# ---- design 1 ----
Fig. 1: design 1, cell placement
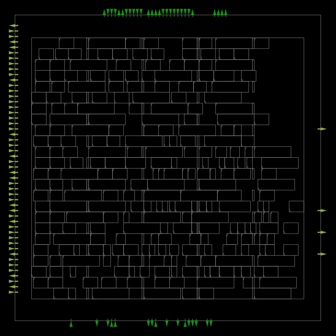
Fig. 2: design 1, sizing map
Bar = 20 um.
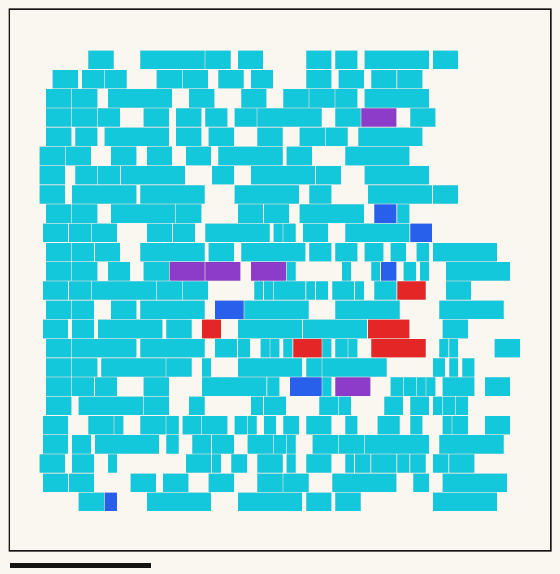
Fig. 3: design 1, sequential cells grouped by signal name
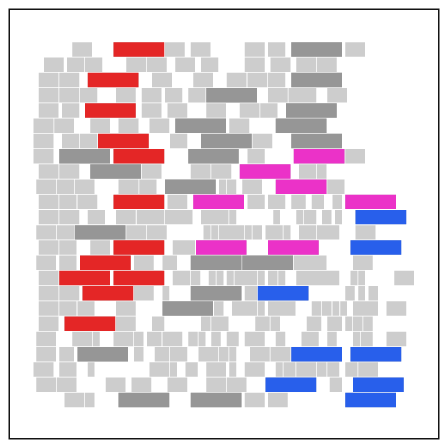
<file path="src/rtl/wifi_tx_ofdm_frame_sequencer.sv">
// Sequences one OFDM frame: forwards preamble samples, kicks the IFFT, then
// forwards fixed-length symbols until the symbol flagged last completes.
module wifi_tx_ofdm_frame_sequencer #(
    parameter int DATA_W  = 12,
    parameter int SYM_LEN = 80,
    parameter int CNT_W   = 8
) (
    input  logic              clk,
    input  logic              reset,
    input  logic              start,
    input  logic              pre_valid,
    input  logic [DATA_W-1:0] pre_re,
    input  logic [DATA_W-1:0] pre_im,
    input  logic              pre_done,
    input  logic              sym_valid,
    input  logic [DATA_W-1:0] sym_re,
    input  logic [DATA_W-1:0] sym_im,
    input  logic              last_sym,
    input  logic              irq_en,
    input  logic              irq_clear,
    output logic              out_valid,
    output logic [DATA_W-1:0] out_re,
    output logic [DATA_W-1:0] out_im,
    output logic              ifft_start,
    output logic              busy,
    output logic              frame_done,
    output logic [CNT_W-1:0]  sym_count,
    output logic              err,
    output logic              irq,
    output logic [2:0]        dbg_state
);

    localparam int SAMP_W = (SYM_LEN > 1) ? $clog2(SYM_LEN) : 1;
    localparam logic [SAMP_W-1:0] LAST_SAMP = SAMP_W'(SYM_LEN - 1);
    localparam logic [CNT_W-1:0]  CNT_MAX   = '1;

    typedef enum logic [2:0] {
        IDLE     = 3'd0,
        PRE      = 3'd1,
        WAIT_SYM = 3'd2,
        DATA     = 3'd3,
        DONE     = 3'd4
    } state_t;

    state_t            state;
    state_t            state_nxt;
    logic [SAMP_W-1:0] samp_cnt;
    logic              last_latch;
    logic              done_flag;

    logic pre_fwd;
    logic sym_acc;
    logic sym_end;
    logic last_seen;
    logic violation;

    // Streams have no backpressure: a sample is taken in the cycle its valid is
    // high in an accepting state, and out_valid marks each forwarded sample
    // exactly one cycle later.
    always_comb begin
        state_nxt = state;
        pre_fwd   = (state == PRE) && pre_valid;
        sym_acc   = sym_valid && ((state == WAIT_SYM) || (state == DATA));
        sym_end   = sym_acc && (samp_cnt == LAST_SAMP);
        last_seen = last_latch || (sym_acc && last_sym);
        violation = (sym_valid && ((state == IDLE) || (state == PRE)))
                  || (pre_valid && ((state == WAIT_SYM) || (state == DATA) || (state == DONE)))
                  || (pre_done && (state != PRE));
        case (state)
            IDLE:     if (start) state_nxt = PRE;
            PRE:      if (pre_done) state_nxt = WAIT_SYM;
            WAIT_SYM,
            DATA: begin
                if (sym_end)      state_nxt = last_seen ? DONE : WAIT_SYM;
                else if (sym_acc) state_nxt = DATA;
            end
            DONE:     state_nxt = IDLE;
            default:  state_nxt = IDLE;
        endcase
    end

    always_ff @(posedge clk or negedge reset) begin
        if (!reset) begin
            state      <= IDLE;
            samp_cnt   <= '0;
            last_latch <= 1'b0;
            sym_count  <= '0;
            out_valid  <= 1'b0;
            out_re     <= '0;
            out_im     <= '0;
            ifft_start <= 1'b0;
        end else begin
            state      <= state_nxt;
            out_valid  <= pre_fwd || sym_acc;
            out_re     <= pre_fwd ? pre_re : (sym_acc ? sym_re : '0);
            out_im     <= pre_fwd ? pre_im : (sym_acc ? sym_im : '0);
            ifft_start <= (state == PRE) && pre_done;

            if (sym_end)      samp_cnt <= '0;
            else if (sym_acc) samp_cnt <= samp_cnt + 1'b1;

            if (sym_end)                  last_latch <= 1'b0;
            else if (sym_acc && last_sym) last_latch <= 1'b1;

            if ((state == IDLE) && start)              sym_count <= '0;
            else if (sym_end && (sym_count != CNT_MAX)) sym_count <= sym_count + 1'b1;
        end
    end

    // A clear in the same cycle as a set wins, so software never loses a clear.
    always_ff @(posedge clk or negedge reset) begin
        if (!reset) begin
            done_flag <= 1'b0;
            err       <= 1'b0;
        end else if (irq_clear) begin
            done_flag <= 1'b0;
            err       <= 1'b0;
        end else begin
            if (state == DONE) done_flag <= 1'b1;
            if (violation)     err       <= 1'b1;
        end
    end

    assign busy       = (state != IDLE);
    assign frame_done = (state == DONE);
    assign irq        = (done_flag || err) && irq_en;
    assign dbg_state  = state;

endmodule

</file>
<file path="config.mk">
export PLATFORM = sky130hd
export DESIGN_NAME = wifi_tx_ofdm_frame_sequencer
export DESIGN_NICKNAME = d
export VERILOG_FILES = /design/src/rtl/wifi_tx_ofdm_frame_sequencer.sv
export SDC_FILE = /design/constraint.sdc
export NUM_CORES = 1
export LEC_CHECK = 0
export CORE_MARGIN = 4
export CORE_UTILIZATION = 43
export CTS_CLUSTER_DIAMETER = 100
export CTS_CLUSTER_SIZE = 20
export DETAILED_ROUTE_END_ITERATION = 8
export HOLD_SLACK_MARGIN = 0.03
export PLACE_DENSITY = 0.8
export SYNTH_ARGS = -nofsm -noshare
export SYNTH_HDL_FRONTEND = slang
export SYNTH_SLANG_ARGS = --single-unit
</file>
<file path="constraint.sdc">
create_clock -name clk -period 3.5 [get_ports clk]
set_input_delay 0.7 -clock clk [delete_from_list [all_inputs] [get_ports clk]]
set_output_delay 0.7 -clock clk [all_outputs]
set_load 0.02 [all_outputs]
</file>
==> impl_metrics.yaml <==
# flow metrics
logic_synthesis:
  topCellsByArea: "dfrtp_1 (58%), a22o_1 (10%), nand2_1 (3.4%)"
  ys_types: 41
power:
  finalPower_w: 0.00118
grt:
  grt-ovfl-total: 0
final_timing:
  setup_violations: 0
  hold_ws_ns: 0.502
  worst_pin_slew_ns: 1.01
  drv_slew: 0
routing:
  initialDrtViolationCount: 66
  ant_nets: 0
run_status:
  status: "completed"
clock_tree:
  cts-root-buf: "clkbuf_8"
  cts_sinks: 47
floorplan:
  row_count: 24
worst_hold_path:
  hp-start: "last_latch$_DFFE_PN0P_"
  worstHoldEndpoint: "last_latch$_DFFE_PN0P_"
cells_and_area:
  lay_top_cells: "clkdlybuf4s50_1 (96), dfrtp_1 (47), a22o_1 (24)"
critical_path:
  worstReg2RegEnd: "out_re[0]$_DFF_PN0_"
  crit_path_max_fanout: 11
About Fig. 1:
fillers: 363
fin cells: 320

About Fig. 2:
size	colour	cells	share
x2	blue	6	2.2%
x1 and smaller	cyan	252	94%
x3 and x4	red	5	1.9%
x6 and larger	purple	5	1.9%

About Fig. 3:
name in the netlist	colour	placed flops
out_re	red	12
sym_count	blue	8
samp_cnt	magenta	7
not coloured	20

==> critical path, stage by stage (launching register included) <==
cell and delay (ns):
dfrtp_1 0.50, nor3b_1 0.40, clkdlybuf4s50_1 0.69
==> power breakdown <==
part	total (W)	switching (W)	internal, W
clock network	0.000294	0.000160	0.000133
logic	0.000241	0.000101	0.000141
registers	0.000641	0.0000454	0.000595
==> metrics by stage <==
step                      std cells  setup WS [ns]
after floorplan                 172           1.54
after global placement          314          0.942
after detailed placement        314          0.931
after CTS                       320          0.890
after global routing            320          0.767
final                           320          0.921
==> area by class of cell <==
cell class	count	area, um^2	share of cell area
Inverter	2	7.51	0.00243
Timing Repair Buffer	98	973	0.316
Multi-Input combinational cell	115	790	0.256
Sequential cell	47	1180	0.381
Clock buffer	6	72.6	0.0235
Tap cell	52	65.1	0.0211
==> cells by family after synthesis <==
| kind of cell | after synthesis | share of synthesized area |
|---|---|---|
| mux | 4 | 0.0199 |
| fa+ha+maj | 2 | 0.0124 |
| flops | 47 | 0.584 |
| simple gates | 59 | 0.174 |
| buf+inv | 10 | 0.0236 |
| compound gates | 47 | 0.173 |
| xor+xnor | 3 | 0.0131 |

# ---- design 2 ----
$ cat src/rtl/fabric_cfg_pkg.sv
// fabric_cfg_pkg: shared types and constants for the fabric configuration loader.
// Holds the loader state encoding, the CRC-16-CCITT constants and the single-bit
// CRC step used by the optional integrity checksum (FABRIC_CFG_LOADER_CRC_EN).

package fabric_cfg_pkg;

    typedef enum logic [1:0] {
        IDLE = 2'd0,
        LOAD = 2'd1,
        SET  = 2'd2,
        DONE = 2'd3
    } cfg_state_t;

    localparam logic [15:0] CRC16_POLY = 16'h1021;
    localparam logic [15:0] CRC16_INIT = 16'hFFFF;

    // One MSB-first CRC-16 update for a single serial bit.
    function automatic logic [15:0] crc16_next(input logic [15:0] crc_cur, input logic bit_in);
        logic fb;
        fb = crc_cur[15] ^ bit_in;
        return {crc_cur[14:0], 1'b0} ^ (fb ? CRC16_POLY : 16'h0000);
    endfunction

endpackage

$ cat src/rtl/fabric_cfg_crc16.sv
// fabric_cfg_crc16: bit-serial CRC-16-CCITT (poly 0x1021, init 0xFFFF, MSB-first).
// Only instantiated by fabric_cfg_loader when FABRIC_CFG_LOADER_CRC_EN is defined.
// init re-seeds the register; en folds in bit_in. init takes priority over en.

module fabric_cfg_crc16
    import fabric_cfg_pkg::*;
(
    input  logic        clk,
    input  logic        rst,
    input  logic        init,
    input  logic        en,
    input  logic        bit_in,
    output logic [15:0] crc
);

    // Checksum register: seeded on reset/init, one update per shifted chain bit.
    always_ff @(posedge clk) begin
        if (!rst) begin
            crc <= CRC16_INIT;
        end else if (init) begin
            crc <= CRC16_INIT;
        end else if (en) begin
            crc <= crc16_next(crc, bit_in);
        end
    end

endmodule

$ cat src/rtl/fabric_cfg_loader.sv
// fabric_cfg_loader: accepts host configuration words over valid/ready, shifts
// them LSB-first onto the tile scan chain with cen, then strobes cset to commit.
// Optional macro FABRIC_CFG_LOADER_CRC_EN adds a 16-bit CRC of the shifted bits.
//
// state | meaning
// ------+--------------------------------------------------------------
// IDLE  | waiting for start; all outputs low
// LOAD  | accepting words and shifting until CHAIN_LEN bits have gone out
// SET   | cset high for one cycle to commit the chain
// DONE  | done high for one cycle, then back to IDLE

module fabric_cfg_loader
    import fabric_cfg_pkg::*;
#(
    parameter int WORD_W    = 32,
    parameter int CHAIN_LEN = 3983,
    parameter int CNT_W     = $clog2(CHAIN_LEN + 1)
) (
    input  logic              clk,
    input  logic              rst,
    input  logic              start,
    input  logic [WORD_W-1:0] word_in,
    input  logic              word_valid,
    output logic              word_ready,
    output logic              shift_out,
    output logic              cen,
    output logic              cset,
    output logic              busy,
    output logic              done
`ifdef FABRIC_CFG_LOADER_CRC_EN
    ,
    output logic [15:0]       crc
`endif
);

    localparam int N_WORDS = (CHAIN_LEN + WORD_W - 1) / WORD_W;
    localparam int REM_W   = $clog2(WORD_W + 1);

    localparam logic [CNT_W-1:0] CHAIN_LEN_C = CNT_W'(CHAIN_LEN);
    localparam logic [CNT_W-1:0] N_WORDS_C   = CNT_W'(N_WORDS);
    localparam logic [CNT_W-1:0] CNT_ONE     = CNT_W'(1);
    localparam logic [REM_W-1:0] REM_ONE     = REM_W'(1);
    // The accepted word's bit 0 goes out immediately, so WORD_W-1 bits stay buffered.
    localparam logic [REM_W-1:0] REM_AFTER_LOAD = REM_W'(WORD_W - 1);

    cfg_state_t        state;
    logic [WORD_W-1:0] sreg;
    logic [REM_W-1:0]  rem;          // bits still buffered in sreg, not yet on shift_out
    logic [CNT_W-1:0]  bits_left;    // down-counter of chain bits still to send
    logic [CNT_W-1:0]  words_taken;

    logic accept;
    logic emit;
    logic emit_bit;

    // A new word is taken only once the buffer has drained, which lets a word
    // accepted on the last-bit cycle continue the stream with no gap.
    assign word_ready = (state == LOAD) && (rem == '0) && (words_taken < N_WORDS_C);
    assign accept     = word_ready && word_valid;

    // A bit leaves whenever the chain still needs bits and one is available,
    // either freshly accepted or buffered. Excess bits of the last word never emit.
    assign emit     = (state == LOAD) && (bits_left != '0) && (accept || (rem != '0));
    assign emit_bit = accept ? word_in[0] : sreg[0];

    // Sequencer FSM with registered chain-side outputs.
    always_ff @(posedge clk) begin
        if (!rst) begin
            state       <= IDLE;
            sreg        <= '0;
            rem         <= '0;
            bits_left   <= '0;
            words_taken <= '0;
            shift_out   <= 1'b0;
            cen         <= 1'b0;
            cset        <= 1'b0;
            busy        <= 1'b0;
            done        <= 1'b0;
        end else begin
            shift_out <= emit ? emit_bit : 1'b0;
            cen       <= emit;
            cset      <= 1'b0;
            done      <= 1'b0;

            case (state)
                IDLE: begin
                    if (start) begin
                        state       <= LOAD;
                        busy        <= 1'b1;
                        bits_left   <= CHAIN_LEN_C;
                        words_taken <= '0;
                        rem         <= '0;
                        sreg        <= '0;
                    end
                end

                LOAD: begin
                    if (accept) begin
                        sreg        <= word_in >> 1;
                        rem         <= REM_AFTER_LOAD;
                        words_taken <= words_taken + CNT_ONE;
                    end else if (rem != '0) begin
                        sreg <= sreg >> 1;
                        rem  <= rem - REM_ONE;
                    end

                    if (emit) begin
                        bits_left <= bits_left - CNT_ONE;
                    end

                    // Terminal count: the final bit is on shift_out this cycle.
                    if (bits_left == '0) begin
                        state <= SET;
                        cset  <= 1'b1;
                        rem   <= '0;
                        sreg  <= '0;
                    end
                end

                SET: begin
                    state <= DONE;
                    done  <= 1'b1;
                end

                DONE: begin
                    state <= IDLE;
                    busy  <= 1'b0;
                end

                default: begin
                    state <= IDLE;
                    busy  <= 1'b0;
                end
            endcase
        end
    end

`ifdef FABRIC_CFG_LOADER_CRC_EN
    logic crc_init;

    assign crc_init = (state == IDLE) && start;

    fabric_cfg_crc16 u_crc (
        .clk    (clk),
        .rst    (rst),
        .init   (crc_init),
        .en     (emit),
        .bit_in (emit_bit),
        .crc    (crc)
    );
`endif

endmodule

$ cat config.mk
export PLATFORM = sky130hd
export DESIGN_NAME = fabric_cfg_loader
export DESIGN_NICKNAME = d
export VERILOG_FILES = /design/src/rtl/fabric_cfg_pkg.sv /design/src/rtl/fabric_cfg_crc16.sv /design/src/rtl/fabric_cfg_loader.sv
export SDC_FILE = /design/constraint.sdc
export NUM_CORES = 1
export LEC_CHECK = 0
export CAP_MARGIN = 20
export CORE_ASPECT_RATIO = 0.8
export CORE_MARGIN = 1
export CORE_UTILIZATION = 50
export DETAILED_ROUTE_END_ITERATION = 7
export PLACE_DENSITY = 0.73
export SLEW_MARGIN = 0
export SYNTH_ARGS = -nofsm -noshare
export SYNTH_HDL_FRONTEND = slang
export SYNTH_SLANG_ARGS = --single-unit
$ cat constraint.sdc
create_clock -name clk -period 2.65 [get_ports clk]
set_input_delay 0.53 -clock clk [delete_from_list [all_inputs] [get_ports clk]]
set_output_delay 0.53 -clock clk [all_outputs]
set_load 0.1 [all_outputs]
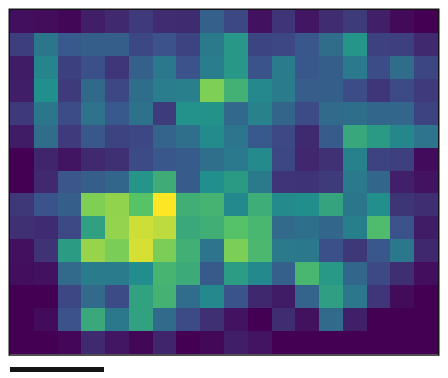
Fig. 4. Routed metal per tile (design 2).
Bar = 20 um. 18 x 15 tiles, from dark purple (low) to yellow (high), scaled to the fullest tile. Values are wire area over tile area, all layers added.
tiles over half the peak	17%
emptiest ninth of the die	bottom right
densest ninth of the die	middle

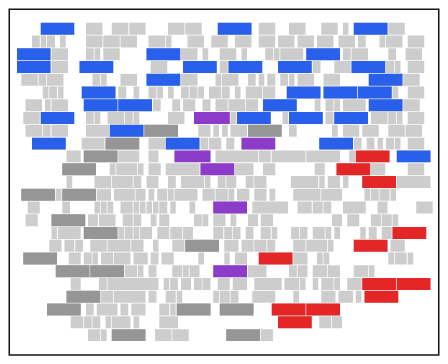
Fig. 5. Sequential cells grouped by signal name (design 2).
name in the netlist	colour	placed flops
words_taken	red	12
sreg	blue	31
rem	purple	6
not coloured	19

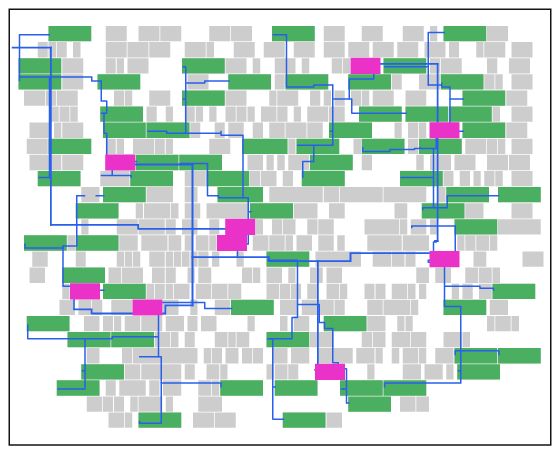
Fig. 6. Clock wires, drivers and flops (design 2).
[clock-net drivers] magenta | count: 9
[flip-flops] green | count: 68
[clock wires] blue | length: 823 um
routed clock nets	10

==> impl_metrics.yaml <==
# flow metrics
logic_synthesis:
  fp_nets: 408
  edf_count: 0
  synthAdderAreaFrac: 0.0315
  top_area_frac: 0.428
  ys_types: 54
placement:
  dp_slack_ns: 0.218
  dp.cells: 483
clock_tree:
  cts_sinks: 68
  cts-root-buf: "clkbuf_8"
floorplan:
  top_level_ports: 42
critical_path:
  worst-path-buf-inv: 2
  crit_path_max_fanout: 2
  cpPeakStageDelay_ns: 0.40
  start_kind: "register"
final_timing:
  hold_viol: 0
  worst_pin_slew_ns: 0.610
  clock_skew_ns: 0.0124
cells_and_area:
  stdcell_count: 504
  flops: 68
  comb_area_frac: 0.430
  fill_cells: 506
  fin_area_um2: 4020
  regMostFlops: "sreg"
  mostFrequentLayoutCell: "dfxtp_1"
  n_all_buffers: 58
run_status:
  status: "completed"
grt:
  grt_pass1_vias: 2569
  grt_use_met2: 0.357
routing:
  vias: 2771
  viasPerCell: 5.50
worst min-delay path, delay by kind of cell (launching register included):
kind / cells / cell delay (ns)
flops: 1 / 0.31
simple gates: 1 / 0.05
compound gates: 1 / 0.05
worst paths after layout:
kind | start | end | depth (start not counted)
max reg2reg | rem[1]$_SDFFE_PN0P_ | bits_left[5]$_SDFFE_PN0P_ | 10
min | sreg[6]$_SDFFE_PN0P_ | sreg[6]$_SDFFE_PN0P_ | 2
max | rem[1]$_SDFFE_PN0P_ | word_ready | 6
min reg2reg | sreg[6]$_SDFFE_PN0P_ | sreg[6]$_SDFFE_PN0P_ | 2
power by group:
part / total [W] / leakage, nW / internal (W) / switching [W]
registers: 0.00127 / 0.552 / 0.00114 / 0.000123
logic: 0.00186 / 0.792 / 0.000729 / 0.00113
clock network: 0.000861 / 0.0983 / 0.000458 / 0.000404
total: 0.00398 / 1.44 / 0.00233 / 0.00165
timing repair:
item | 4_1_cts | 5_1_grt
pin swaps | 3 | 1
buffers inserted | 5 | 0
hold endpoints to repair | 0 | 0
endpoints found under the setup margin | 1 | 2
hold buffers | 0 | 0
gates resized | 7 | 1

# ---- design 3 ----
### src/rtl/uint_to_oh_stream_if.sv
// Handshake bundle for the index-to-one-hot decoder: index in, one-hot out,
// plus the error-count side channel.
interface uint_to_oh_stream_if #(
  parameter int N     = 4,
  parameter int ERR_W = 8
);
  localparam int IDX_W = (N > 2) ? $clog2(N) : 1;

  logic             io_in_valid;
  logic             io_in_ready;
  logic [IDX_W-1:0] io_in_bits;
  logic             io_out_valid;
  logic             io_out_ready;
  logic [N-1:0]     io_out_bits;
  logic             io_out_err;
  logic [ERR_W-1:0] io_err_count;
  logic             io_clear_err;

  modport master (
    output io_in_valid, io_in_bits, io_out_ready, io_clear_err,
    input  io_in_ready, io_out_valid, io_out_bits, io_out_err, io_err_count
  );

  modport slave (
    input  io_in_valid, io_in_bits, io_out_ready, io_clear_err,
    output io_in_ready, io_out_valid, io_out_bits, io_out_err, io_err_count
  );
endinterface

### src/rtl/uint_to_oh_stream.sv
// Binary index to one-hot decoder behind a 2-entry FIFO. Decode happens at
// enqueue so outputs come straight from the head register.
module uint_to_oh_stream #(
  parameter int N     = 4,
  parameter int ERR_W = 8
) (
  input  logic                  clk,
  input  logic                  reset_n,
  uint_to_oh_stream_if.slave    io
);
  typedef logic [N:0] entry_t;  // {err, onehot}

  entry_t           head_q, head_d;
  entry_t           tail_q, tail_d;
  entry_t           entry_in;
  logic [1:0]       count_q, count_d;
  logic [ERR_W-1:0] err_cnt_q, err_cnt_d;
  logic             push, pop;

  always_comb begin
    entry_in = '0;
    for (int i = 0; i < N; i++) begin
      if (int'(io.io_in_bits) == i) entry_in[i] = 1'b1;
    end
    entry_in[N] = ~|entry_in[N-1:0];
  end

  assign io.io_in_ready  = (count_q != 2'd2);
  assign io.io_out_valid = (count_q != 2'd0);
  assign io.io_out_bits  = io.io_out_valid ? head_q[N-1:0] : '0;
  assign io.io_out_err   = io.io_out_valid & head_q[N];
  assign io.io_err_count = err_cnt_q;

  assign push = io.io_in_valid & io.io_in_ready;
  assign pop  = io.io_out_valid & io.io_out_ready;

  always_comb begin
    head_d  = head_q;
    tail_d  = tail_q;
    count_d = count_q;
    case ({push, pop})
      2'b10: begin
        if (count_q == 2'd0) head_d = entry_in;
        else                 tail_d = entry_in;
        count_d = count_q + 2'd1;
      end
      2'b01: begin
        head_d  = tail_q;
        count_d = count_q - 2'd1;
      end
      // simultaneous push/pop only happens at count 1: new entry replaces head
      2'b11:   head_d = entry_in;
      default: ;
    endcase
  end

  always_comb begin
    err_cnt_d = err_cnt_q;
    if (io.io_clear_err) begin
      err_cnt_d = '0;
    end else if (push && entry_in[N] && !(&err_cnt_q)) begin
      err_cnt_d = err_cnt_q + ERR_W'(1);
    end
  end

  always_ff @(posedge clk or negedge reset_n) begin
    if (!reset_n) begin
      head_q    <= '0;
      tail_q    <= '0;
      count_q   <= 2'd0;
      err_cnt_q <= '0;
    end else begin
      head_q    <= head_d;
      tail_q    <= tail_d;
      count_q   <= count_d;
      err_cnt_q <= err_cnt_d;
    end
  end
endmodule

### src/flat_wrapper.sv
// flat-port wrapper written by rule: the top's interface ports become plain ports
module uint_to_oh_stream_flat 
#(
  parameter int N     = 4,
  parameter int ERR_W = 8
)
  (clk, reset_n, io_io_in_valid, io_io_in_bits, io_io_out_ready, io_io_clear_err, io_io_in_ready, io_io_out_valid, io_io_out_bits, io_io_out_err, io_io_err_count);
  uint_to_oh_stream_if #(.N(N), .ERR_W(ERR_W)) io_i ();
  input  logic clk;
  input  logic reset_n;
  input wire logic [$bits(io_i.io_in_valid)-1:0] io_io_in_valid;
  input wire logic [$bits(io_i.io_in_bits)-1:0] io_io_in_bits;
  input wire logic [$bits(io_i.io_out_ready)-1:0] io_io_out_ready;
  input wire logic [$bits(io_i.io_clear_err)-1:0] io_io_clear_err;
  output wire logic [$bits(io_i.io_in_ready)-1:0] io_io_in_ready;
  output wire logic [$bits(io_i.io_out_valid)-1:0] io_io_out_valid;
  output wire logic [$bits(io_i.io_out_bits)-1:0] io_io_out_bits;
  output wire logic [$bits(io_i.io_out_err)-1:0] io_io_out_err;
  output wire logic [$bits(io_i.io_err_count)-1:0] io_io_err_count;
  assign io_i.io_in_valid = io_io_in_valid;
  assign io_i.io_in_bits = io_io_in_bits;
  assign io_i.io_out_ready = io_io_out_ready;
  assign io_i.io_clear_err = io_io_clear_err;
  assign io_io_in_ready = io_i.io_in_ready;
  assign io_io_out_valid = io_i.io_out_valid;
  assign io_io_out_bits = io_i.io_out_bits;
  assign io_io_out_err = io_i.io_out_err;
  assign io_io_err_count = io_i.io_err_count;
  uint_to_oh_stream #(.N(N), .ERR_W(ERR_W)) u_core (.clk(clk), .reset_n(reset_n), .io(io_i));
endmodule
### config.mk
export PLATFORM = sky130hd
export DESIGN_NAME = uint_to_oh_stream_flat
export DESIGN_NICKNAME = d
export VERILOG_FILES = /design/src/rtl/uint_to_oh_stream_if.sv /design/src/rtl/uint_to_oh_stream.sv /design/src/flat_wrapper.sv
export SDC_FILE = /design/constraint.sdc
export NUM_CORES = 1
export LEC_CHECK = 0
export CORE_MARGIN = 8
export CORE_UTILIZATION = 47
export CTS_CLUSTER_SIZE = 28
export DETAILED_ROUTE_END_ITERATION = 10
export GPL_TIMING_DRIVEN = 0
export PLACE_DENSITY = 0.88
export SYNTH_ARGS = -nofsm -noshare
export SYNTH_HDL_FRONTEND = slang
export SYNTH_SLANG_ARGS = --single-unit
### constraint.sdc
create_clock -name clk -period 1.9 [get_ports clk]
set_clock_uncertainty 0.05 [all_clocks]
set_input_delay 0.38 -clock clk [delete_from_list [all_inputs] [get_ports clk]]
set_output_delay 0.38 -clock clk [all_outputs]
set_load 0.02 [all_outputs]
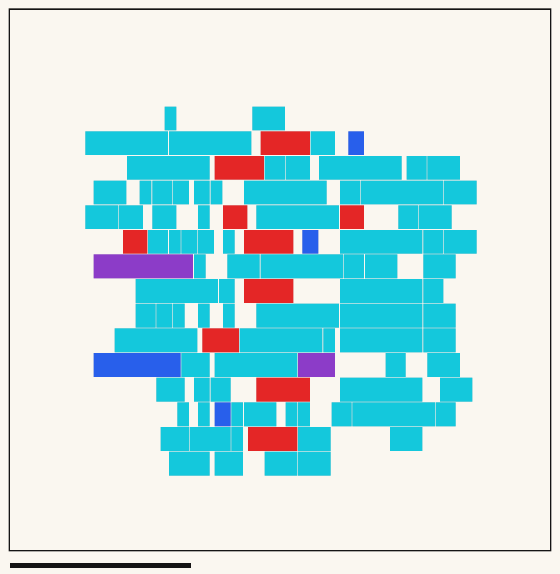
Fig. 7. Sizing map (design 3).
Bar = 20 um.
size	colour	cells	share
x2	blue	4	3.9%
x6 and larger	purple	2	2.0%
x3 and x4	red	10	9.8%
x1 and smaller	cyan	86	84%

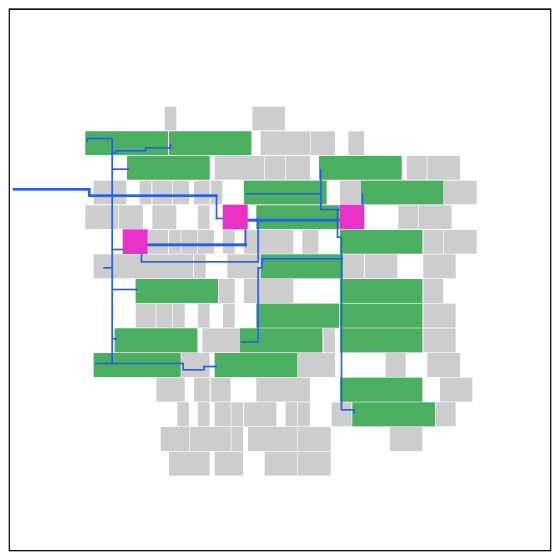
Fig. 8. Clock wires, drivers and flops (design 3).
[clock-net drivers] magenta | count: 3
[clock wires] blue | length: 196 um
[flip-flops] green | count: 20
routed clock nets	4

==> impl_metrics.yaml <==
# flow metrics
final_timing:
  hold_viol: 0
  fmax_mhz: 552
  worst_pin_slew_ns: 0.852
critical_path:
  setup.worst_path.end: "io_io_out_bits[3]"
  worstReg2RegEnd: "u_core.head_q[1]$_DFFE_PN0P_"
  cp_top_family: "simple AND/OR/NAND/NOR gates"
routing:
  dr_wl_met3_um: 131
  vias: 598
  initialDrtViolationCount: 2
grt:
  top_usage_layer: "met2"
  antenna_found_initial: 0
  grt.total_usage: 0.0991
logic_synthesis:
  synth_stat.cells: 77
  synth_area_per_cell_um2: 11.6
  fp_nets: 86
  synthAdderAreaFrac: 0.0281
  top_area_cell: "dfrtp_1"
  topCellsByArea: "dfrtp_1 (56%), nor2b_1 (7.0%), mux2_4 (6.7%)"
clock_tree:
  htreeDepth: 1
  cts.clk_slew.worst_paths_ns: 0.11
  cts_sinks: 20
power:
  power_leader: "combinational logic"
cells_and_area:
  final_util: 0.670
worst_hold_path:
  hp-start: "u_core.tail_q[2]$_DFFE_PN0P_"
placement:
  place.gp.congestion: 0.736
  dp_slack_ns: -0.0926
run_status:
  status: "completed"
## area by class of cell
class                           count  area (um^2)
Multi-Input combinational cell     51          365
Fill cell                         133          583
Sequential cell                    20          502
Timing Repair Buffer               21          199
Inverter                            4         15.0
Clock buffer                        3         22.5
Tap cell                           25         31.3
Clock inverter                      1         30.0
Buffer                              2         16.3
## metrics by stage
step / TNS (ns) / hold WS (ns)
floorplan: 0 / 0.0344
global placement: -0.137 / 0.412
detailed placement: -0.418 / 0.422
CTS: 0 / 0.449
global route: 0 / 0.478
finish: 0 / 0.445
## placed cells by master (no fill, tap or decap)
master           count
nor2_4               1
o21ai_0              6
dfrtp_2              1
clkbuf_4             3
dfrtp_1             19
clkdlybuf4s15_1      4
inv_1                4
a21oi_4              1
dlygate4sd2_1        1
clkdlybuf4s50_1     14
o31ai_1              2
nand2b_1             3
bufinv_16            1
nand2_1             11
buf_2                3
xor2_1               1
o21a_4               1
o21ai_1              1
xnor2_1              2
nor2b_1             10
nor2_1               2
mux2_4               4
and2_1               1
mux2i_1              1
ha_1                 2
and2b_1              2
buf_6                1
## sequential cells by signal, indices dropped and copies added (netlist names)
register and flops:
u_core.tail_q 5, u_core.io.io_err_count 8, u_core.head_q 5, u_core.count_q 2

# ---- design 4 ----
Fig. 9: design 4, clock wires, drivers and flops
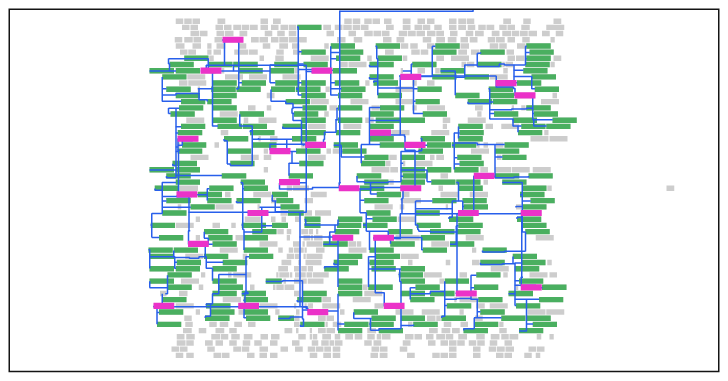
Fig. 10: design 4, routed metal per tile
Bar = 100 um. 31 x 16 tiles, from dark purple (low) to yellow (high), scaled to the fullest tile. Values are wire area over tile area, all layers added.
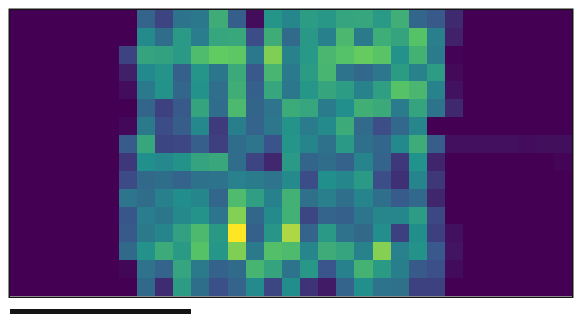
Fig. 11: design 4, sequential cells grouped by signal name
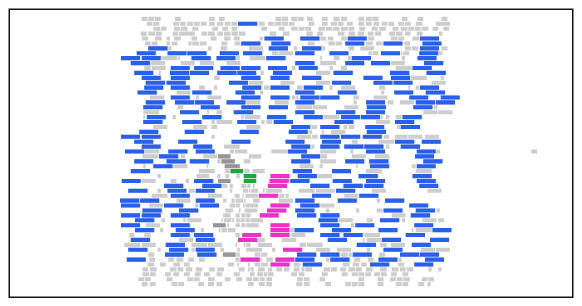
--- src/rtl/regfile_writeback.sv ---
// Write-back queue for the 16 x 64-bit register file: load/ALU results are queued in order and
// presented on the write port until committed. Define REGS_WB_PENDING_EN to export pending_mask.
module regfile_writeback #(
    parameter int unsigned DEPTH = 4
) (
    input  logic        clock,
    input  logic        reset_n,
    input  logic        clock_enable,
    input  logic        mmu_ready,
    input  logic        alu_valid,
    output logic        alu_ready,
    input  logic [3:0]  alu_addr,
    input  logic [63:0] alu_data,
    input  logic        ld_valid,
    output logic        ld_ready,
    input  logic [3:0]  ld_addr,
    input  logic [63:0] ld_data,
    output logic [3:0]  regD_addr,
    output logic [63:0] regD_data,
`ifdef REGS_WB_PENDING_EN
    output logic [15:0] pending_mask,
`endif
    output logic        reg_write_en
);

    localparam int unsigned PtrW = (DEPTH > 1) ? $clog2(DEPTH) : 1;
    localparam int unsigned CntW = PtrW + 1;

    logic [3:0]      addr_q [DEPTH];
    logic [63:0]     data_q [DEPTH];
    logic [PtrW-1:0] rd_ptr_q, rd_ptr_d;
    logic [PtrW-1:0] wr_ptr_q, wr_ptr_d;
    logic [CntW-1:0] count_q, count_d;

    logic        full, empty;
    logic        ld_fire, alu_fire;
    logic        push, pop;
    logic [3:0]  push_addr;
    logic [63:0] push_data;

    assign full  = (count_q == CntW'(DEPTH));
    assign empty = (count_q == '0);

    // Load unit has fixed priority; readies depend only on registered state and ld_valid.
    assign ld_ready  = !full;
    assign alu_ready = !full && !ld_valid;

    assign ld_fire  = ld_valid && ld_ready;
    assign alu_fire = alu_valid && alu_ready;

    always_comb begin
        push_addr = alu_addr;
        push_data = alu_data;
        if (ld_fire) begin
            push_addr = ld_addr;
            push_data = ld_data;
        end
    end

    // Writes to r0 complete the handshake but never occupy a slot.
    assign push = (ld_fire || alu_fire) && (push_addr != 4'd0);
    assign pop  = !empty && mmu_ready;

    always_comb begin
        rd_ptr_d = rd_ptr_q;
        wr_ptr_d = wr_ptr_q;
        count_d  = count_q;
        if (push) begin
            wr_ptr_d = wr_ptr_q + 1'b1;
        end
        if (pop) begin
            rd_ptr_d = rd_ptr_q + 1'b1;
        end
        unique case ({push, pop})
            2'b10:   count_d = count_q + 1'b1;
            2'b01:   count_d = count_q - 1'b1;
            default: count_d = count_q;
        endcase
    end

    always_ff @(posedge clock) begin
        if (!reset_n) begin
            rd_ptr_q <= '0;
            wr_ptr_q <= '0;
            count_q  <= '0;
        end else if (clock_enable) begin
            rd_ptr_q <= rd_ptr_d;
            wr_ptr_q <= wr_ptr_d;
            count_q  <= count_d;
        end
    end

    always_ff @(posedge clock) begin
        if (reset_n && clock_enable && push) begin
            addr_q[wr_ptr_q] <= push_addr;
            data_q[wr_ptr_q] <= push_data;
        end
    end

    assign reg_write_en = !empty;
    assign regD_addr    = empty ? 4'd0 : addr_q[rd_ptr_q];
    assign regD_data    = empty ? 64'd0 : data_q[rd_ptr_q];

`ifdef REGS_WB_PENDING_EN
    logic [15:0]     mask;
    logic [PtrW-1:0] slot;

    always_comb begin
        mask = '0;
        slot = '0;
        for (int i = 0; i < int'(DEPTH); i++) begin
            slot = rd_ptr_q + PtrW'(i);
            if (CntW'(i) < count_q) begin
                mask[addr_q[slot]] = 1'b1;
            end
        end
        mask[0] = 1'b0;
    end

    assign pending_mask = mask;
`endif

endmodule

--- config.mk ---
export PLATFORM = sky130hd
export DESIGN_NAME = regfile_writeback
export DESIGN_NICKNAME = d
export VERILOG_FILES = /design/src/rtl/regfile_writeback.sv
export SDC_FILE = /design/constraint.sdc
export NUM_CORES = 1
export LEC_CHECK = 0
export CORE_ASPECT_RATIO = 0.5
export CORE_MARGIN = 3
export CORE_UTILIZATION = 25
export CTS_CLUSTER_DIAMETER = 120
export DETAILED_ROUTE_END_ITERATION = 6
export GPL_ROUTABILITY_DRIVEN = 0
export PLACE_DENSITY = 0.58
export SYNTH_ARGS = -nofsm -noshare
export SYNTH_HDL_FRONTEND = slang
export SYNTH_SLANG_ARGS = --single-unit
--- constraint.sdc ---
create_clock -name clock -period 3.1 [get_ports clock]
set_clock_uncertainty 0.05 [all_clocks]
set_input_delay 0.465 -clock clock [delete_from_list [all_inputs] [get_ports clock]]
set_output_delay 0.465 -clock clock [all_outputs]
set_load 0.01 [all_outputs]
==> impl_metrics.yaml <==
# flow metrics
grt:
  grt_max_degree: 59
  grt-ovfl-total: 0
logic_synthesis:
  syn_area_um2: 11600
  top_area_frac: 0.702
  synthAdderAreaFrac: 0.00709
  netlist_instances: 569
  ff_type: "edfxtp_1"
  top_area_cell: "edfxtp_1"
  ys_sh_aoi: 0.00344
  synth-async-reset-ratio: 0
final_timing:
  fmax_mhz: 337
  fin_crit_ns: 2.96
  rsz0062_at_grt: "no"
  timing.setup.tns_ns: 0
run_status:
  status: "completed"
critical_path:
  end_kind: "primary output"
  crit_chain: "buf_12 > mux4_2 > and2_1 > clkdlybuf4s50_1"
power:
  comb-power_w: 0.00169
About Fig. 9:
[clock wires] blue | length: 3050 um
[flip-flops] green | count: 281
[clock-net drivers] magenta | count: 28
routed clock nets	29

About Fig. 10:
densest ninth of the die	top middle
nearly empty tiles	40%
tiles over half the peak	20%
fullest tile	0.31

About Fig. 11:
name in the netlist	colour	placed flops
count_q	green	3
addr_q	magenta	16
data_q	blue	256
not coloured	6

[synthesized netlist by cell type (2+ instances only)]
cell and number:
and2_1 75, and3_1 4, buf_12 3, buf_2 11, buf_6 4, clkbuf_1 13, dfxtp_1 9, edfxtp_1 272
ha_1 5, inv_1 6, inv_2 2, mux2_2 68, mux4_2 68, nand2_1 5, nor2_1 3, or3_1 2
xnor2_1 5
[critical path, delay by kind of cell, from the launching register on]
kind	cells	cell delay (ns)
and+or+nand+nor	1	0.17
DFF	1	0.37
muxes	1	0.55
buffers and inverters	2	0.81
[metal layers]
metal	track usage	part of all wire	up-vias
met2	0.210	0.61	60
met1	0.0986	0.34	3131
met4	0.0216	0.018	0
met5	0	0	-
met3	0.0131	0.023	37
li1	-	-	2728
[through the flow]
stage	hold WS, ns	utilization
finish	0.450	0.339
global route	0.483	0.339
CTS	0.453	0.339
detailed placement	0.444	0.320
global placement	0.433	0.320
floorplan	0.418	-
[final cells by class]
cell class,instances,area (um^2),share of cell area
flip-flops and latches,281,8350,0.541
multi-input cells,248,3060,0.198
repair buffers,229,2370,0.153
well taps,627,785,0.0508
clock buffers,34,744,0.0482
clock inverters,17,108,0.00697
inverters,8,30.0,0.00194

# ---- design 5 ----
### config.mk
export PLATFORM = sky130hd
export DESIGN_NAME = fc_align_ctrl_flat
export DESIGN_NICKNAME = d
export VERILOG_FILES = /design/src/rtl/fc_word_if.sv /design/src/rtl/fc_align_ctrl.sv /design/src/flat_wrapper.sv
export SDC_FILE = /design/constraint.sdc
export NUM_CORES = 1
export LEC_CHECK = 0
export CAP_MARGIN = 0
export CORE_MARGIN = 5
export CORE_UTILIZATION = 25
export CTS_CLUSTER_SIZE = 25
export DETAILED_ROUTE_END_ITERATION = 7
export PLACE_DENSITY = 0.41
export SLEW_MARGIN = 20
export SYNTH_ARGS = -nofsm -noshare
export SYNTH_HDL_FRONTEND = slang
export SYNTH_SLANG_ARGS = --single-unit
### constraint.sdc
create_clock -name clk320 -period 3.99 [get_ports clk320]
set_clock_uncertainty 0.1 [all_clocks]
set_input_delay 0.9975 -clock clk320 [delete_from_list [all_inputs] [get_ports clk320]]
set_output_delay 0.9975 -clock clk320 [all_outputs]
set_load 0.01 [all_outputs]
### src/rtl/fc_word_if.sv
// Decoded fast-command word stream from the word-aligning decoder to the alignment controller.
// Handshake: fcd is a new word on each cycle fcd_valid=1. There is no ready; the consumer takes every word.
interface fc_word_if;
    logic [9:0] fcd;
    logic       fcd_valid;

    modport master (output fcd, output fcd_valid);
    modport slave  (input  fcd, input  fcd_valid);
endinterface

### src/rtl/fc_align_ctrl.sv
// Automatic alignment controller: sweeps the four clock/command delay phases, locks on a run of
// clean IDLE words, and re-sweeps when a locked link sees a burst of invalid words.
module fc_align_ctrl #(
    parameter logic [9:0] IDLE_CODE     = 10'h001,
    parameter int         SETTLE_CYCLES = 16,
    parameter int         LOCK_COUNT    = 32,
    parameter int         WINDOW        = 256,
    parameter int         ERR_LIMIT     = 4
) (
    input  logic       clk320,
    input  logic       rst,
    input  logic       start,
    input  logic       man_en,
    input  logic       man_clkDelayEn,
    input  logic       man_fcDelayEn,
    fc_word_if.slave   word,
    output logic       clkDelayEn,
    output logic       fcDelayEn,
    output logic       locked,
    output logic       align_fail,
    output logic [1:0] lock_phase,
    output logic [7:0] relock_cnt,
    output logic [2:0] state_dbg
);
    localparam int SW = $clog2(SETTLE_CYCLES + 1);
    localparam int WW = $clog2(WINDOW + 1);
    localparam int MW = $clog2(LOCK_COUNT + 1);
    localparam int EW = $clog2(ERR_LIMIT + 1);

    typedef enum logic [2:0] {
        S_IDLE   = 3'd0,
        S_SETTLE = 3'd1,
        S_SEARCH = 3'd2,
        S_LOCKED = 3'd3,
        S_FAIL   = 3'd4
    } state_t;

    state_t          state_q, state_d;
    logic [1:0]      phase_q, phase_d;
    logic            clk_q, clk_d, fc_q, fc_d;
    logic            locked_q, locked_d, fail_q, fail_d;
    logic [7:0]      relock_q, relock_d;
    logic [SW-1:0]   settle_q, settle_d;
    logic [WW-1:0]   word_q, word_d, word_inc;
    logic [MW-1:0]   match_q, match_d, match_inc;
    logic [EW-1:0]   err_q, err_d, err_inc;
    logic [1:0]      phase_inc;
    logic            is_idle, one_hot;

    assign word_inc  = word_q + 1'b1;
    assign match_inc = match_q + 1'b1;
    assign err_inc   = err_q + 1'b1;
    assign phase_inc = phase_q + 2'd1;
    assign is_idle   = (word.fcd == IDLE_CODE);
    assign one_hot   = (word.fcd != 10'd0) && ((word.fcd & (word.fcd - 10'd1)) == 10'd0);

    always_ff @(posedge clk320) begin
        if (rst) begin
            state_q  <= S_IDLE;
            phase_q  <= 2'd0;
            clk_q    <= 1'b0;
            fc_q     <= 1'b0;
            locked_q <= 1'b0;
            fail_q   <= 1'b0;
            relock_q <= 8'd0;
            settle_q <= '0;
            word_q   <= '0;
            match_q  <= '0;
            err_q    <= '0;
        end else begin
            state_q  <= state_d;
            phase_q  <= phase_d;
            clk_q    <= clk_d;
            fc_q     <= fc_d;
            locked_q <= locked_d;
            fail_q   <= fail_d;
            relock_q <= relock_d;
            settle_q <= settle_d;
            word_q   <= word_d;
            match_q  <= match_d;
            err_q    <= err_d;
        end
    end

    always_comb begin
        state_d  = state_q;
        phase_d  = phase_q;
        clk_d    = clk_q;
        fc_d     = fc_q;
        locked_d = locked_q;
        fail_d   = fail_q;
        relock_d = relock_q;
        settle_d = settle_q;
        word_d   = word_q;
        match_d  = match_q;
        err_d    = err_q;
        if (man_en) begin
            state_d  = S_IDLE;
            clk_d    = man_clkDelayEn;
            fc_d     = man_fcDelayEn;
            locked_d = 1'b0;
            fail_d   = 1'b0;
        end else begin
            case (state_q)
                S_IDLE: if (start) begin
                    state_d  = S_SETTLE;
                    phase_d  = 2'd0;
                    clk_d    = 1'b0;
                    fc_d     = 1'b0;
                    settle_d = '0;
                end
                S_SETTLE: begin
                    if (settle_q == SW'(SETTLE_CYCLES - 1)) begin
                        state_d = S_SEARCH;
                        word_d  = '0;
                        match_d = '0;
                    end else begin
                        settle_d = settle_q + 1'b1;
                    end
                end
                S_SEARCH: if (word.fcd_valid) begin
                    word_d  = word_inc;
                    match_d = is_idle ? match_inc : '0;
                    // Lock wins over window exhaustion on the same word.
                    if (is_idle && (match_inc == MW'(LOCK_COUNT))) begin
                        state_d  = S_LOCKED;
                        locked_d = 1'b1;
                        err_d    = '0;
                    end else if (word_inc == WW'(WINDOW)) begin
                        if (phase_q != 2'd3) begin
                            state_d  = S_SETTLE;
                            phase_d  = phase_inc;
                            clk_d    = phase_inc[0];
                            fc_d     = phase_inc[1];
                            settle_d = '0;
                        end else begin
                            state_d = S_FAIL;
                            fail_d  = 1'b1;
                        end
                    end
                end
                S_LOCKED: if (word.fcd_valid) begin
                    if (!one_hot) begin
                        err_d = err_inc;
                        if (err_inc == EW'(ERR_LIMIT)) begin
                            state_d  = S_SETTLE;
                            locked_d = 1'b0;
                            relock_d = (relock_q == 8'hff) ? relock_q : relock_q + 8'd1;
                            phase_d  = 2'd0;
                            clk_d    = 1'b0;
                            fc_d     = 1'b0;
                            settle_d = '0;
                        end
                    end else begin
                        err_d = '0;
                    end
                end
                S_FAIL: if (start) begin
                    state_d  = S_SETTLE;
                    fail_d   = 1'b0;
                    phase_d  = 2'd0;
                    clk_d    = 1'b0;
                    fc_d     = 1'b0;
                    settle_d = '0;
                end
                default: state_d = S_IDLE;
            endcase
        end
    end

    assign clkDelayEn = clk_q;
    assign fcDelayEn  = fc_q;
    assign locked     = locked_q;
    assign align_fail = fail_q;
    assign lock_phase = phase_q;
    assign relock_cnt = relock_q;
    assign state_dbg  = state_q;
endmodule
### src/flat_wrapper.sv
// flat-port wrapper written by rule: the top's interface ports become plain ports
module fc_align_ctrl_flat 
#(
    parameter logic [9:0] IDLE_CODE     = 10'h001,
    parameter int         SETTLE_CYCLES = 16,
    parameter int         LOCK_COUNT    = 32,
    parameter int         WINDOW        = 256,
    parameter int         ERR_LIMIT     = 4
)
  (clk320, rst, start, man_en, man_clkDelayEn, man_fcDelayEn, clkDelayEn, fcDelayEn, locked, align_fail, lock_phase, relock_cnt, state_dbg, word_fcd, word_fcd_valid);
  fc_word_if word_i ();
  input  logic clk320;
  input  logic rst;
  input  logic start;
  input  logic man_en;
  input  logic man_clkDelayEn;
  input  logic man_fcDelayEn;
  output logic clkDelayEn;
  output logic fcDelayEn;
  output logic locked;
  output logic align_fail;
  output logic [1:0] lock_phase;
  output logic [7:0] relock_cnt;
  output logic [2:0] state_dbg;
  input wire logic [$bits(word_i.fcd)-1:0] word_fcd;
  input wire logic [$bits(word_i.fcd_valid)-1:0] word_fcd_valid;
  assign word_i.fcd = word_fcd;
  assign word_i.fcd_valid = word_fcd_valid;
  fc_align_ctrl #(.IDLE_CODE(IDLE_CODE), .SETTLE_CYCLES(SETTLE_CYCLES), .LOCK_COUNT(LOCK_COUNT), .WINDOW(WINDOW), .ERR_LIMIT(ERR_LIMIT)) u_core (.clk320(clk320), .rst(rst), .start(start), .man_en(man_en), .man_clkDelayEn(man_clkDelayEn), .man_fcDelayEn(man_fcDelayEn), .word(word_i), .clkDelayEn(clkDelayEn), .fcDelayEn(fcDelayEn), .locked(locked), .align_fail(align_fail), .lock_phase(lock_phase), .relock_cnt(relock_cnt), .state_dbg(state_dbg));
endmodule
==> impl_metrics.yaml <==
# flow metrics
routing:
  viasPerCell: 5.07
  wire_per_inst_um: 14.3
  firstDrtPassIters: 4
logic_synthesis:
  ys_area_um2: 2710
  yosys_register_bits: 40
  ys_seq_share: 0.295
  topCellsByArea: "dfxtp_1 (30%), a21oi_1 (5.2%), ha_1 (4.6%)"
  ys_sh_aoi: 0.246
  top_area_cell: "dfxtp_1"
power:
  pwr-share-comb: 0.092
  switching_power_w: 0.000197
clock_tree:
  clock.latency.late_pin_ns: 0.29
  tritoncts: "done"
  numCtsBuffers: 5
  postCtsSetupBuffers: 0
cells_and_area:
  area_delta_synth_final_pct: 22.3
  mostFrequentLayoutCell: "dfxtp_1"
  regMostFlops: "u_core.word_q"
  insertedDiodeCount: 0
final_timing:
  rsz0062_at_grt: "no"
  setup_violations: 0
placement:
  place.gp.congestion: 0.812
critical_path:
  critPathKind: "in2reg"
  worst-path-buf-inv: 1
  cp.arrival_ns: 3.65
  slowest_stage: "or4_4"
run_status:
  status: "completed"
floorplan:
  fp_util: 0.252
grt:
  grt_max_degree: 22
## layout make-up
cell class	instances	area, um^2
clock inverters	2	35.0
flip-flops and latches	40	801
well taps	140	175
fillers	1196	7430
inverters	14	52.6
multi-input cells	264	1780
clock buffers	6	72.6
repair buffers	43	405
## through the flow
step | cells | hold WS [ns] | utilization | instance area, um^2
CTS | 509 | 0.398 | 0.309 | 3320
global placement | 501 | 0.382 | 0.299 | 3210
finish | 509 | 0.387 | 0.309 | 3320
detailed placement | 501 | 0.378 | 0.299 | 3210
global route | 509 | 0.425 | 0.309 | 3320
floorplan | 336 | 0.359 | - | 2710
## worst paths after layout
kind	start	to	slack (ns)	cells past startpoint
worst min-delay path	u_core.locked$_SDFFE_PP0P_	u_core.locked$_SDFFE_PP0P_	0.39	2
worst max-delay path	word_fcd[6]	u_core.clkDelayEn$_SDFFE_PP0P_	0.45	8
worst max register to register	u_core.word_q[0]$_SDFFE_PP0P_	u_core.settle_q[0]$_SDFFE_PP0P_	1.17	8
worst min register to register	u_core.locked$_SDFFE_PP0P_	u_core.locked$_SDFFE_PP0P_	0.39	2
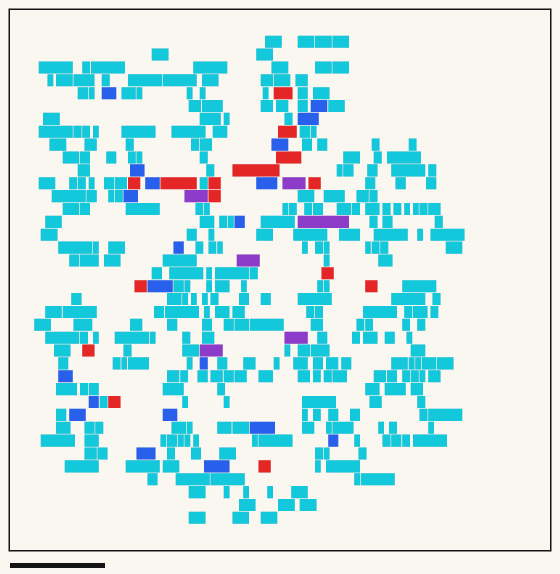
Fig. 12. Sizing map (design 5).
Bar = 20 um.
size	colour	cells	share
x6 and larger	purple	6	1.6%
x1 and smaller	cyan	328	89%
x3 and x4	red	15	4.1%
x2	blue	20	5.4%

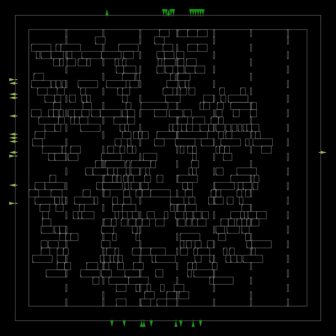
Fig. 13. Cell placement (design 5).
fillers: 1196
core area: 10700 um^2
fin cells: 509


# ---- design 6 ----
Fig. 14: design 6, cell placement
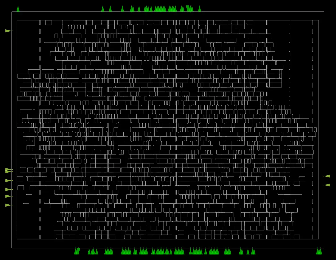
Fig. 15: design 6, M4 wires
Bar = 50 um. Supply wires on this layer in grey.
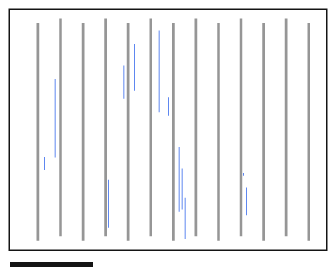
`src/rtl/backlight_frame_writer.sv`:
```
// rtl/backlight_frame_writer.sv - per-frame zone-dimmed LED grey value generator for the SRAM frame writer
module backlight_frame_writer #(
    parameter int ROWS         = 12,
    parameter int COLS         = 12,
    parameter int FRAME_CYC    = 416667,
    parameter int CHASE_FRAMES = 30
) (
    input  logic        I_clk,
    input  logic        I_rst_n,
    input  logic [71:0] light_reg,
    input  logic [1:0]  mode_sel,
    output logic        sdbpflag,
    output logic        wt_en,
    output logic [9:0]  wtaddr,
    output logic [15:0] wtdina,
    output logic        busy,
    output logic        overrun
);

    localparam int NLED = ROWS * COLS;
    localparam int ZR   = ROWS / 3;
    localparam int ZC   = COLS / 3;
    localparam int TW   = $clog2(FRAME_CYC + 1);
    localparam int CW   = $clog2(CHASE_FRAMES + 1);

    localparam logic [1:0] S_IDLE  = 2'd0;
    localparam logic [1:0] S_SOF   = 2'd1;
    localparam logic [1:0] S_WRITE = 2'd2;
    localparam logic [1:0] S_WAIT  = 2'd3;

    logic [1:0]    r_state;
    logic [TW-1:0] r_timer;
    logic [8:0]    r_breath;
    logic [CW-1:0] r_chase_cnt;
    logic [3:0]    r_chase_idx;
    logic [71:0]   r_sh_light;
    logic [1:0]    r_sh_mode;

    logic [9:0]    r_addr;
    logic [9:0]    r_zc_cnt;
    logic [9:0]    r_zr_cnt;
    logic [1:0]    r_zcol;
    logic [1:0]    r_zrow;

    logic          r_sdbpflag;
    logic          r_wt_en;
    logic [9:0]    r_wtaddr;
    logic [15:0]   r_wtdina;
    logic          r_busy;
    logic          r_overrun;

    logic [3:0]    w_zone;
    logic [7:0]    w_level;
    logic [7:0]    w_phase;
    logic [7:0]    w_le_breath;
    logic [7:0]    w_le;
    logic [15:0]   w_square;
    logic [15:0]   w_grey;
    logic          w_expire;
    logic          w_last;
    logic [CW-1:0] w_chase_nxt;

    // Zone index comes from the boundary counters, so no divider is needed.
    always_comb begin
        w_zone      = ({2'b00, r_zrow} << 1) + {2'b00, r_zrow} + {2'b00, r_zcol};
        w_level     = r_sh_light[{w_zone, 3'b000} +: 8];
        w_phase     = r_breath[8] ? ~r_breath[7:0] : r_breath[7:0];
        w_le_breath = 8'(({8'd0, w_level} * {8'd0, w_phase}) >> 8);
        w_le        = w_level;
        case (r_sh_mode)
            2'd1:    w_le = w_le_breath;
            2'd2:    w_le = (w_zone == r_chase_idx) ? w_level : 8'd0;
            default: w_le = w_level;
        endcase
        w_square    = {8'd0, w_le} * {8'd0, w_le};
        w_grey      = (r_sh_mode == 2'd3) ? 16'hFFFF : w_square;
        w_expire    = (r_timer <= TW'(1));
        w_last      = (r_addr == 10'(NLED - 1));
        w_chase_nxt = r_chase_cnt + CW'(1);
    end

    always_ff @(posedge I_clk) begin
        if (!I_rst_n) begin
            r_state     <= S_IDLE;
            r_timer     <= '0;
            r_breath    <= '0;
            r_chase_cnt <= '0;
            r_chase_idx <= '0;
            r_sh_light  <= '0;
            r_sh_mode   <= '0;
            r_addr      <= '0;
            r_zc_cnt    <= '0;
            r_zr_cnt    <= '0;
            r_zcol      <= '0;
            r_zrow      <= '0;
            r_sdbpflag  <= 1'b0;
            r_wt_en     <= 1'b0;
            r_wtaddr    <= '0;
            r_wtdina    <= '0;
            r_busy      <= 1'b0;
            r_overrun   <= 1'b0;
        end else begin
            r_sdbpflag <= (r_state == S_SOF);
            r_busy     <= (r_state == S_SOF) || (r_state == S_WRITE);
            r_wt_en    <= (r_state == S_WRITE);

            // Timer saturates at zero so a late frame still sees it expired.
            if (r_state != S_IDLE && r_timer != '0) begin
                r_timer <= r_timer - TW'(1);
            end

            case (r_state)
                S_IDLE: begin
                    r_state <= S_SOF;
                end
                S_SOF: begin
                    r_sh_light <= light_reg;
                    r_sh_mode  <= mode_sel;
                    r_timer    <= TW'(FRAME_CYC - 1);
                    r_breath   <= r_breath + 9'd1;
                    if (w_chase_nxt == CW'(CHASE_FRAMES)) begin
                        r_chase_cnt <= '0;
                        r_chase_idx <= (r_chase_idx == 4'd8) ? 4'd0 : r_chase_idx + 4'd1;
                    end else begin
                        r_chase_cnt <= w_chase_nxt;
                    end
                    r_addr   <= '0;
                    r_zc_cnt <= '0;
                    r_zr_cnt <= '0;
                    r_zcol   <= '0;
                    r_zrow   <= '0;
                    r_state  <= S_WRITE;
                end
                S_WRITE: begin
                    r_wtaddr <= r_addr;
                    r_wtdina <= w_grey;
                    r_addr   <= r_addr + 10'd1;
                    if (r_zc_cnt == 10'(ZC - 1)) begin
                        r_zc_cnt <= '0;
                        if (r_zcol == 2'd2) begin
                            r_zcol <= '0;
                            if (r_zr_cnt == 10'(ZR - 1)) begin
                                r_zr_cnt <= '0;
                                r_zrow   <= r_zrow + 2'd1;
                            end else begin
                                r_zr_cnt <= r_zr_cnt + 10'd1;
                            end
                        end else begin
                            r_zcol <= r_zcol + 2'd1;
                        end
                    end else begin
                        r_zc_cnt <= r_zc_cnt + 10'd1;
                    end
                    if (w_last) begin
                        r_state <= w_expire ? S_SOF : S_WAIT;
                    end else if (w_expire) begin
                        r_overrun <= 1'b1;
                    end
                end
                S_WAIT: begin
                    if (w_expire) begin
                        r_state <= S_SOF;
                    end
                end
                default: begin
                    r_state <= S_IDLE;
                end
            endcase
        end
    end

    assign sdbpflag = r_sdbpflag;
    assign wt_en    = r_wt_en;
    assign wtaddr   = r_wtaddr;
    assign wtdina   = r_wtdina;
    assign busy     = r_busy;
    assign overrun  = r_overrun;

endmodule

```
`config.mk`:
```
export PLATFORM = sky130hd
export DESIGN_NAME = backlight_frame_writer
export DESIGN_NICKNAME = d
export VERILOG_FILES = /design/src/rtl/backlight_frame_writer.sv
export SDC_FILE = /design/constraint.sdc
export NUM_CORES = 1
export LEC_CHECK = 0
export ABC_AREA = 1
export CAP_MARGIN = 10
export CORE_ASPECT_RATIO = 0.75
export CORE_MARGIN = 3
export CORE_UTILIZATION = 45
export DETAILED_ROUTE_END_ITERATION = 10
export PLACE_DENSITY = 0.65
export REMOVE_ABC_BUFFERS = 1
export SLEW_MARGIN = 20
export SYNTH_ARGS = -nofsm -noshare
export SYNTH_HDL_FRONTEND = slang
export SYNTH_SLANG_ARGS = --single-unit
```
`constraint.sdc`:
```
create_clock -name I_clk -period 13.5 [get_ports I_clk]
set_input_delay 4.05 -clock I_clk [delete_from_list [all_inputs] [get_ports I_clk]]
set_output_delay 4.05 -clock I_clk [all_outputs]
set_load 0.02 [all_outputs]
```
==> impl_metrics.yaml <==
# flow metrics
power:
  powerDensity_nw_per_um2: 244
  pwr-share-comb: 0.631
  seqPwrFrac: 0.215
  seq_cell_power_w: 0.000697
logic_synthesis:
  yosys_register_bits: 177
  netlist_instances: 1470
  ff_type: "dfxtp_1"
  synth.top_cells.by_count: "inv_1 (233), nand2_1 (202), dfxtp_1 (177)"
critical_path:
  cp_top_family: "adder cells"
  r2r_start: "r_zrow[1]$_SDFFE_PN0P_"
  cp-startpoint: "r_zrow[1]$_SDFFE_PN0P_"
  setup.worst_path.end: "wtdina[14]$_SDFFE_PN0P_"
  cp_num_cells: 42
final_timing:
  hold_viol: 0
  setup_violations: 0
cells_and_area:
  area_delta_synth_final_pct: 16.7
  stdcell_count: 1900
routing:
  vias: 9815
worst_hold_path:
  worstHoldEndpoint: "r_sh_light[55]$_SDFFE_PN0P_"
floorplan:
  fp_util: 0.467
  chipArea_um2: 27400
run_status:
  status: "completed"
clock_tree:
  hold_buffers: 0
## Picture notes: Fig. 14
fillers: 2282
num rows: 49
final core occ: 0.545
Seq area share: 0.266

## Picture notes: Fig. 15
share of all routed wire	1.1%
nets with wire on the layer	7
main direction	vertical

-- worst reg2reg max path: cells and delay by family, from the launching register on --
| family | cells | cell delay, ns |
|---|---|---|
| adder cells (fa/ha/maj) | 13 | 6.03 |
| AND-OR/OR-AND | 8 | 2.04 |
| AND/OR/NAND/NOR | 14 | 1.82 |
| flip-flops | 1 | 0.41 |
| buffers and inverters | 7 | 0.33 |
-- area by class of cell --
| type | instances | area, um^2 | share of cell area |
|---|---|---|---|
| Sequential cell | 177 | 3540 | 0.266 |
| Multi-Input combinational cell | 992 | 6720 | 0.504 |
| Timing Repair Buffer | 112 | 1100 | 0.0824 |
| Tap cell | 331 | 414 | 0.0311 |
| Inverter | 256 | 966 | 0.0724 |
| Clock inverter | 15 | 173 | 0.0129 |
| Clock buffer | 17 | 425 | 0.0319 |
-- cells by family (layout without fill, tap and decap cells) --
logic type / Yosys count / in the layout / synth area share
compound gates: 309 / 309 / 0.167
fa+ha+maj: 148 / 148 / 0.203
simple gates: 497 / 497 / 0.186
buf+inv: 301 / 400 / 0.103
xor+xnor: 38 / 38 / 0.0304
flops: 177 / 177 / 0.310

# ---- design 7 ----
Fig. 16: design 7, cell placement
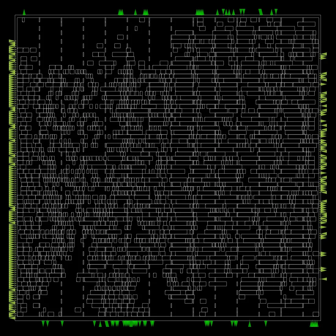
Fig. 17: design 7, M4 wires
Bar = 50 um. Supply wires on this layer in grey.
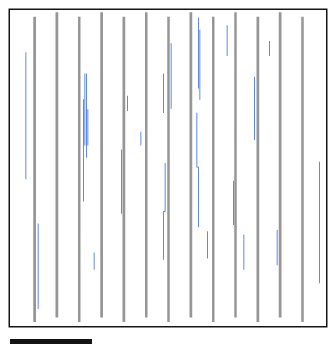
Fig. 18: design 7, sequential cells grouped by signal name
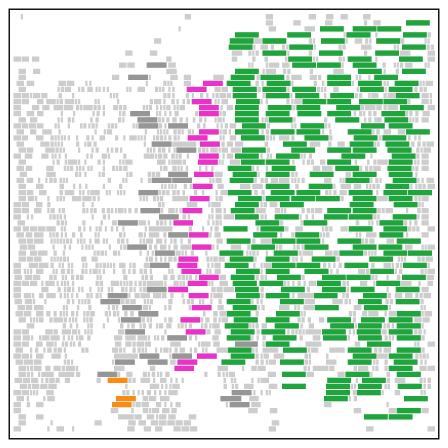
--- src/rtl/instruction_fetch_queue_pkg.sv ---
// Shared definitions for the prefetching fetch stage.
// Covers redirect-select encodings, the PC step, and the ceil-log2 helper.
package instr_fetch_pkg;

    typedef enum logic [1:0] {
        SEL_NONE     = 2'd0,
        SEL_BRANCH   = 2'd1,
        SEL_JUMP_RS  = 2'd2,
        SEL_JUMP_INM = 2'd3
    } redirect_sel_e;

    localparam int PC_INC = 4;

    function automatic int clogb2(input int value);
        int r;
        r = 0;
        while ((1 << r) < value) r = r + 1;
        return r;
    endfunction

endpackage

--- src/rtl/instruction_fetch_queue_if.sv ---
// Instruction-memory read port plus the decode-facing valid/ready head port.
// Decode handshake: the head transfers on any edge where o_valid & i_ready; o_ir/o_pc hold while o_valid & ~i_ready.
interface instruction_fetch_queue_if #(
    parameter int NB_REG   = 32,
    parameter int NB_INSTR = 32,
    parameter int NB_ADDR  = 11
);
    logic                o_imem_en;
    logic [NB_ADDR-1:0]  o_imem_addr;
    logic [NB_INSTR-1:0] i_imem_data;
    logic                o_valid;
    logic                i_ready;
    logic [NB_INSTR-1:0] o_ir;
    logic [NB_REG-1:0]   o_pc;

    modport master (
        output o_imem_en, o_imem_addr, o_valid, o_ir, o_pc,
        input  i_imem_data, i_ready
    );

    modport slave (
        input  o_imem_en, o_imem_addr, o_valid, o_ir, o_pc,
        output i_imem_data, i_ready
    );
endinterface

--- src/rtl/instruction_fetch_queue_fetch_queue.sv ---
// Circular prefetch FIFO.
// Pointers wrap naturally because DEPTH is a power of two; flush empties it in one edge.
module fetch_queue
    import instr_fetch_pkg::*;
#(
    parameter int WIDTH = 64,
    parameter int DEPTH = 4,
    localparam int AW = clogb2(DEPTH),
    localparam int CW = AW + 1
) (
    input  logic             i_clock,
    input  logic             i_reset,
    input  logic             push,
    input  logic             pop,
    input  logic             flush,
    input  logic [WIDTH-1:0] push_data,
    output logic [WIDTH-1:0] head_data,
    output logic [CW-1:0]    count,
    output logic             full,
    output logic             empty
);
    logic [WIDTH-1:0] mem [DEPTH];
    logic [AW-1:0]    rd_ptr;
    logic [AW-1:0]    wr_ptr;
    logic             do_pop;

    assign empty  = (count == '0);
    assign full   = (count == CW'(DEPTH));
    assign do_pop = pop & ~empty;
    // Masking the head keeps the outputs at zero whenever nothing is queued.
    assign head_data = empty ? '0 : mem[rd_ptr];

    always_ff @(posedge i_clock) begin
        if (push && !flush) mem[wr_ptr] <= push_data;
    end

    always_ff @(posedge i_clock or posedge i_reset) begin
        if (i_reset) begin
            rd_ptr <= '0;
            wr_ptr <= '0;
            count  <= '0;
        end else if (flush) begin
            rd_ptr <= '0;
            wr_ptr <= '0;
            count  <= '0;
        end else begin
            if (push)   wr_ptr <= wr_ptr + AW'(1);
            if (do_pop) rd_ptr <= rd_ptr + AW'(1);
            case ({push, do_pop})
                2'b10:   count <= count + CW'(1);
                2'b01:   count <= count - CW'(1);
                default: count <= count;
            endcase
        end
    end

endmodule

--- src/rtl/instruction_fetch_queue.sv ---
// Prefetching fetch stage: issues sequential reads to a 1-cycle imem, queues responses
// toward decode, and flushes on branch/jump redirects.
module instruction_fetch_queue
    import instr_fetch_pkg::*;
#(
    parameter int NB_REG      = 32,
    parameter int NB_INSTR    = 32,
    parameter int NB_INM_I    = 16,
    parameter int NB_INM_J    = 26,
    parameter int NB_ADDR     = 11,
    parameter int QUEUE_DEPTH = 4,
    parameter logic [NB_REG-1:0] RESET_PC = '0
) (
    input  logic                          i_clock,
    input  logic                          i_reset,
    input  logic                          i_valid,
    instruction_fetch_queue_if.master     bus,
    input  logic                          i_branch,
    input  logic                          i_jump_rs,
    input  logic                          i_jump_inm,
    input  logic [NB_REG-1:0]             i_base_pc,
    input  logic [NB_INM_I-1:0]           i_inm_i,
    input  logic [NB_INM_J-1:0]           i_inm_j,
    input  logic [NB_REG-1:0]             i_rs,
    output logic                          o_misaligned,
    output logic [clogb2(QUEUE_DEPTH):0]  o_count,
    output logic [NB_REG-1:0]             o_fetch_pc
);
    localparam int CW = clogb2(QUEUE_DEPTH) + 1;
    localparam int QW = NB_INSTR + NB_REG;

    redirect_sel_e     sel;
    logic              redirect;
    logic [NB_REG-1:0] branch_off;
    logic [NB_REG-1:0] target_raw;
    logic [NB_REG-1:0] target;

    logic [NB_REG-1:0] fetch_pc;
    logic [NB_REG-1:0] issued_pc;
    logic              inflight;
    logic              misaligned;

    logic              issue;
    logic              push;
    logic              pop;
    logic              head_valid;
    logic              full;
    logic              empty;
    logic [QW-1:0]     head;
    logic [CW-1:0]     count;
    logic [CW:0]       occupancy;

    // Multiple simultaneous redirect requests are treated as no redirect at all.
    always_comb begin
        sel = SEL_NONE;
        case ({i_branch, i_jump_rs, i_jump_inm})
            3'b100:  sel = SEL_BRANCH;
            3'b010:  sel = SEL_JUMP_RS;
            3'b001:  sel = SEL_JUMP_INM;
            default: sel = SEL_NONE;
        endcase
    end

    assign redirect   = i_valid & (sel != SEL_NONE);
    assign branch_off = {{(NB_REG-NB_INM_I-2){i_inm_i[NB_INM_I-1]}}, i_inm_i, 2'b00};

    always_comb begin
        target_raw = i_rs;
        case (sel)
            SEL_BRANCH:   target_raw = i_base_pc + branch_off;
            SEL_JUMP_INM: target_raw = {i_base_pc[NB_REG-1:NB_REG-4], i_inm_j, 2'b00};
            default:      target_raw = i_rs;
        endcase
    end

    assign target = {target_raw[NB_REG-1:2], 2'b00};

    // Slots already promised (queued + in flight) minus the one leaving this edge.
    assign occupancy  = {1'b0, count} + (CW+1)'(inflight) - (CW+1)'(pop);
    assign issue      = ~i_reset & i_valid & ~redirect & (occupancy < (CW+1)'(QUEUE_DEPTH));
    assign push       = inflight & ~redirect;
    assign head_valid = i_valid & ~empty;
    assign pop        = head_valid & bus.i_ready;

    always_ff @(posedge i_clock or posedge i_reset) begin
        if (i_reset) begin
            fetch_pc   <= RESET_PC;
            issued_pc  <= '0;
            inflight   <= 1'b0;
            misaligned <= 1'b0;
        end else if (redirect) begin
            fetch_pc <= target;
            inflight <= 1'b0;
            if (target_raw[1:0] != 2'b00) misaligned <= 1'b1;
        end else begin
            inflight <= issue;
            if (issue) begin
                fetch_pc  <= fetch_pc + NB_REG'(PC_INC);
                issued_pc <= fetch_pc;
            end
        end
    end

    fetch_queue #(
        .WIDTH (QW),
        .DEPTH (QUEUE_DEPTH)
    ) u_queue (
        .i_clock   (i_clock),
        .i_reset   (i_reset),
        .push      (push),
        .pop       (pop),
        .flush     (redirect),
        .push_data ({bus.i_imem_data, issued_pc + NB_REG'(PC_INC)}),
        .head_data (head),
        .count     (count),
        .full      (full),
        .empty     (empty)
    );

    assert property (@(posedge i_clock) disable iff (i_reset) !(push && full && !pop));

    assign bus.o_imem_en   = issue;
    assign bus.o_imem_addr = fetch_pc[NB_ADDR+1:2];
    assign bus.o_valid     = head_valid;
    assign bus.o_ir        = head[QW-1:NB_REG];
    assign bus.o_pc        = head[NB_REG-1:0];
    assign o_misaligned    = misaligned;
    assign o_count         = count;
    assign o_fetch_pc      = fetch_pc;

endmodule
--- src/flat_wrapper.sv ---
// flat-port wrapper written by rule: the top's interface ports become plain ports
module instruction_fetch_queue_flat import instr_fetch_pkg::*;
#(
    parameter int NB_REG      = 32,
    parameter int NB_INSTR    = 32,
    parameter int NB_INM_I    = 16,
    parameter int NB_INM_J    = 26,
    parameter int NB_ADDR     = 11,
    parameter int QUEUE_DEPTH = 4,
    parameter logic [NB_REG-1:0] RESET_PC = '0
)
  (i_clock, i_reset, i_valid, i_branch, i_jump_rs, i_jump_inm, i_base_pc, i_inm_i, i_inm_j, i_rs, o_misaligned, o_count, o_fetch_pc, bus_o_imem_en, bus_o_imem_addr, bus_o_valid, bus_o_ir, bus_o_pc, bus_i_imem_data, bus_i_ready);
  instruction_fetch_queue_if #(.NB_REG(NB_REG), .NB_INSTR(NB_INSTR), .NB_ADDR(NB_ADDR)) bus_i ();
  input  logic i_clock;
  input  logic i_reset;
  input  logic i_valid;
  input  logic i_branch;
  input  logic i_jump_rs;
  input  logic i_jump_inm;
  input  logic [NB_REG-1:0] i_base_pc;
  input  logic [NB_INM_I-1:0] i_inm_i;
  input  logic [NB_INM_J-1:0] i_inm_j;
  input  logic [NB_REG-1:0] i_rs;
  output logic o_misaligned;
  output logic [clogb2(QUEUE_DEPTH):0] o_count;
  output logic [NB_REG-1:0] o_fetch_pc;
  output wire logic [$bits(bus_i.o_imem_en)-1:0] bus_o_imem_en;
  output wire logic [$bits(bus_i.o_imem_addr)-1:0] bus_o_imem_addr;
  output wire logic [$bits(bus_i.o_valid)-1:0] bus_o_valid;
  output wire logic [$bits(bus_i.o_ir)-1:0] bus_o_ir;
  output wire logic [$bits(bus_i.o_pc)-1:0] bus_o_pc;
  input wire logic [$bits(bus_i.i_imem_data)-1:0] bus_i_imem_data;
  input wire logic [$bits(bus_i.i_ready)-1:0] bus_i_ready;
  assign bus_o_imem_en = bus_i.o_imem_en;
  assign bus_o_imem_addr = bus_i.o_imem_addr;
  assign bus_o_valid = bus_i.o_valid;
  assign bus_o_ir = bus_i.o_ir;
  assign bus_o_pc = bus_i.o_pc;
  assign bus_i.i_imem_data = bus_i_imem_data;
  assign bus_i.i_ready = bus_i_ready;
  instruction_fetch_queue #(.NB_REG(NB_REG), .NB_INSTR(NB_INSTR), .NB_INM_I(NB_INM_I), .NB_INM_J(NB_INM_J), .NB_ADDR(NB_ADDR), .QUEUE_DEPTH(QUEUE_DEPTH), .RESET_PC(RESET_PC)) u_core (.i_clock(i_clock), .i_reset(i_reset), .i_valid(i_valid), .bus(bus_i), .i_branch(i_branch), .i_jump_rs(i_jump_rs), .i_jump_inm(i_jump_inm), .i_base_pc(i_base_pc), .i_inm_i(i_inm_i), .i_inm_j(i_inm_j), .i_rs(i_rs), .o_misaligned(o_misaligned), .o_count(o_count), .o_fetch_pc(o_fetch_pc));
endmodule
--- config.mk ---
export PLATFORM = sky130hd
export DESIGN_NAME = instruction_fetch_queue_flat
export DESIGN_NICKNAME = d
export VERILOG_FILES = /design/src/rtl/instruction_fetch_queue_pkg.sv /design/src/rtl/instruction_fetch_queue_if.sv /design/src/rtl/instruction_fetch_queue_fetch_queue.sv /design/src/rtl/instruction_fetch_queue.sv /design/src/flat_wrapper.sv
export SDC_FILE = /design/constraint.sdc
export NUM_CORES = 1
export LEC_CHECK = 0
export ABC_AREA = 1
export CAP_MARGIN = 20
export CORE_UTILIZATION = 45
export CTS_BUF_LIST = sky130_fd_sc_hd__clkbuf_4 sky130_fd_sc_hd__clkbuf_8
export CTS_CLUSTER_DIAMETER = 150
export DETAILED_ROUTE_END_ITERATION = 8
export PLACE_DENSITY = 0.74
export SYNTH_ARGS = -nofsm -noshare
export SYNTH_HDL_FRONTEND = slang
export SYNTH_SLANG_ARGS = --single-unit
--- constraint.sdc ---
create_clock -name i_clock -period 3.8 [get_ports i_clock]
set_input_delay 0.76 -clock i_clock [delete_from_list [all_inputs] [get_ports i_clock]]
set_output_delay 0.76 -clock i_clock [all_outputs]
set_load 0.01 [all_outputs]
==> impl_metrics.yaml <==
# flow metrics
clock_tree:
  cts_sinks: 317
  cts_buffer_depth: 3
cells_and_area:
  inv_count: 140
  flop_area_um2: 9180
placement:
  port_buffers: 253
run_status:
  status: "completed"
critical_path:
  cp_num_cells: 14
floorplan:
  fp_util: 0.457
  dieHeight_um: 192
logic_synthesis:
  synth.top_cells.by_count: "nor2_1 (339), nand2_1 (307), edfxtp_1 (248)"
  top_area_frac: 0.458
  ys_seq_share: 0.564
  yosys_register_bits: 317
  synthSimpleGateAreaFrac: 0.206
final_timing:
  setup_violations: 0
  fmax_mhz: 285
grt:
  grt_pass1_vias: 13100
  grt_max_degree: 126
routing:
  top_layer: "met4"
  dr_wl_met3_mm: 3.13
power:
  powerDensity_nw_per_um2: 663
Notes on Fig. 16 above:
Seq area share: 0.453
fillers: 3124
tap cells: 461
fin cells: 2522
Seq Cell Count: 317

Notes on Fig. 17 above:
share of all routed wire	2.0%
main direction	vertical
wire length on this layer	874 um
longest straight run	76.8 um

Notes on Fig. 18 above:
name in the netlist	colour	placed flops
u_core.u_queue.count	orange	3
u_core.u_queue.mem	green	248
u_core.issued_pc	magenta	30
not coloured	36

## cell usage in the layout (no fill, tap or decap), types with 4 or more instances in the layout
cell type and instances:
nor2_1 335, nand2_1 307, clkdlybuf4s50_1 252, edfxtp_1 248
o21ai_0 198, inv_1 133, a21oi_1 114, dfrtp_1 67
nand3_1 66, clkbuf_8 51, ha_1 39, xor2_1 27
nand4_1 21, buf_4 21, nor3_1 16, a221oi_1 14
xnor2_1 12, clkbuf_4 12, clkinv_1 11, o21ai_1 10
nor2_4 9, nor2_2 9, nand2_2 8, buf_12 7
inv_2 6, a22o_1 5, nor3_2 4, or2_2 4
o21bai_1 4, nand3b_1 4, a31oi_1 4, nor4_1 4
conb_1 4
## registers in the layout, summed over array words and instances, names as in the netlist
signal and count:
u_core.o_misaligned 1, u_core.inflight 1, u_core.u_queue.rd_ptr 2, u_core.u_queue.count 3
u_core.u_queue.wr_ptr 2, u_core.u_queue.mem 248, u_core.issued_pc 30, u_core.o_fetch_pc 30
## where the power goes
part           internal (W)  switching [W]
combinational       0.00244        0.00327
sequential          0.00442       0.000510
clock               0.00157        0.00124
total               0.00843        0.00502

# ---- design 8 ----
Fig. 19: design 8, routed metal per tile
Bar = 20 um. 15 x 15 tiles, from dark purple (low) to yellow (high), scaled to the fullest tile. Values are wire area over tile area, all layers added.
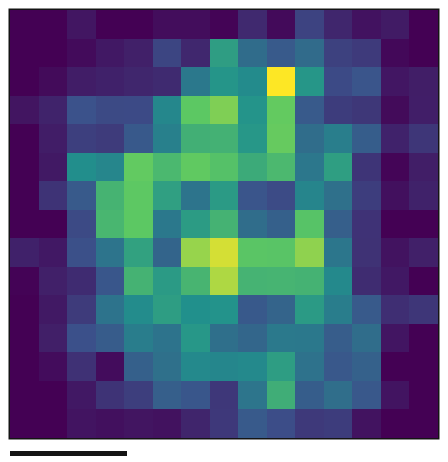
**src/rtl/spi_slave_sync_pkg.sv**
```systemverilog
// Shared types and helpers for the system-clocked SPI slave.
package spi_pkg;

  typedef enum logic [1:0] {
    IDLE,
    LOAD,
    SHIFT
  } spi_state_e;

  localparam int unsigned SYNC_STAGES = 2;

  // Sample edge is rising when the idle level equals the phase bit (modes 0 and 3).
  function automatic logic sample_on_rise(input logic cpol, input logic cpha);
    return cpol == cpha;
  endfunction

endpackage

```
**src/rtl/spi_slave_sync_if.sv**
```systemverilog
// Word-side handshake between the SPI slave and the register/command logic.
interface spi_slave_sync_if #(
  parameter int unsigned DATA_W = 8
) ();

  logic [DATA_W-1:0] rx_data;
  logic              rx_valid;
  logic [DATA_W-1:0] tx_data;
  logic              tx_valid;
  logic              tx_ready;
  logic              tx_underrun;

  modport slave (
    output rx_data,
    output rx_valid,
    output tx_ready,
    output tx_underrun,
    input  tx_data,
    input  tx_valid
  );

  modport master (
    input  rx_data,
    input  rx_valid,
    input  tx_ready,
    input  tx_underrun,
    output tx_data,
    output tx_valid
  );

endinterface

```
**src/rtl/spi_slave_sync_edge.sv**
```systemverilog
// Multi-flop synchroniser for an asynchronous pin with optional rise/fall pulses
// derived from one extra history flop.
module spi_sync_edge
  import spi_pkg::*;
#(
  parameter logic RESET_VAL = 1'b0,
  parameter bit   EDGE_EN   = 1'b1
) (
  input  logic clk,
  input  logic rst_n,
  input  logic d_i,
  output logic q_o,
  output logic rise_o,
  output logic fall_o
);

  logic [SYNC_STAGES-1:0] sync_q, sync_d;

  always_comb begin
    sync_d = {sync_q[SYNC_STAGES-2:0], d_i};
  end

  always_ff @(posedge clk or negedge rst_n) begin
    if (!rst_n) begin
      sync_q <= {SYNC_STAGES{RESET_VAL}};
    end else begin
      sync_q <= sync_d;
    end
  end

  assign q_o = sync_q[SYNC_STAGES-1];

  if (EDGE_EN) begin : g_edge
    logic last_q, last_d;

    always_comb begin
      last_d = q_o;
    end

    always_ff @(posedge clk or negedge rst_n) begin
      if (!rst_n) begin
        last_q <= RESET_VAL;
      end else begin
        last_q <= last_d;
      end
    end

    assign rise_o = q_o & ~last_q;
    assign fall_o = ~q_o & last_q;
  end else begin : g_no_edge
    assign rise_o = 1'b0;
    assign fall_o = 1'b0;
  end

endmodule

```
**src/rtl/spi_slave_sync.sv**
```systemverilog
// Full-duplex SPI slave oversampled on the system clock, all CPOL/CPHA modes.
// Define SPI_SLAVE_FRAME_ERR_EN to enable the frame_err pulse on truncated words.
module spi_slave_sync
  import spi_pkg::*;
#(
  parameter int unsigned       DATA_W    = 8,
  parameter bit                CPOL      = 1'b0,
  parameter bit                CPHA      = 1'b0,
  parameter bit                MSB_FIRST = 1'b1,
  parameter logic [DATA_W-1:0] TX_IDLE   = '1
) (
  input  logic            clk,
  input  logic            rst_n,
  input  logic            SCK,
  input  logic            MOSI,
  input  logic            SS,
  output logic            MISO,
  output logic            miso_oe,
  output logic            busy,
  output logic            frame_err,
  spi_slave_sync_if.slave bus
);

  localparam int unsigned     CntW       = $clog2(DATA_W + 1);
  localparam logic [CntW-1:0] CntFull    = CntW'(DATA_W);
  localparam logic [CntW-1:0] CntOne     = CntW'(1);
  localparam bit              SampleRise = sample_on_rise(CPOL, CPHA);

  logic sck_s, sck_rise, sck_fall;
  logic ss_s, ss_rise, ss_fall;
  logic mosi_s, mosi_rise, mosi_fall;
  logic unused_sync;

  spi_sync_edge #(
    .RESET_VAL (CPOL),
    .EDGE_EN   (1'b1)
  ) u_sck_sync (
    .clk    (clk),
    .rst_n  (rst_n),
    .d_i    (SCK),
    .q_o    (sck_s),
    .rise_o (sck_rise),
    .fall_o (sck_fall)
  );

  spi_sync_edge #(
    .RESET_VAL (1'b1),
    .EDGE_EN   (1'b1)
  ) u_ss_sync (
    .clk    (clk),
    .rst_n  (rst_n),
    .d_i    (SS),
    .q_o    (ss_s),
    .rise_o (ss_rise),
    .fall_o (ss_fall)
  );

  spi_sync_edge #(
    .RESET_VAL (1'b0),
    .EDGE_EN   (1'b0)
  ) u_mosi_sync (
    .clk    (clk),
    .rst_n  (rst_n),
    .d_i    (MOSI),
    .q_o    (mosi_s),
    .rise_o (mosi_rise),
    .fall_o (mosi_fall)
  );

  // SS is handled by level so a missed rise pulse can never strand the FSM.
  assign unused_sync = ^{sck_s, ss_rise, mosi_rise, mosi_fall};

  logic sample_edge, shift_edge;
  assign sample_edge = SampleRise ? sck_rise : sck_fall;
  assign shift_edge  = SampleRise ? sck_fall : sck_rise;

  spi_state_e        state_q, state_d;
  logic [CntW-1:0]   cnt_q, cnt_d;
  logic [DATA_W-1:0] rx_shift_q, rx_shift_d;
  logic [DATA_W-1:0] tx_shift_q, tx_shift_d;
  logic [DATA_W-1:0] rx_data_q, rx_data_d;
  logic              rx_valid_q, rx_valid_d;
  logic [DATA_W-1:0] buf_q, buf_d;
  logic              buf_full_q, buf_full_d;
  logic              underrun_q, underrun_d;
  logic              tx_accept;
`ifdef SPI_SLAVE_FRAME_ERR_EN
  logic              frame_err_q, frame_err_d;
`endif

  assign tx_accept = bus.tx_valid && !buf_full_q;

  always_comb begin
    state_d    = state_q;
    cnt_d      = cnt_q;
    rx_shift_d = rx_shift_q;
    tx_shift_d = tx_shift_q;
    rx_data_d  = rx_data_q;
    rx_valid_d = 1'b0;
    buf_d      = buf_q;
    buf_full_d = buf_full_q;
    underrun_d = 1'b0;
`ifdef SPI_SLAVE_FRAME_ERR_EN
    frame_err_d = 1'b0;
`endif

    if (tx_accept) begin
      buf_d      = bus.tx_data;
      buf_full_d = 1'b1;
    end

    if (ss_s && (state_q != IDLE)) begin
      // A word whose last bit landed just before SS rose is still delivered.
      if ((state_q == SHIFT) && (cnt_q == CntFull)) begin
        rx_data_d  = rx_shift_q;
        rx_valid_d = 1'b1;
      end
`ifdef SPI_SLAVE_FRAME_ERR_EN
      frame_err_d = (state_q == SHIFT) && (cnt_q != '0) && (cnt_q < CntFull);
`endif
      state_d    = IDLE;
      cnt_d      = '0;
      rx_shift_d = '0;
      tx_shift_d = '0;
    end else begin
      unique case (state_q)
        IDLE: begin
          if (ss_fall) begin
            state_d = LOAD;
          end
        end
        LOAD: begin
          if (buf_full_q) begin
            tx_shift_d = buf_q;
            buf_full_d = 1'b0;
          end else begin
            tx_shift_d = TX_IDLE;
            underrun_d = 1'b1;
          end
          cnt_d   = '0;
          state_d = SHIFT;
        end
        SHIFT: begin
          if (cnt_q == CntFull) begin
            rx_data_d  = rx_shift_q;
            rx_valid_d = 1'b1;
            cnt_d      = '0;
            state_d    = LOAD;
          end else begin
            if (sample_edge) begin
              rx_shift_d = MSB_FIRST ? {rx_shift_q[DATA_W-2:0], mosi_s}
                                     : {mosi_s, rx_shift_q[DATA_W-1:1]};
              cnt_d      = cnt_q + CntOne;
            end
            // With cnt at zero the shift edge either precedes the first sample
            // (CPHA=1) or trails the previous word's last bit (CPHA=0).
            if (shift_edge && (cnt_q != '0)) begin
              tx_shift_d = MSB_FIRST ? {tx_shift_q[DATA_W-2:0], 1'b0}
                                     : {1'b0, tx_shift_q[DATA_W-1:1]};
            end
          end
        end
        default: state_d = IDLE;
      endcase
    end
  end

  always_ff @(posedge clk or negedge rst_n) begin
    if (!rst_n) begin
      state_q    <= IDLE;
      cnt_q      <= '0;
      rx_shift_q <= '0;
      tx_shift_q <= '0;
      rx_data_q  <= '0;
      rx_valid_q <= 1'b0;
      buf_q      <= '0;
      buf_full_q <= 1'b0;
      underrun_q <= 1'b0;
    end else begin
      state_q    <= state_d;
      cnt_q      <= cnt_d;
      rx_shift_q <= rx_shift_d;
      tx_shift_q <= tx_shift_d;
      rx_data_q  <= rx_data_d;
      rx_valid_q <= rx_valid_d;
      buf_q      <= buf_d;
      buf_full_q <= buf_full_d;
      underrun_q <= underrun_d;
    end
  end

`ifdef SPI_SLAVE_FRAME_ERR_EN
  always_ff @(posedge clk or negedge rst_n) begin
    if (!rst_n) begin
      frame_err_q <= 1'b0;
    end else begin
      frame_err_q <= frame_err_d;
    end
  end

  assign frame_err = frame_err_q;
`else
  assign frame_err = 1'b0;
`endif

  assign MISO            = MSB_FIRST ? tx_shift_q[DATA_W-1] : tx_shift_q[0];
  assign miso_oe         = ~ss_s;
  assign busy            = ~ss_s;
  assign bus.rx_data     = rx_data_q;
  assign bus.rx_valid    = rx_valid_q;
  assign bus.tx_ready    = ~buf_full_q;
  assign bus.tx_underrun = underrun_q;

endmodule

```
**src/flat_wrapper.sv**
```systemverilog
// flat-port wrapper written by rule: the top's interface ports become plain ports
module spi_slave_sync_flat import spi_pkg::*;
#(
  parameter int unsigned       DATA_W    = 8,
  parameter bit                CPOL      = 1'b0,
  parameter bit                CPHA      = 1'b0,
  parameter bit                MSB_FIRST = 1'b1,
  parameter logic [DATA_W-1:0] TX_IDLE   = '1
)
  (clk, rst_n, SCK, MOSI, SS, MISO, miso_oe, busy, frame_err, bus_rx_data, bus_rx_valid, bus_tx_ready, bus_tx_underrun, bus_tx_data, bus_tx_valid);
  spi_slave_sync_if #(.DATA_W(DATA_W)) bus_i ();
  input  logic clk;
  input  logic rst_n;
  input  logic SCK;
  input  logic MOSI;
  input  logic SS;
  output logic MISO;
  output logic miso_oe;
  output logic busy;
  output logic frame_err;
  output wire logic [$bits(bus_i.rx_data)-1:0] bus_rx_data;
  output wire logic [$bits(bus_i.rx_valid)-1:0] bus_rx_valid;
  output wire logic [$bits(bus_i.tx_ready)-1:0] bus_tx_ready;
  output wire logic [$bits(bus_i.tx_underrun)-1:0] bus_tx_underrun;
  input wire logic [$bits(bus_i.tx_data)-1:0] bus_tx_data;
  input wire logic [$bits(bus_i.tx_valid)-1:0] bus_tx_valid;
  assign bus_rx_data = bus_i.rx_data;
  assign bus_rx_valid = bus_i.rx_valid;
  assign bus_tx_ready = bus_i.tx_ready;
  assign bus_tx_underrun = bus_i.tx_underrun;
  assign bus_i.tx_data = bus_tx_data;
  assign bus_i.tx_valid = bus_tx_valid;
  spi_slave_sync #(.DATA_W(DATA_W), .CPOL(CPOL), .CPHA(CPHA), .MSB_FIRST(MSB_FIRST), .TX_IDLE(TX_IDLE)) u_core (.clk(clk), .rst_n(rst_n), .SCK(SCK), .MOSI(MOSI), .SS(SS), .MISO(MISO), .miso_oe(miso_oe), .busy(busy), .frame_err(frame_err), .bus(bus_i));
endmodule
```
**config.mk**
```make
export PLATFORM = sky130hd
export DESIGN_NAME = spi_slave_sync_flat
export DESIGN_NICKNAME = d
export VERILOG_FILES = /design/src/rtl/spi_slave_sync_pkg.sv /design/src/rtl/spi_slave_sync_if.sv /design/src/rtl/spi_slave_sync_edge.sv /design/src/rtl/spi_slave_sync.sv /design/src/flat_wrapper.sv
export SDC_FILE = /design/constraint.sdc
export NUM_CORES = 1
export LEC_CHECK = 0
export ABC_AREA = 1
export CORE_MARGIN = 1
export CORE_UTILIZATION = 45
export CTS_CLUSTER_SIZE = 30
export DETAILED_ROUTE_END_ITERATION = 10
export PLACE_DENSITY = 0.77
export SLEW_MARGIN = 25
export SYNTH_ARGS = -nofsm -noshare
export SYNTH_HDL_FRONTEND = slang
export SYNTH_SLANG_ARGS = --single-unit
```
**constraint.sdc**
```tcl
create_clock -name clk -period 1.4 [get_ports clk]
set_input_delay 0.28 -clock clk [delete_from_list [all_inputs] [get_ports clk]]
set_output_delay 0.28 -clock clk [all_outputs]
set_load 0.02 [all_outputs]
```
==> impl_metrics.yaml <==
# flow metrics
worst_hold_path:
  worstHoldEndpoint: "u_core.u_mosi_sync.sync_q[1]$_DFF_PN0_"
grt:
  grtUsageMet3: 0.0428
  antenna_found_initial: 0
  grt_use_met1: 0.217
critical_path:
  worst-path-buf-inv: 3
run_status:
  status: "completed"
routing:
  dr_wl_met3_um: 137
  wl_mm: 4.75
  ant_nets: 0
cells_and_area:
  fin_nets: 332
  nMultiInputCombCells: 179
clock_tree:
  cts_sinks: 49
  clock.latency.late_pin_ns: 0.31
logic_synthesis:
  ys_types: 24
  synth_stat.cells: 263
power:
  pwr-share-comb: 0.439
Notes on Fig. 19 above:
tiles over half the peak	21%
fullest tile	0.49
densest ninth of the die	middle
mean over tiles	0.14

-- state kept, by name, indices dropped and copies added, names as in the netlist --
signal                           count
u_core.u_ss_sync.g_edge.last_q       1
u_core.bus.rx_data                   8
u_core.cnt_q                         4
u_core.buf_full_q                    1
u_core.state_q                       2
u_core.rx_shift_q                    8
u_core.u_ss_sync.sync_q              2
u_core.u_sck_sync.g_edge.last_q      1
u_core.u_sck_sync.sync_q             2
u_core.bus.tx_underrun               1
u_core.u_mosi_sync.sync_q            2
u_core.bus.rx_valid                  1
u_core.buf_q                         8
u_core.tx_shift_q                    8
-- metrics by stage --
stage / hold WS (ns) / area, um^2 / instances / power, W
after floorplan: -0.0156 / 2280 / 263 / 0.00342
after global placement: 0.262 / 2680 / 365 / 0.00390
after detailed placement: 0.264 / 2680 / 365 / 0.00396
after CTS: 0.358 / 2790 / 374 / 0.00486
after global routing: 0.364 / 2920 / 380 / 0.00539
final: 0.355 / 2920 / 380 / 0.00503
-- timing repair --
item,4_1_cts,5_1_grt
buffers inserted,0,5
resized,24,29
gates cloned,0,1
hold buffers,1,0
endpoints found under the setup margin,32,33
pin swaps,0,9
endpoints found under the hold margin,46,0


==> notes/layouts.md <==
Pictures saved along the way, in no particular order.

Cell placement.
shot_01.png
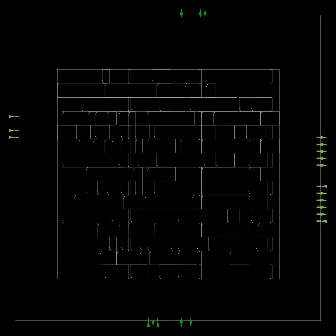
shot_02.png
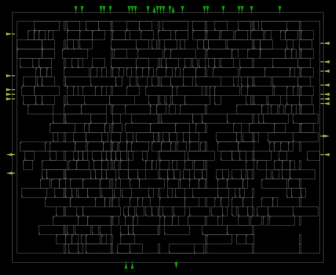
shot_03.png
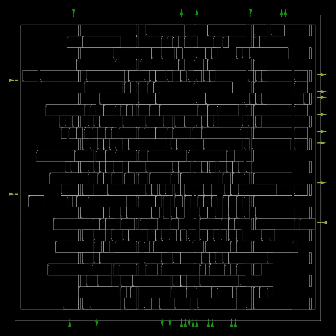
design 2: shot_02.png
design 3: shot_01.png
design 8: shot_03.png


==> notes/layouts.md <==
Pictures saved along the way, in no particular order.

Clock wires, drivers and flops.
(a)
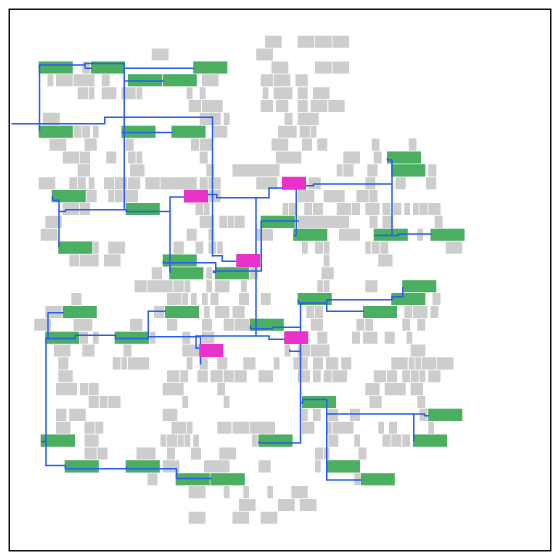
(b)
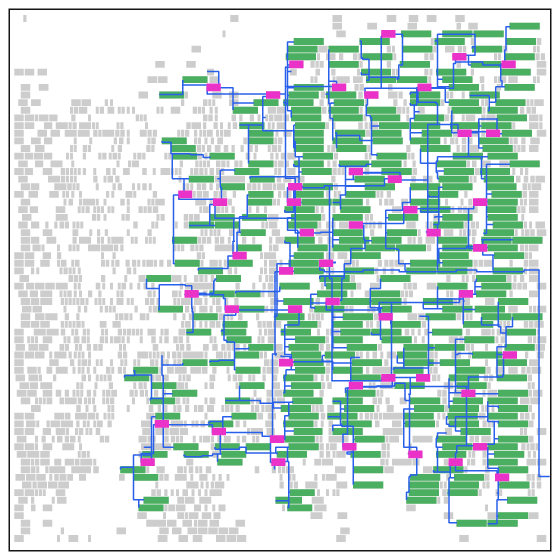
(c)
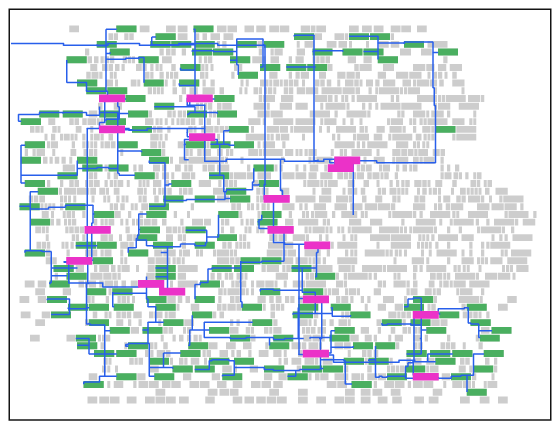
(d)
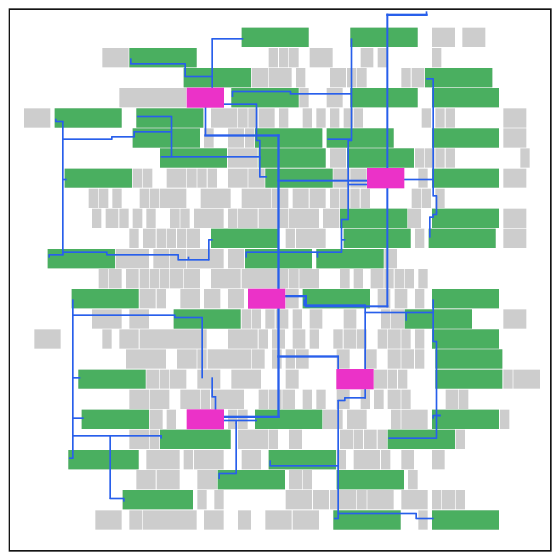
(e)
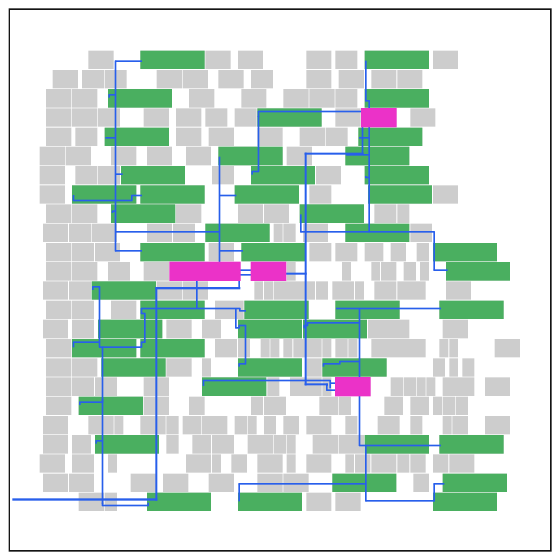
(b): design 7
(e): design 1
(c): design 6
(a): design 5
(d): design 8

Key to (e):
[flip-flops] green | count: 47
[clock wires] blue | length: 531 um
[clock-net drivers] magenta | count: 5
flops lie	spread over the die
routed clock nets	6

Power figures rest on the tool's default switching activity, not on a simulated workload.
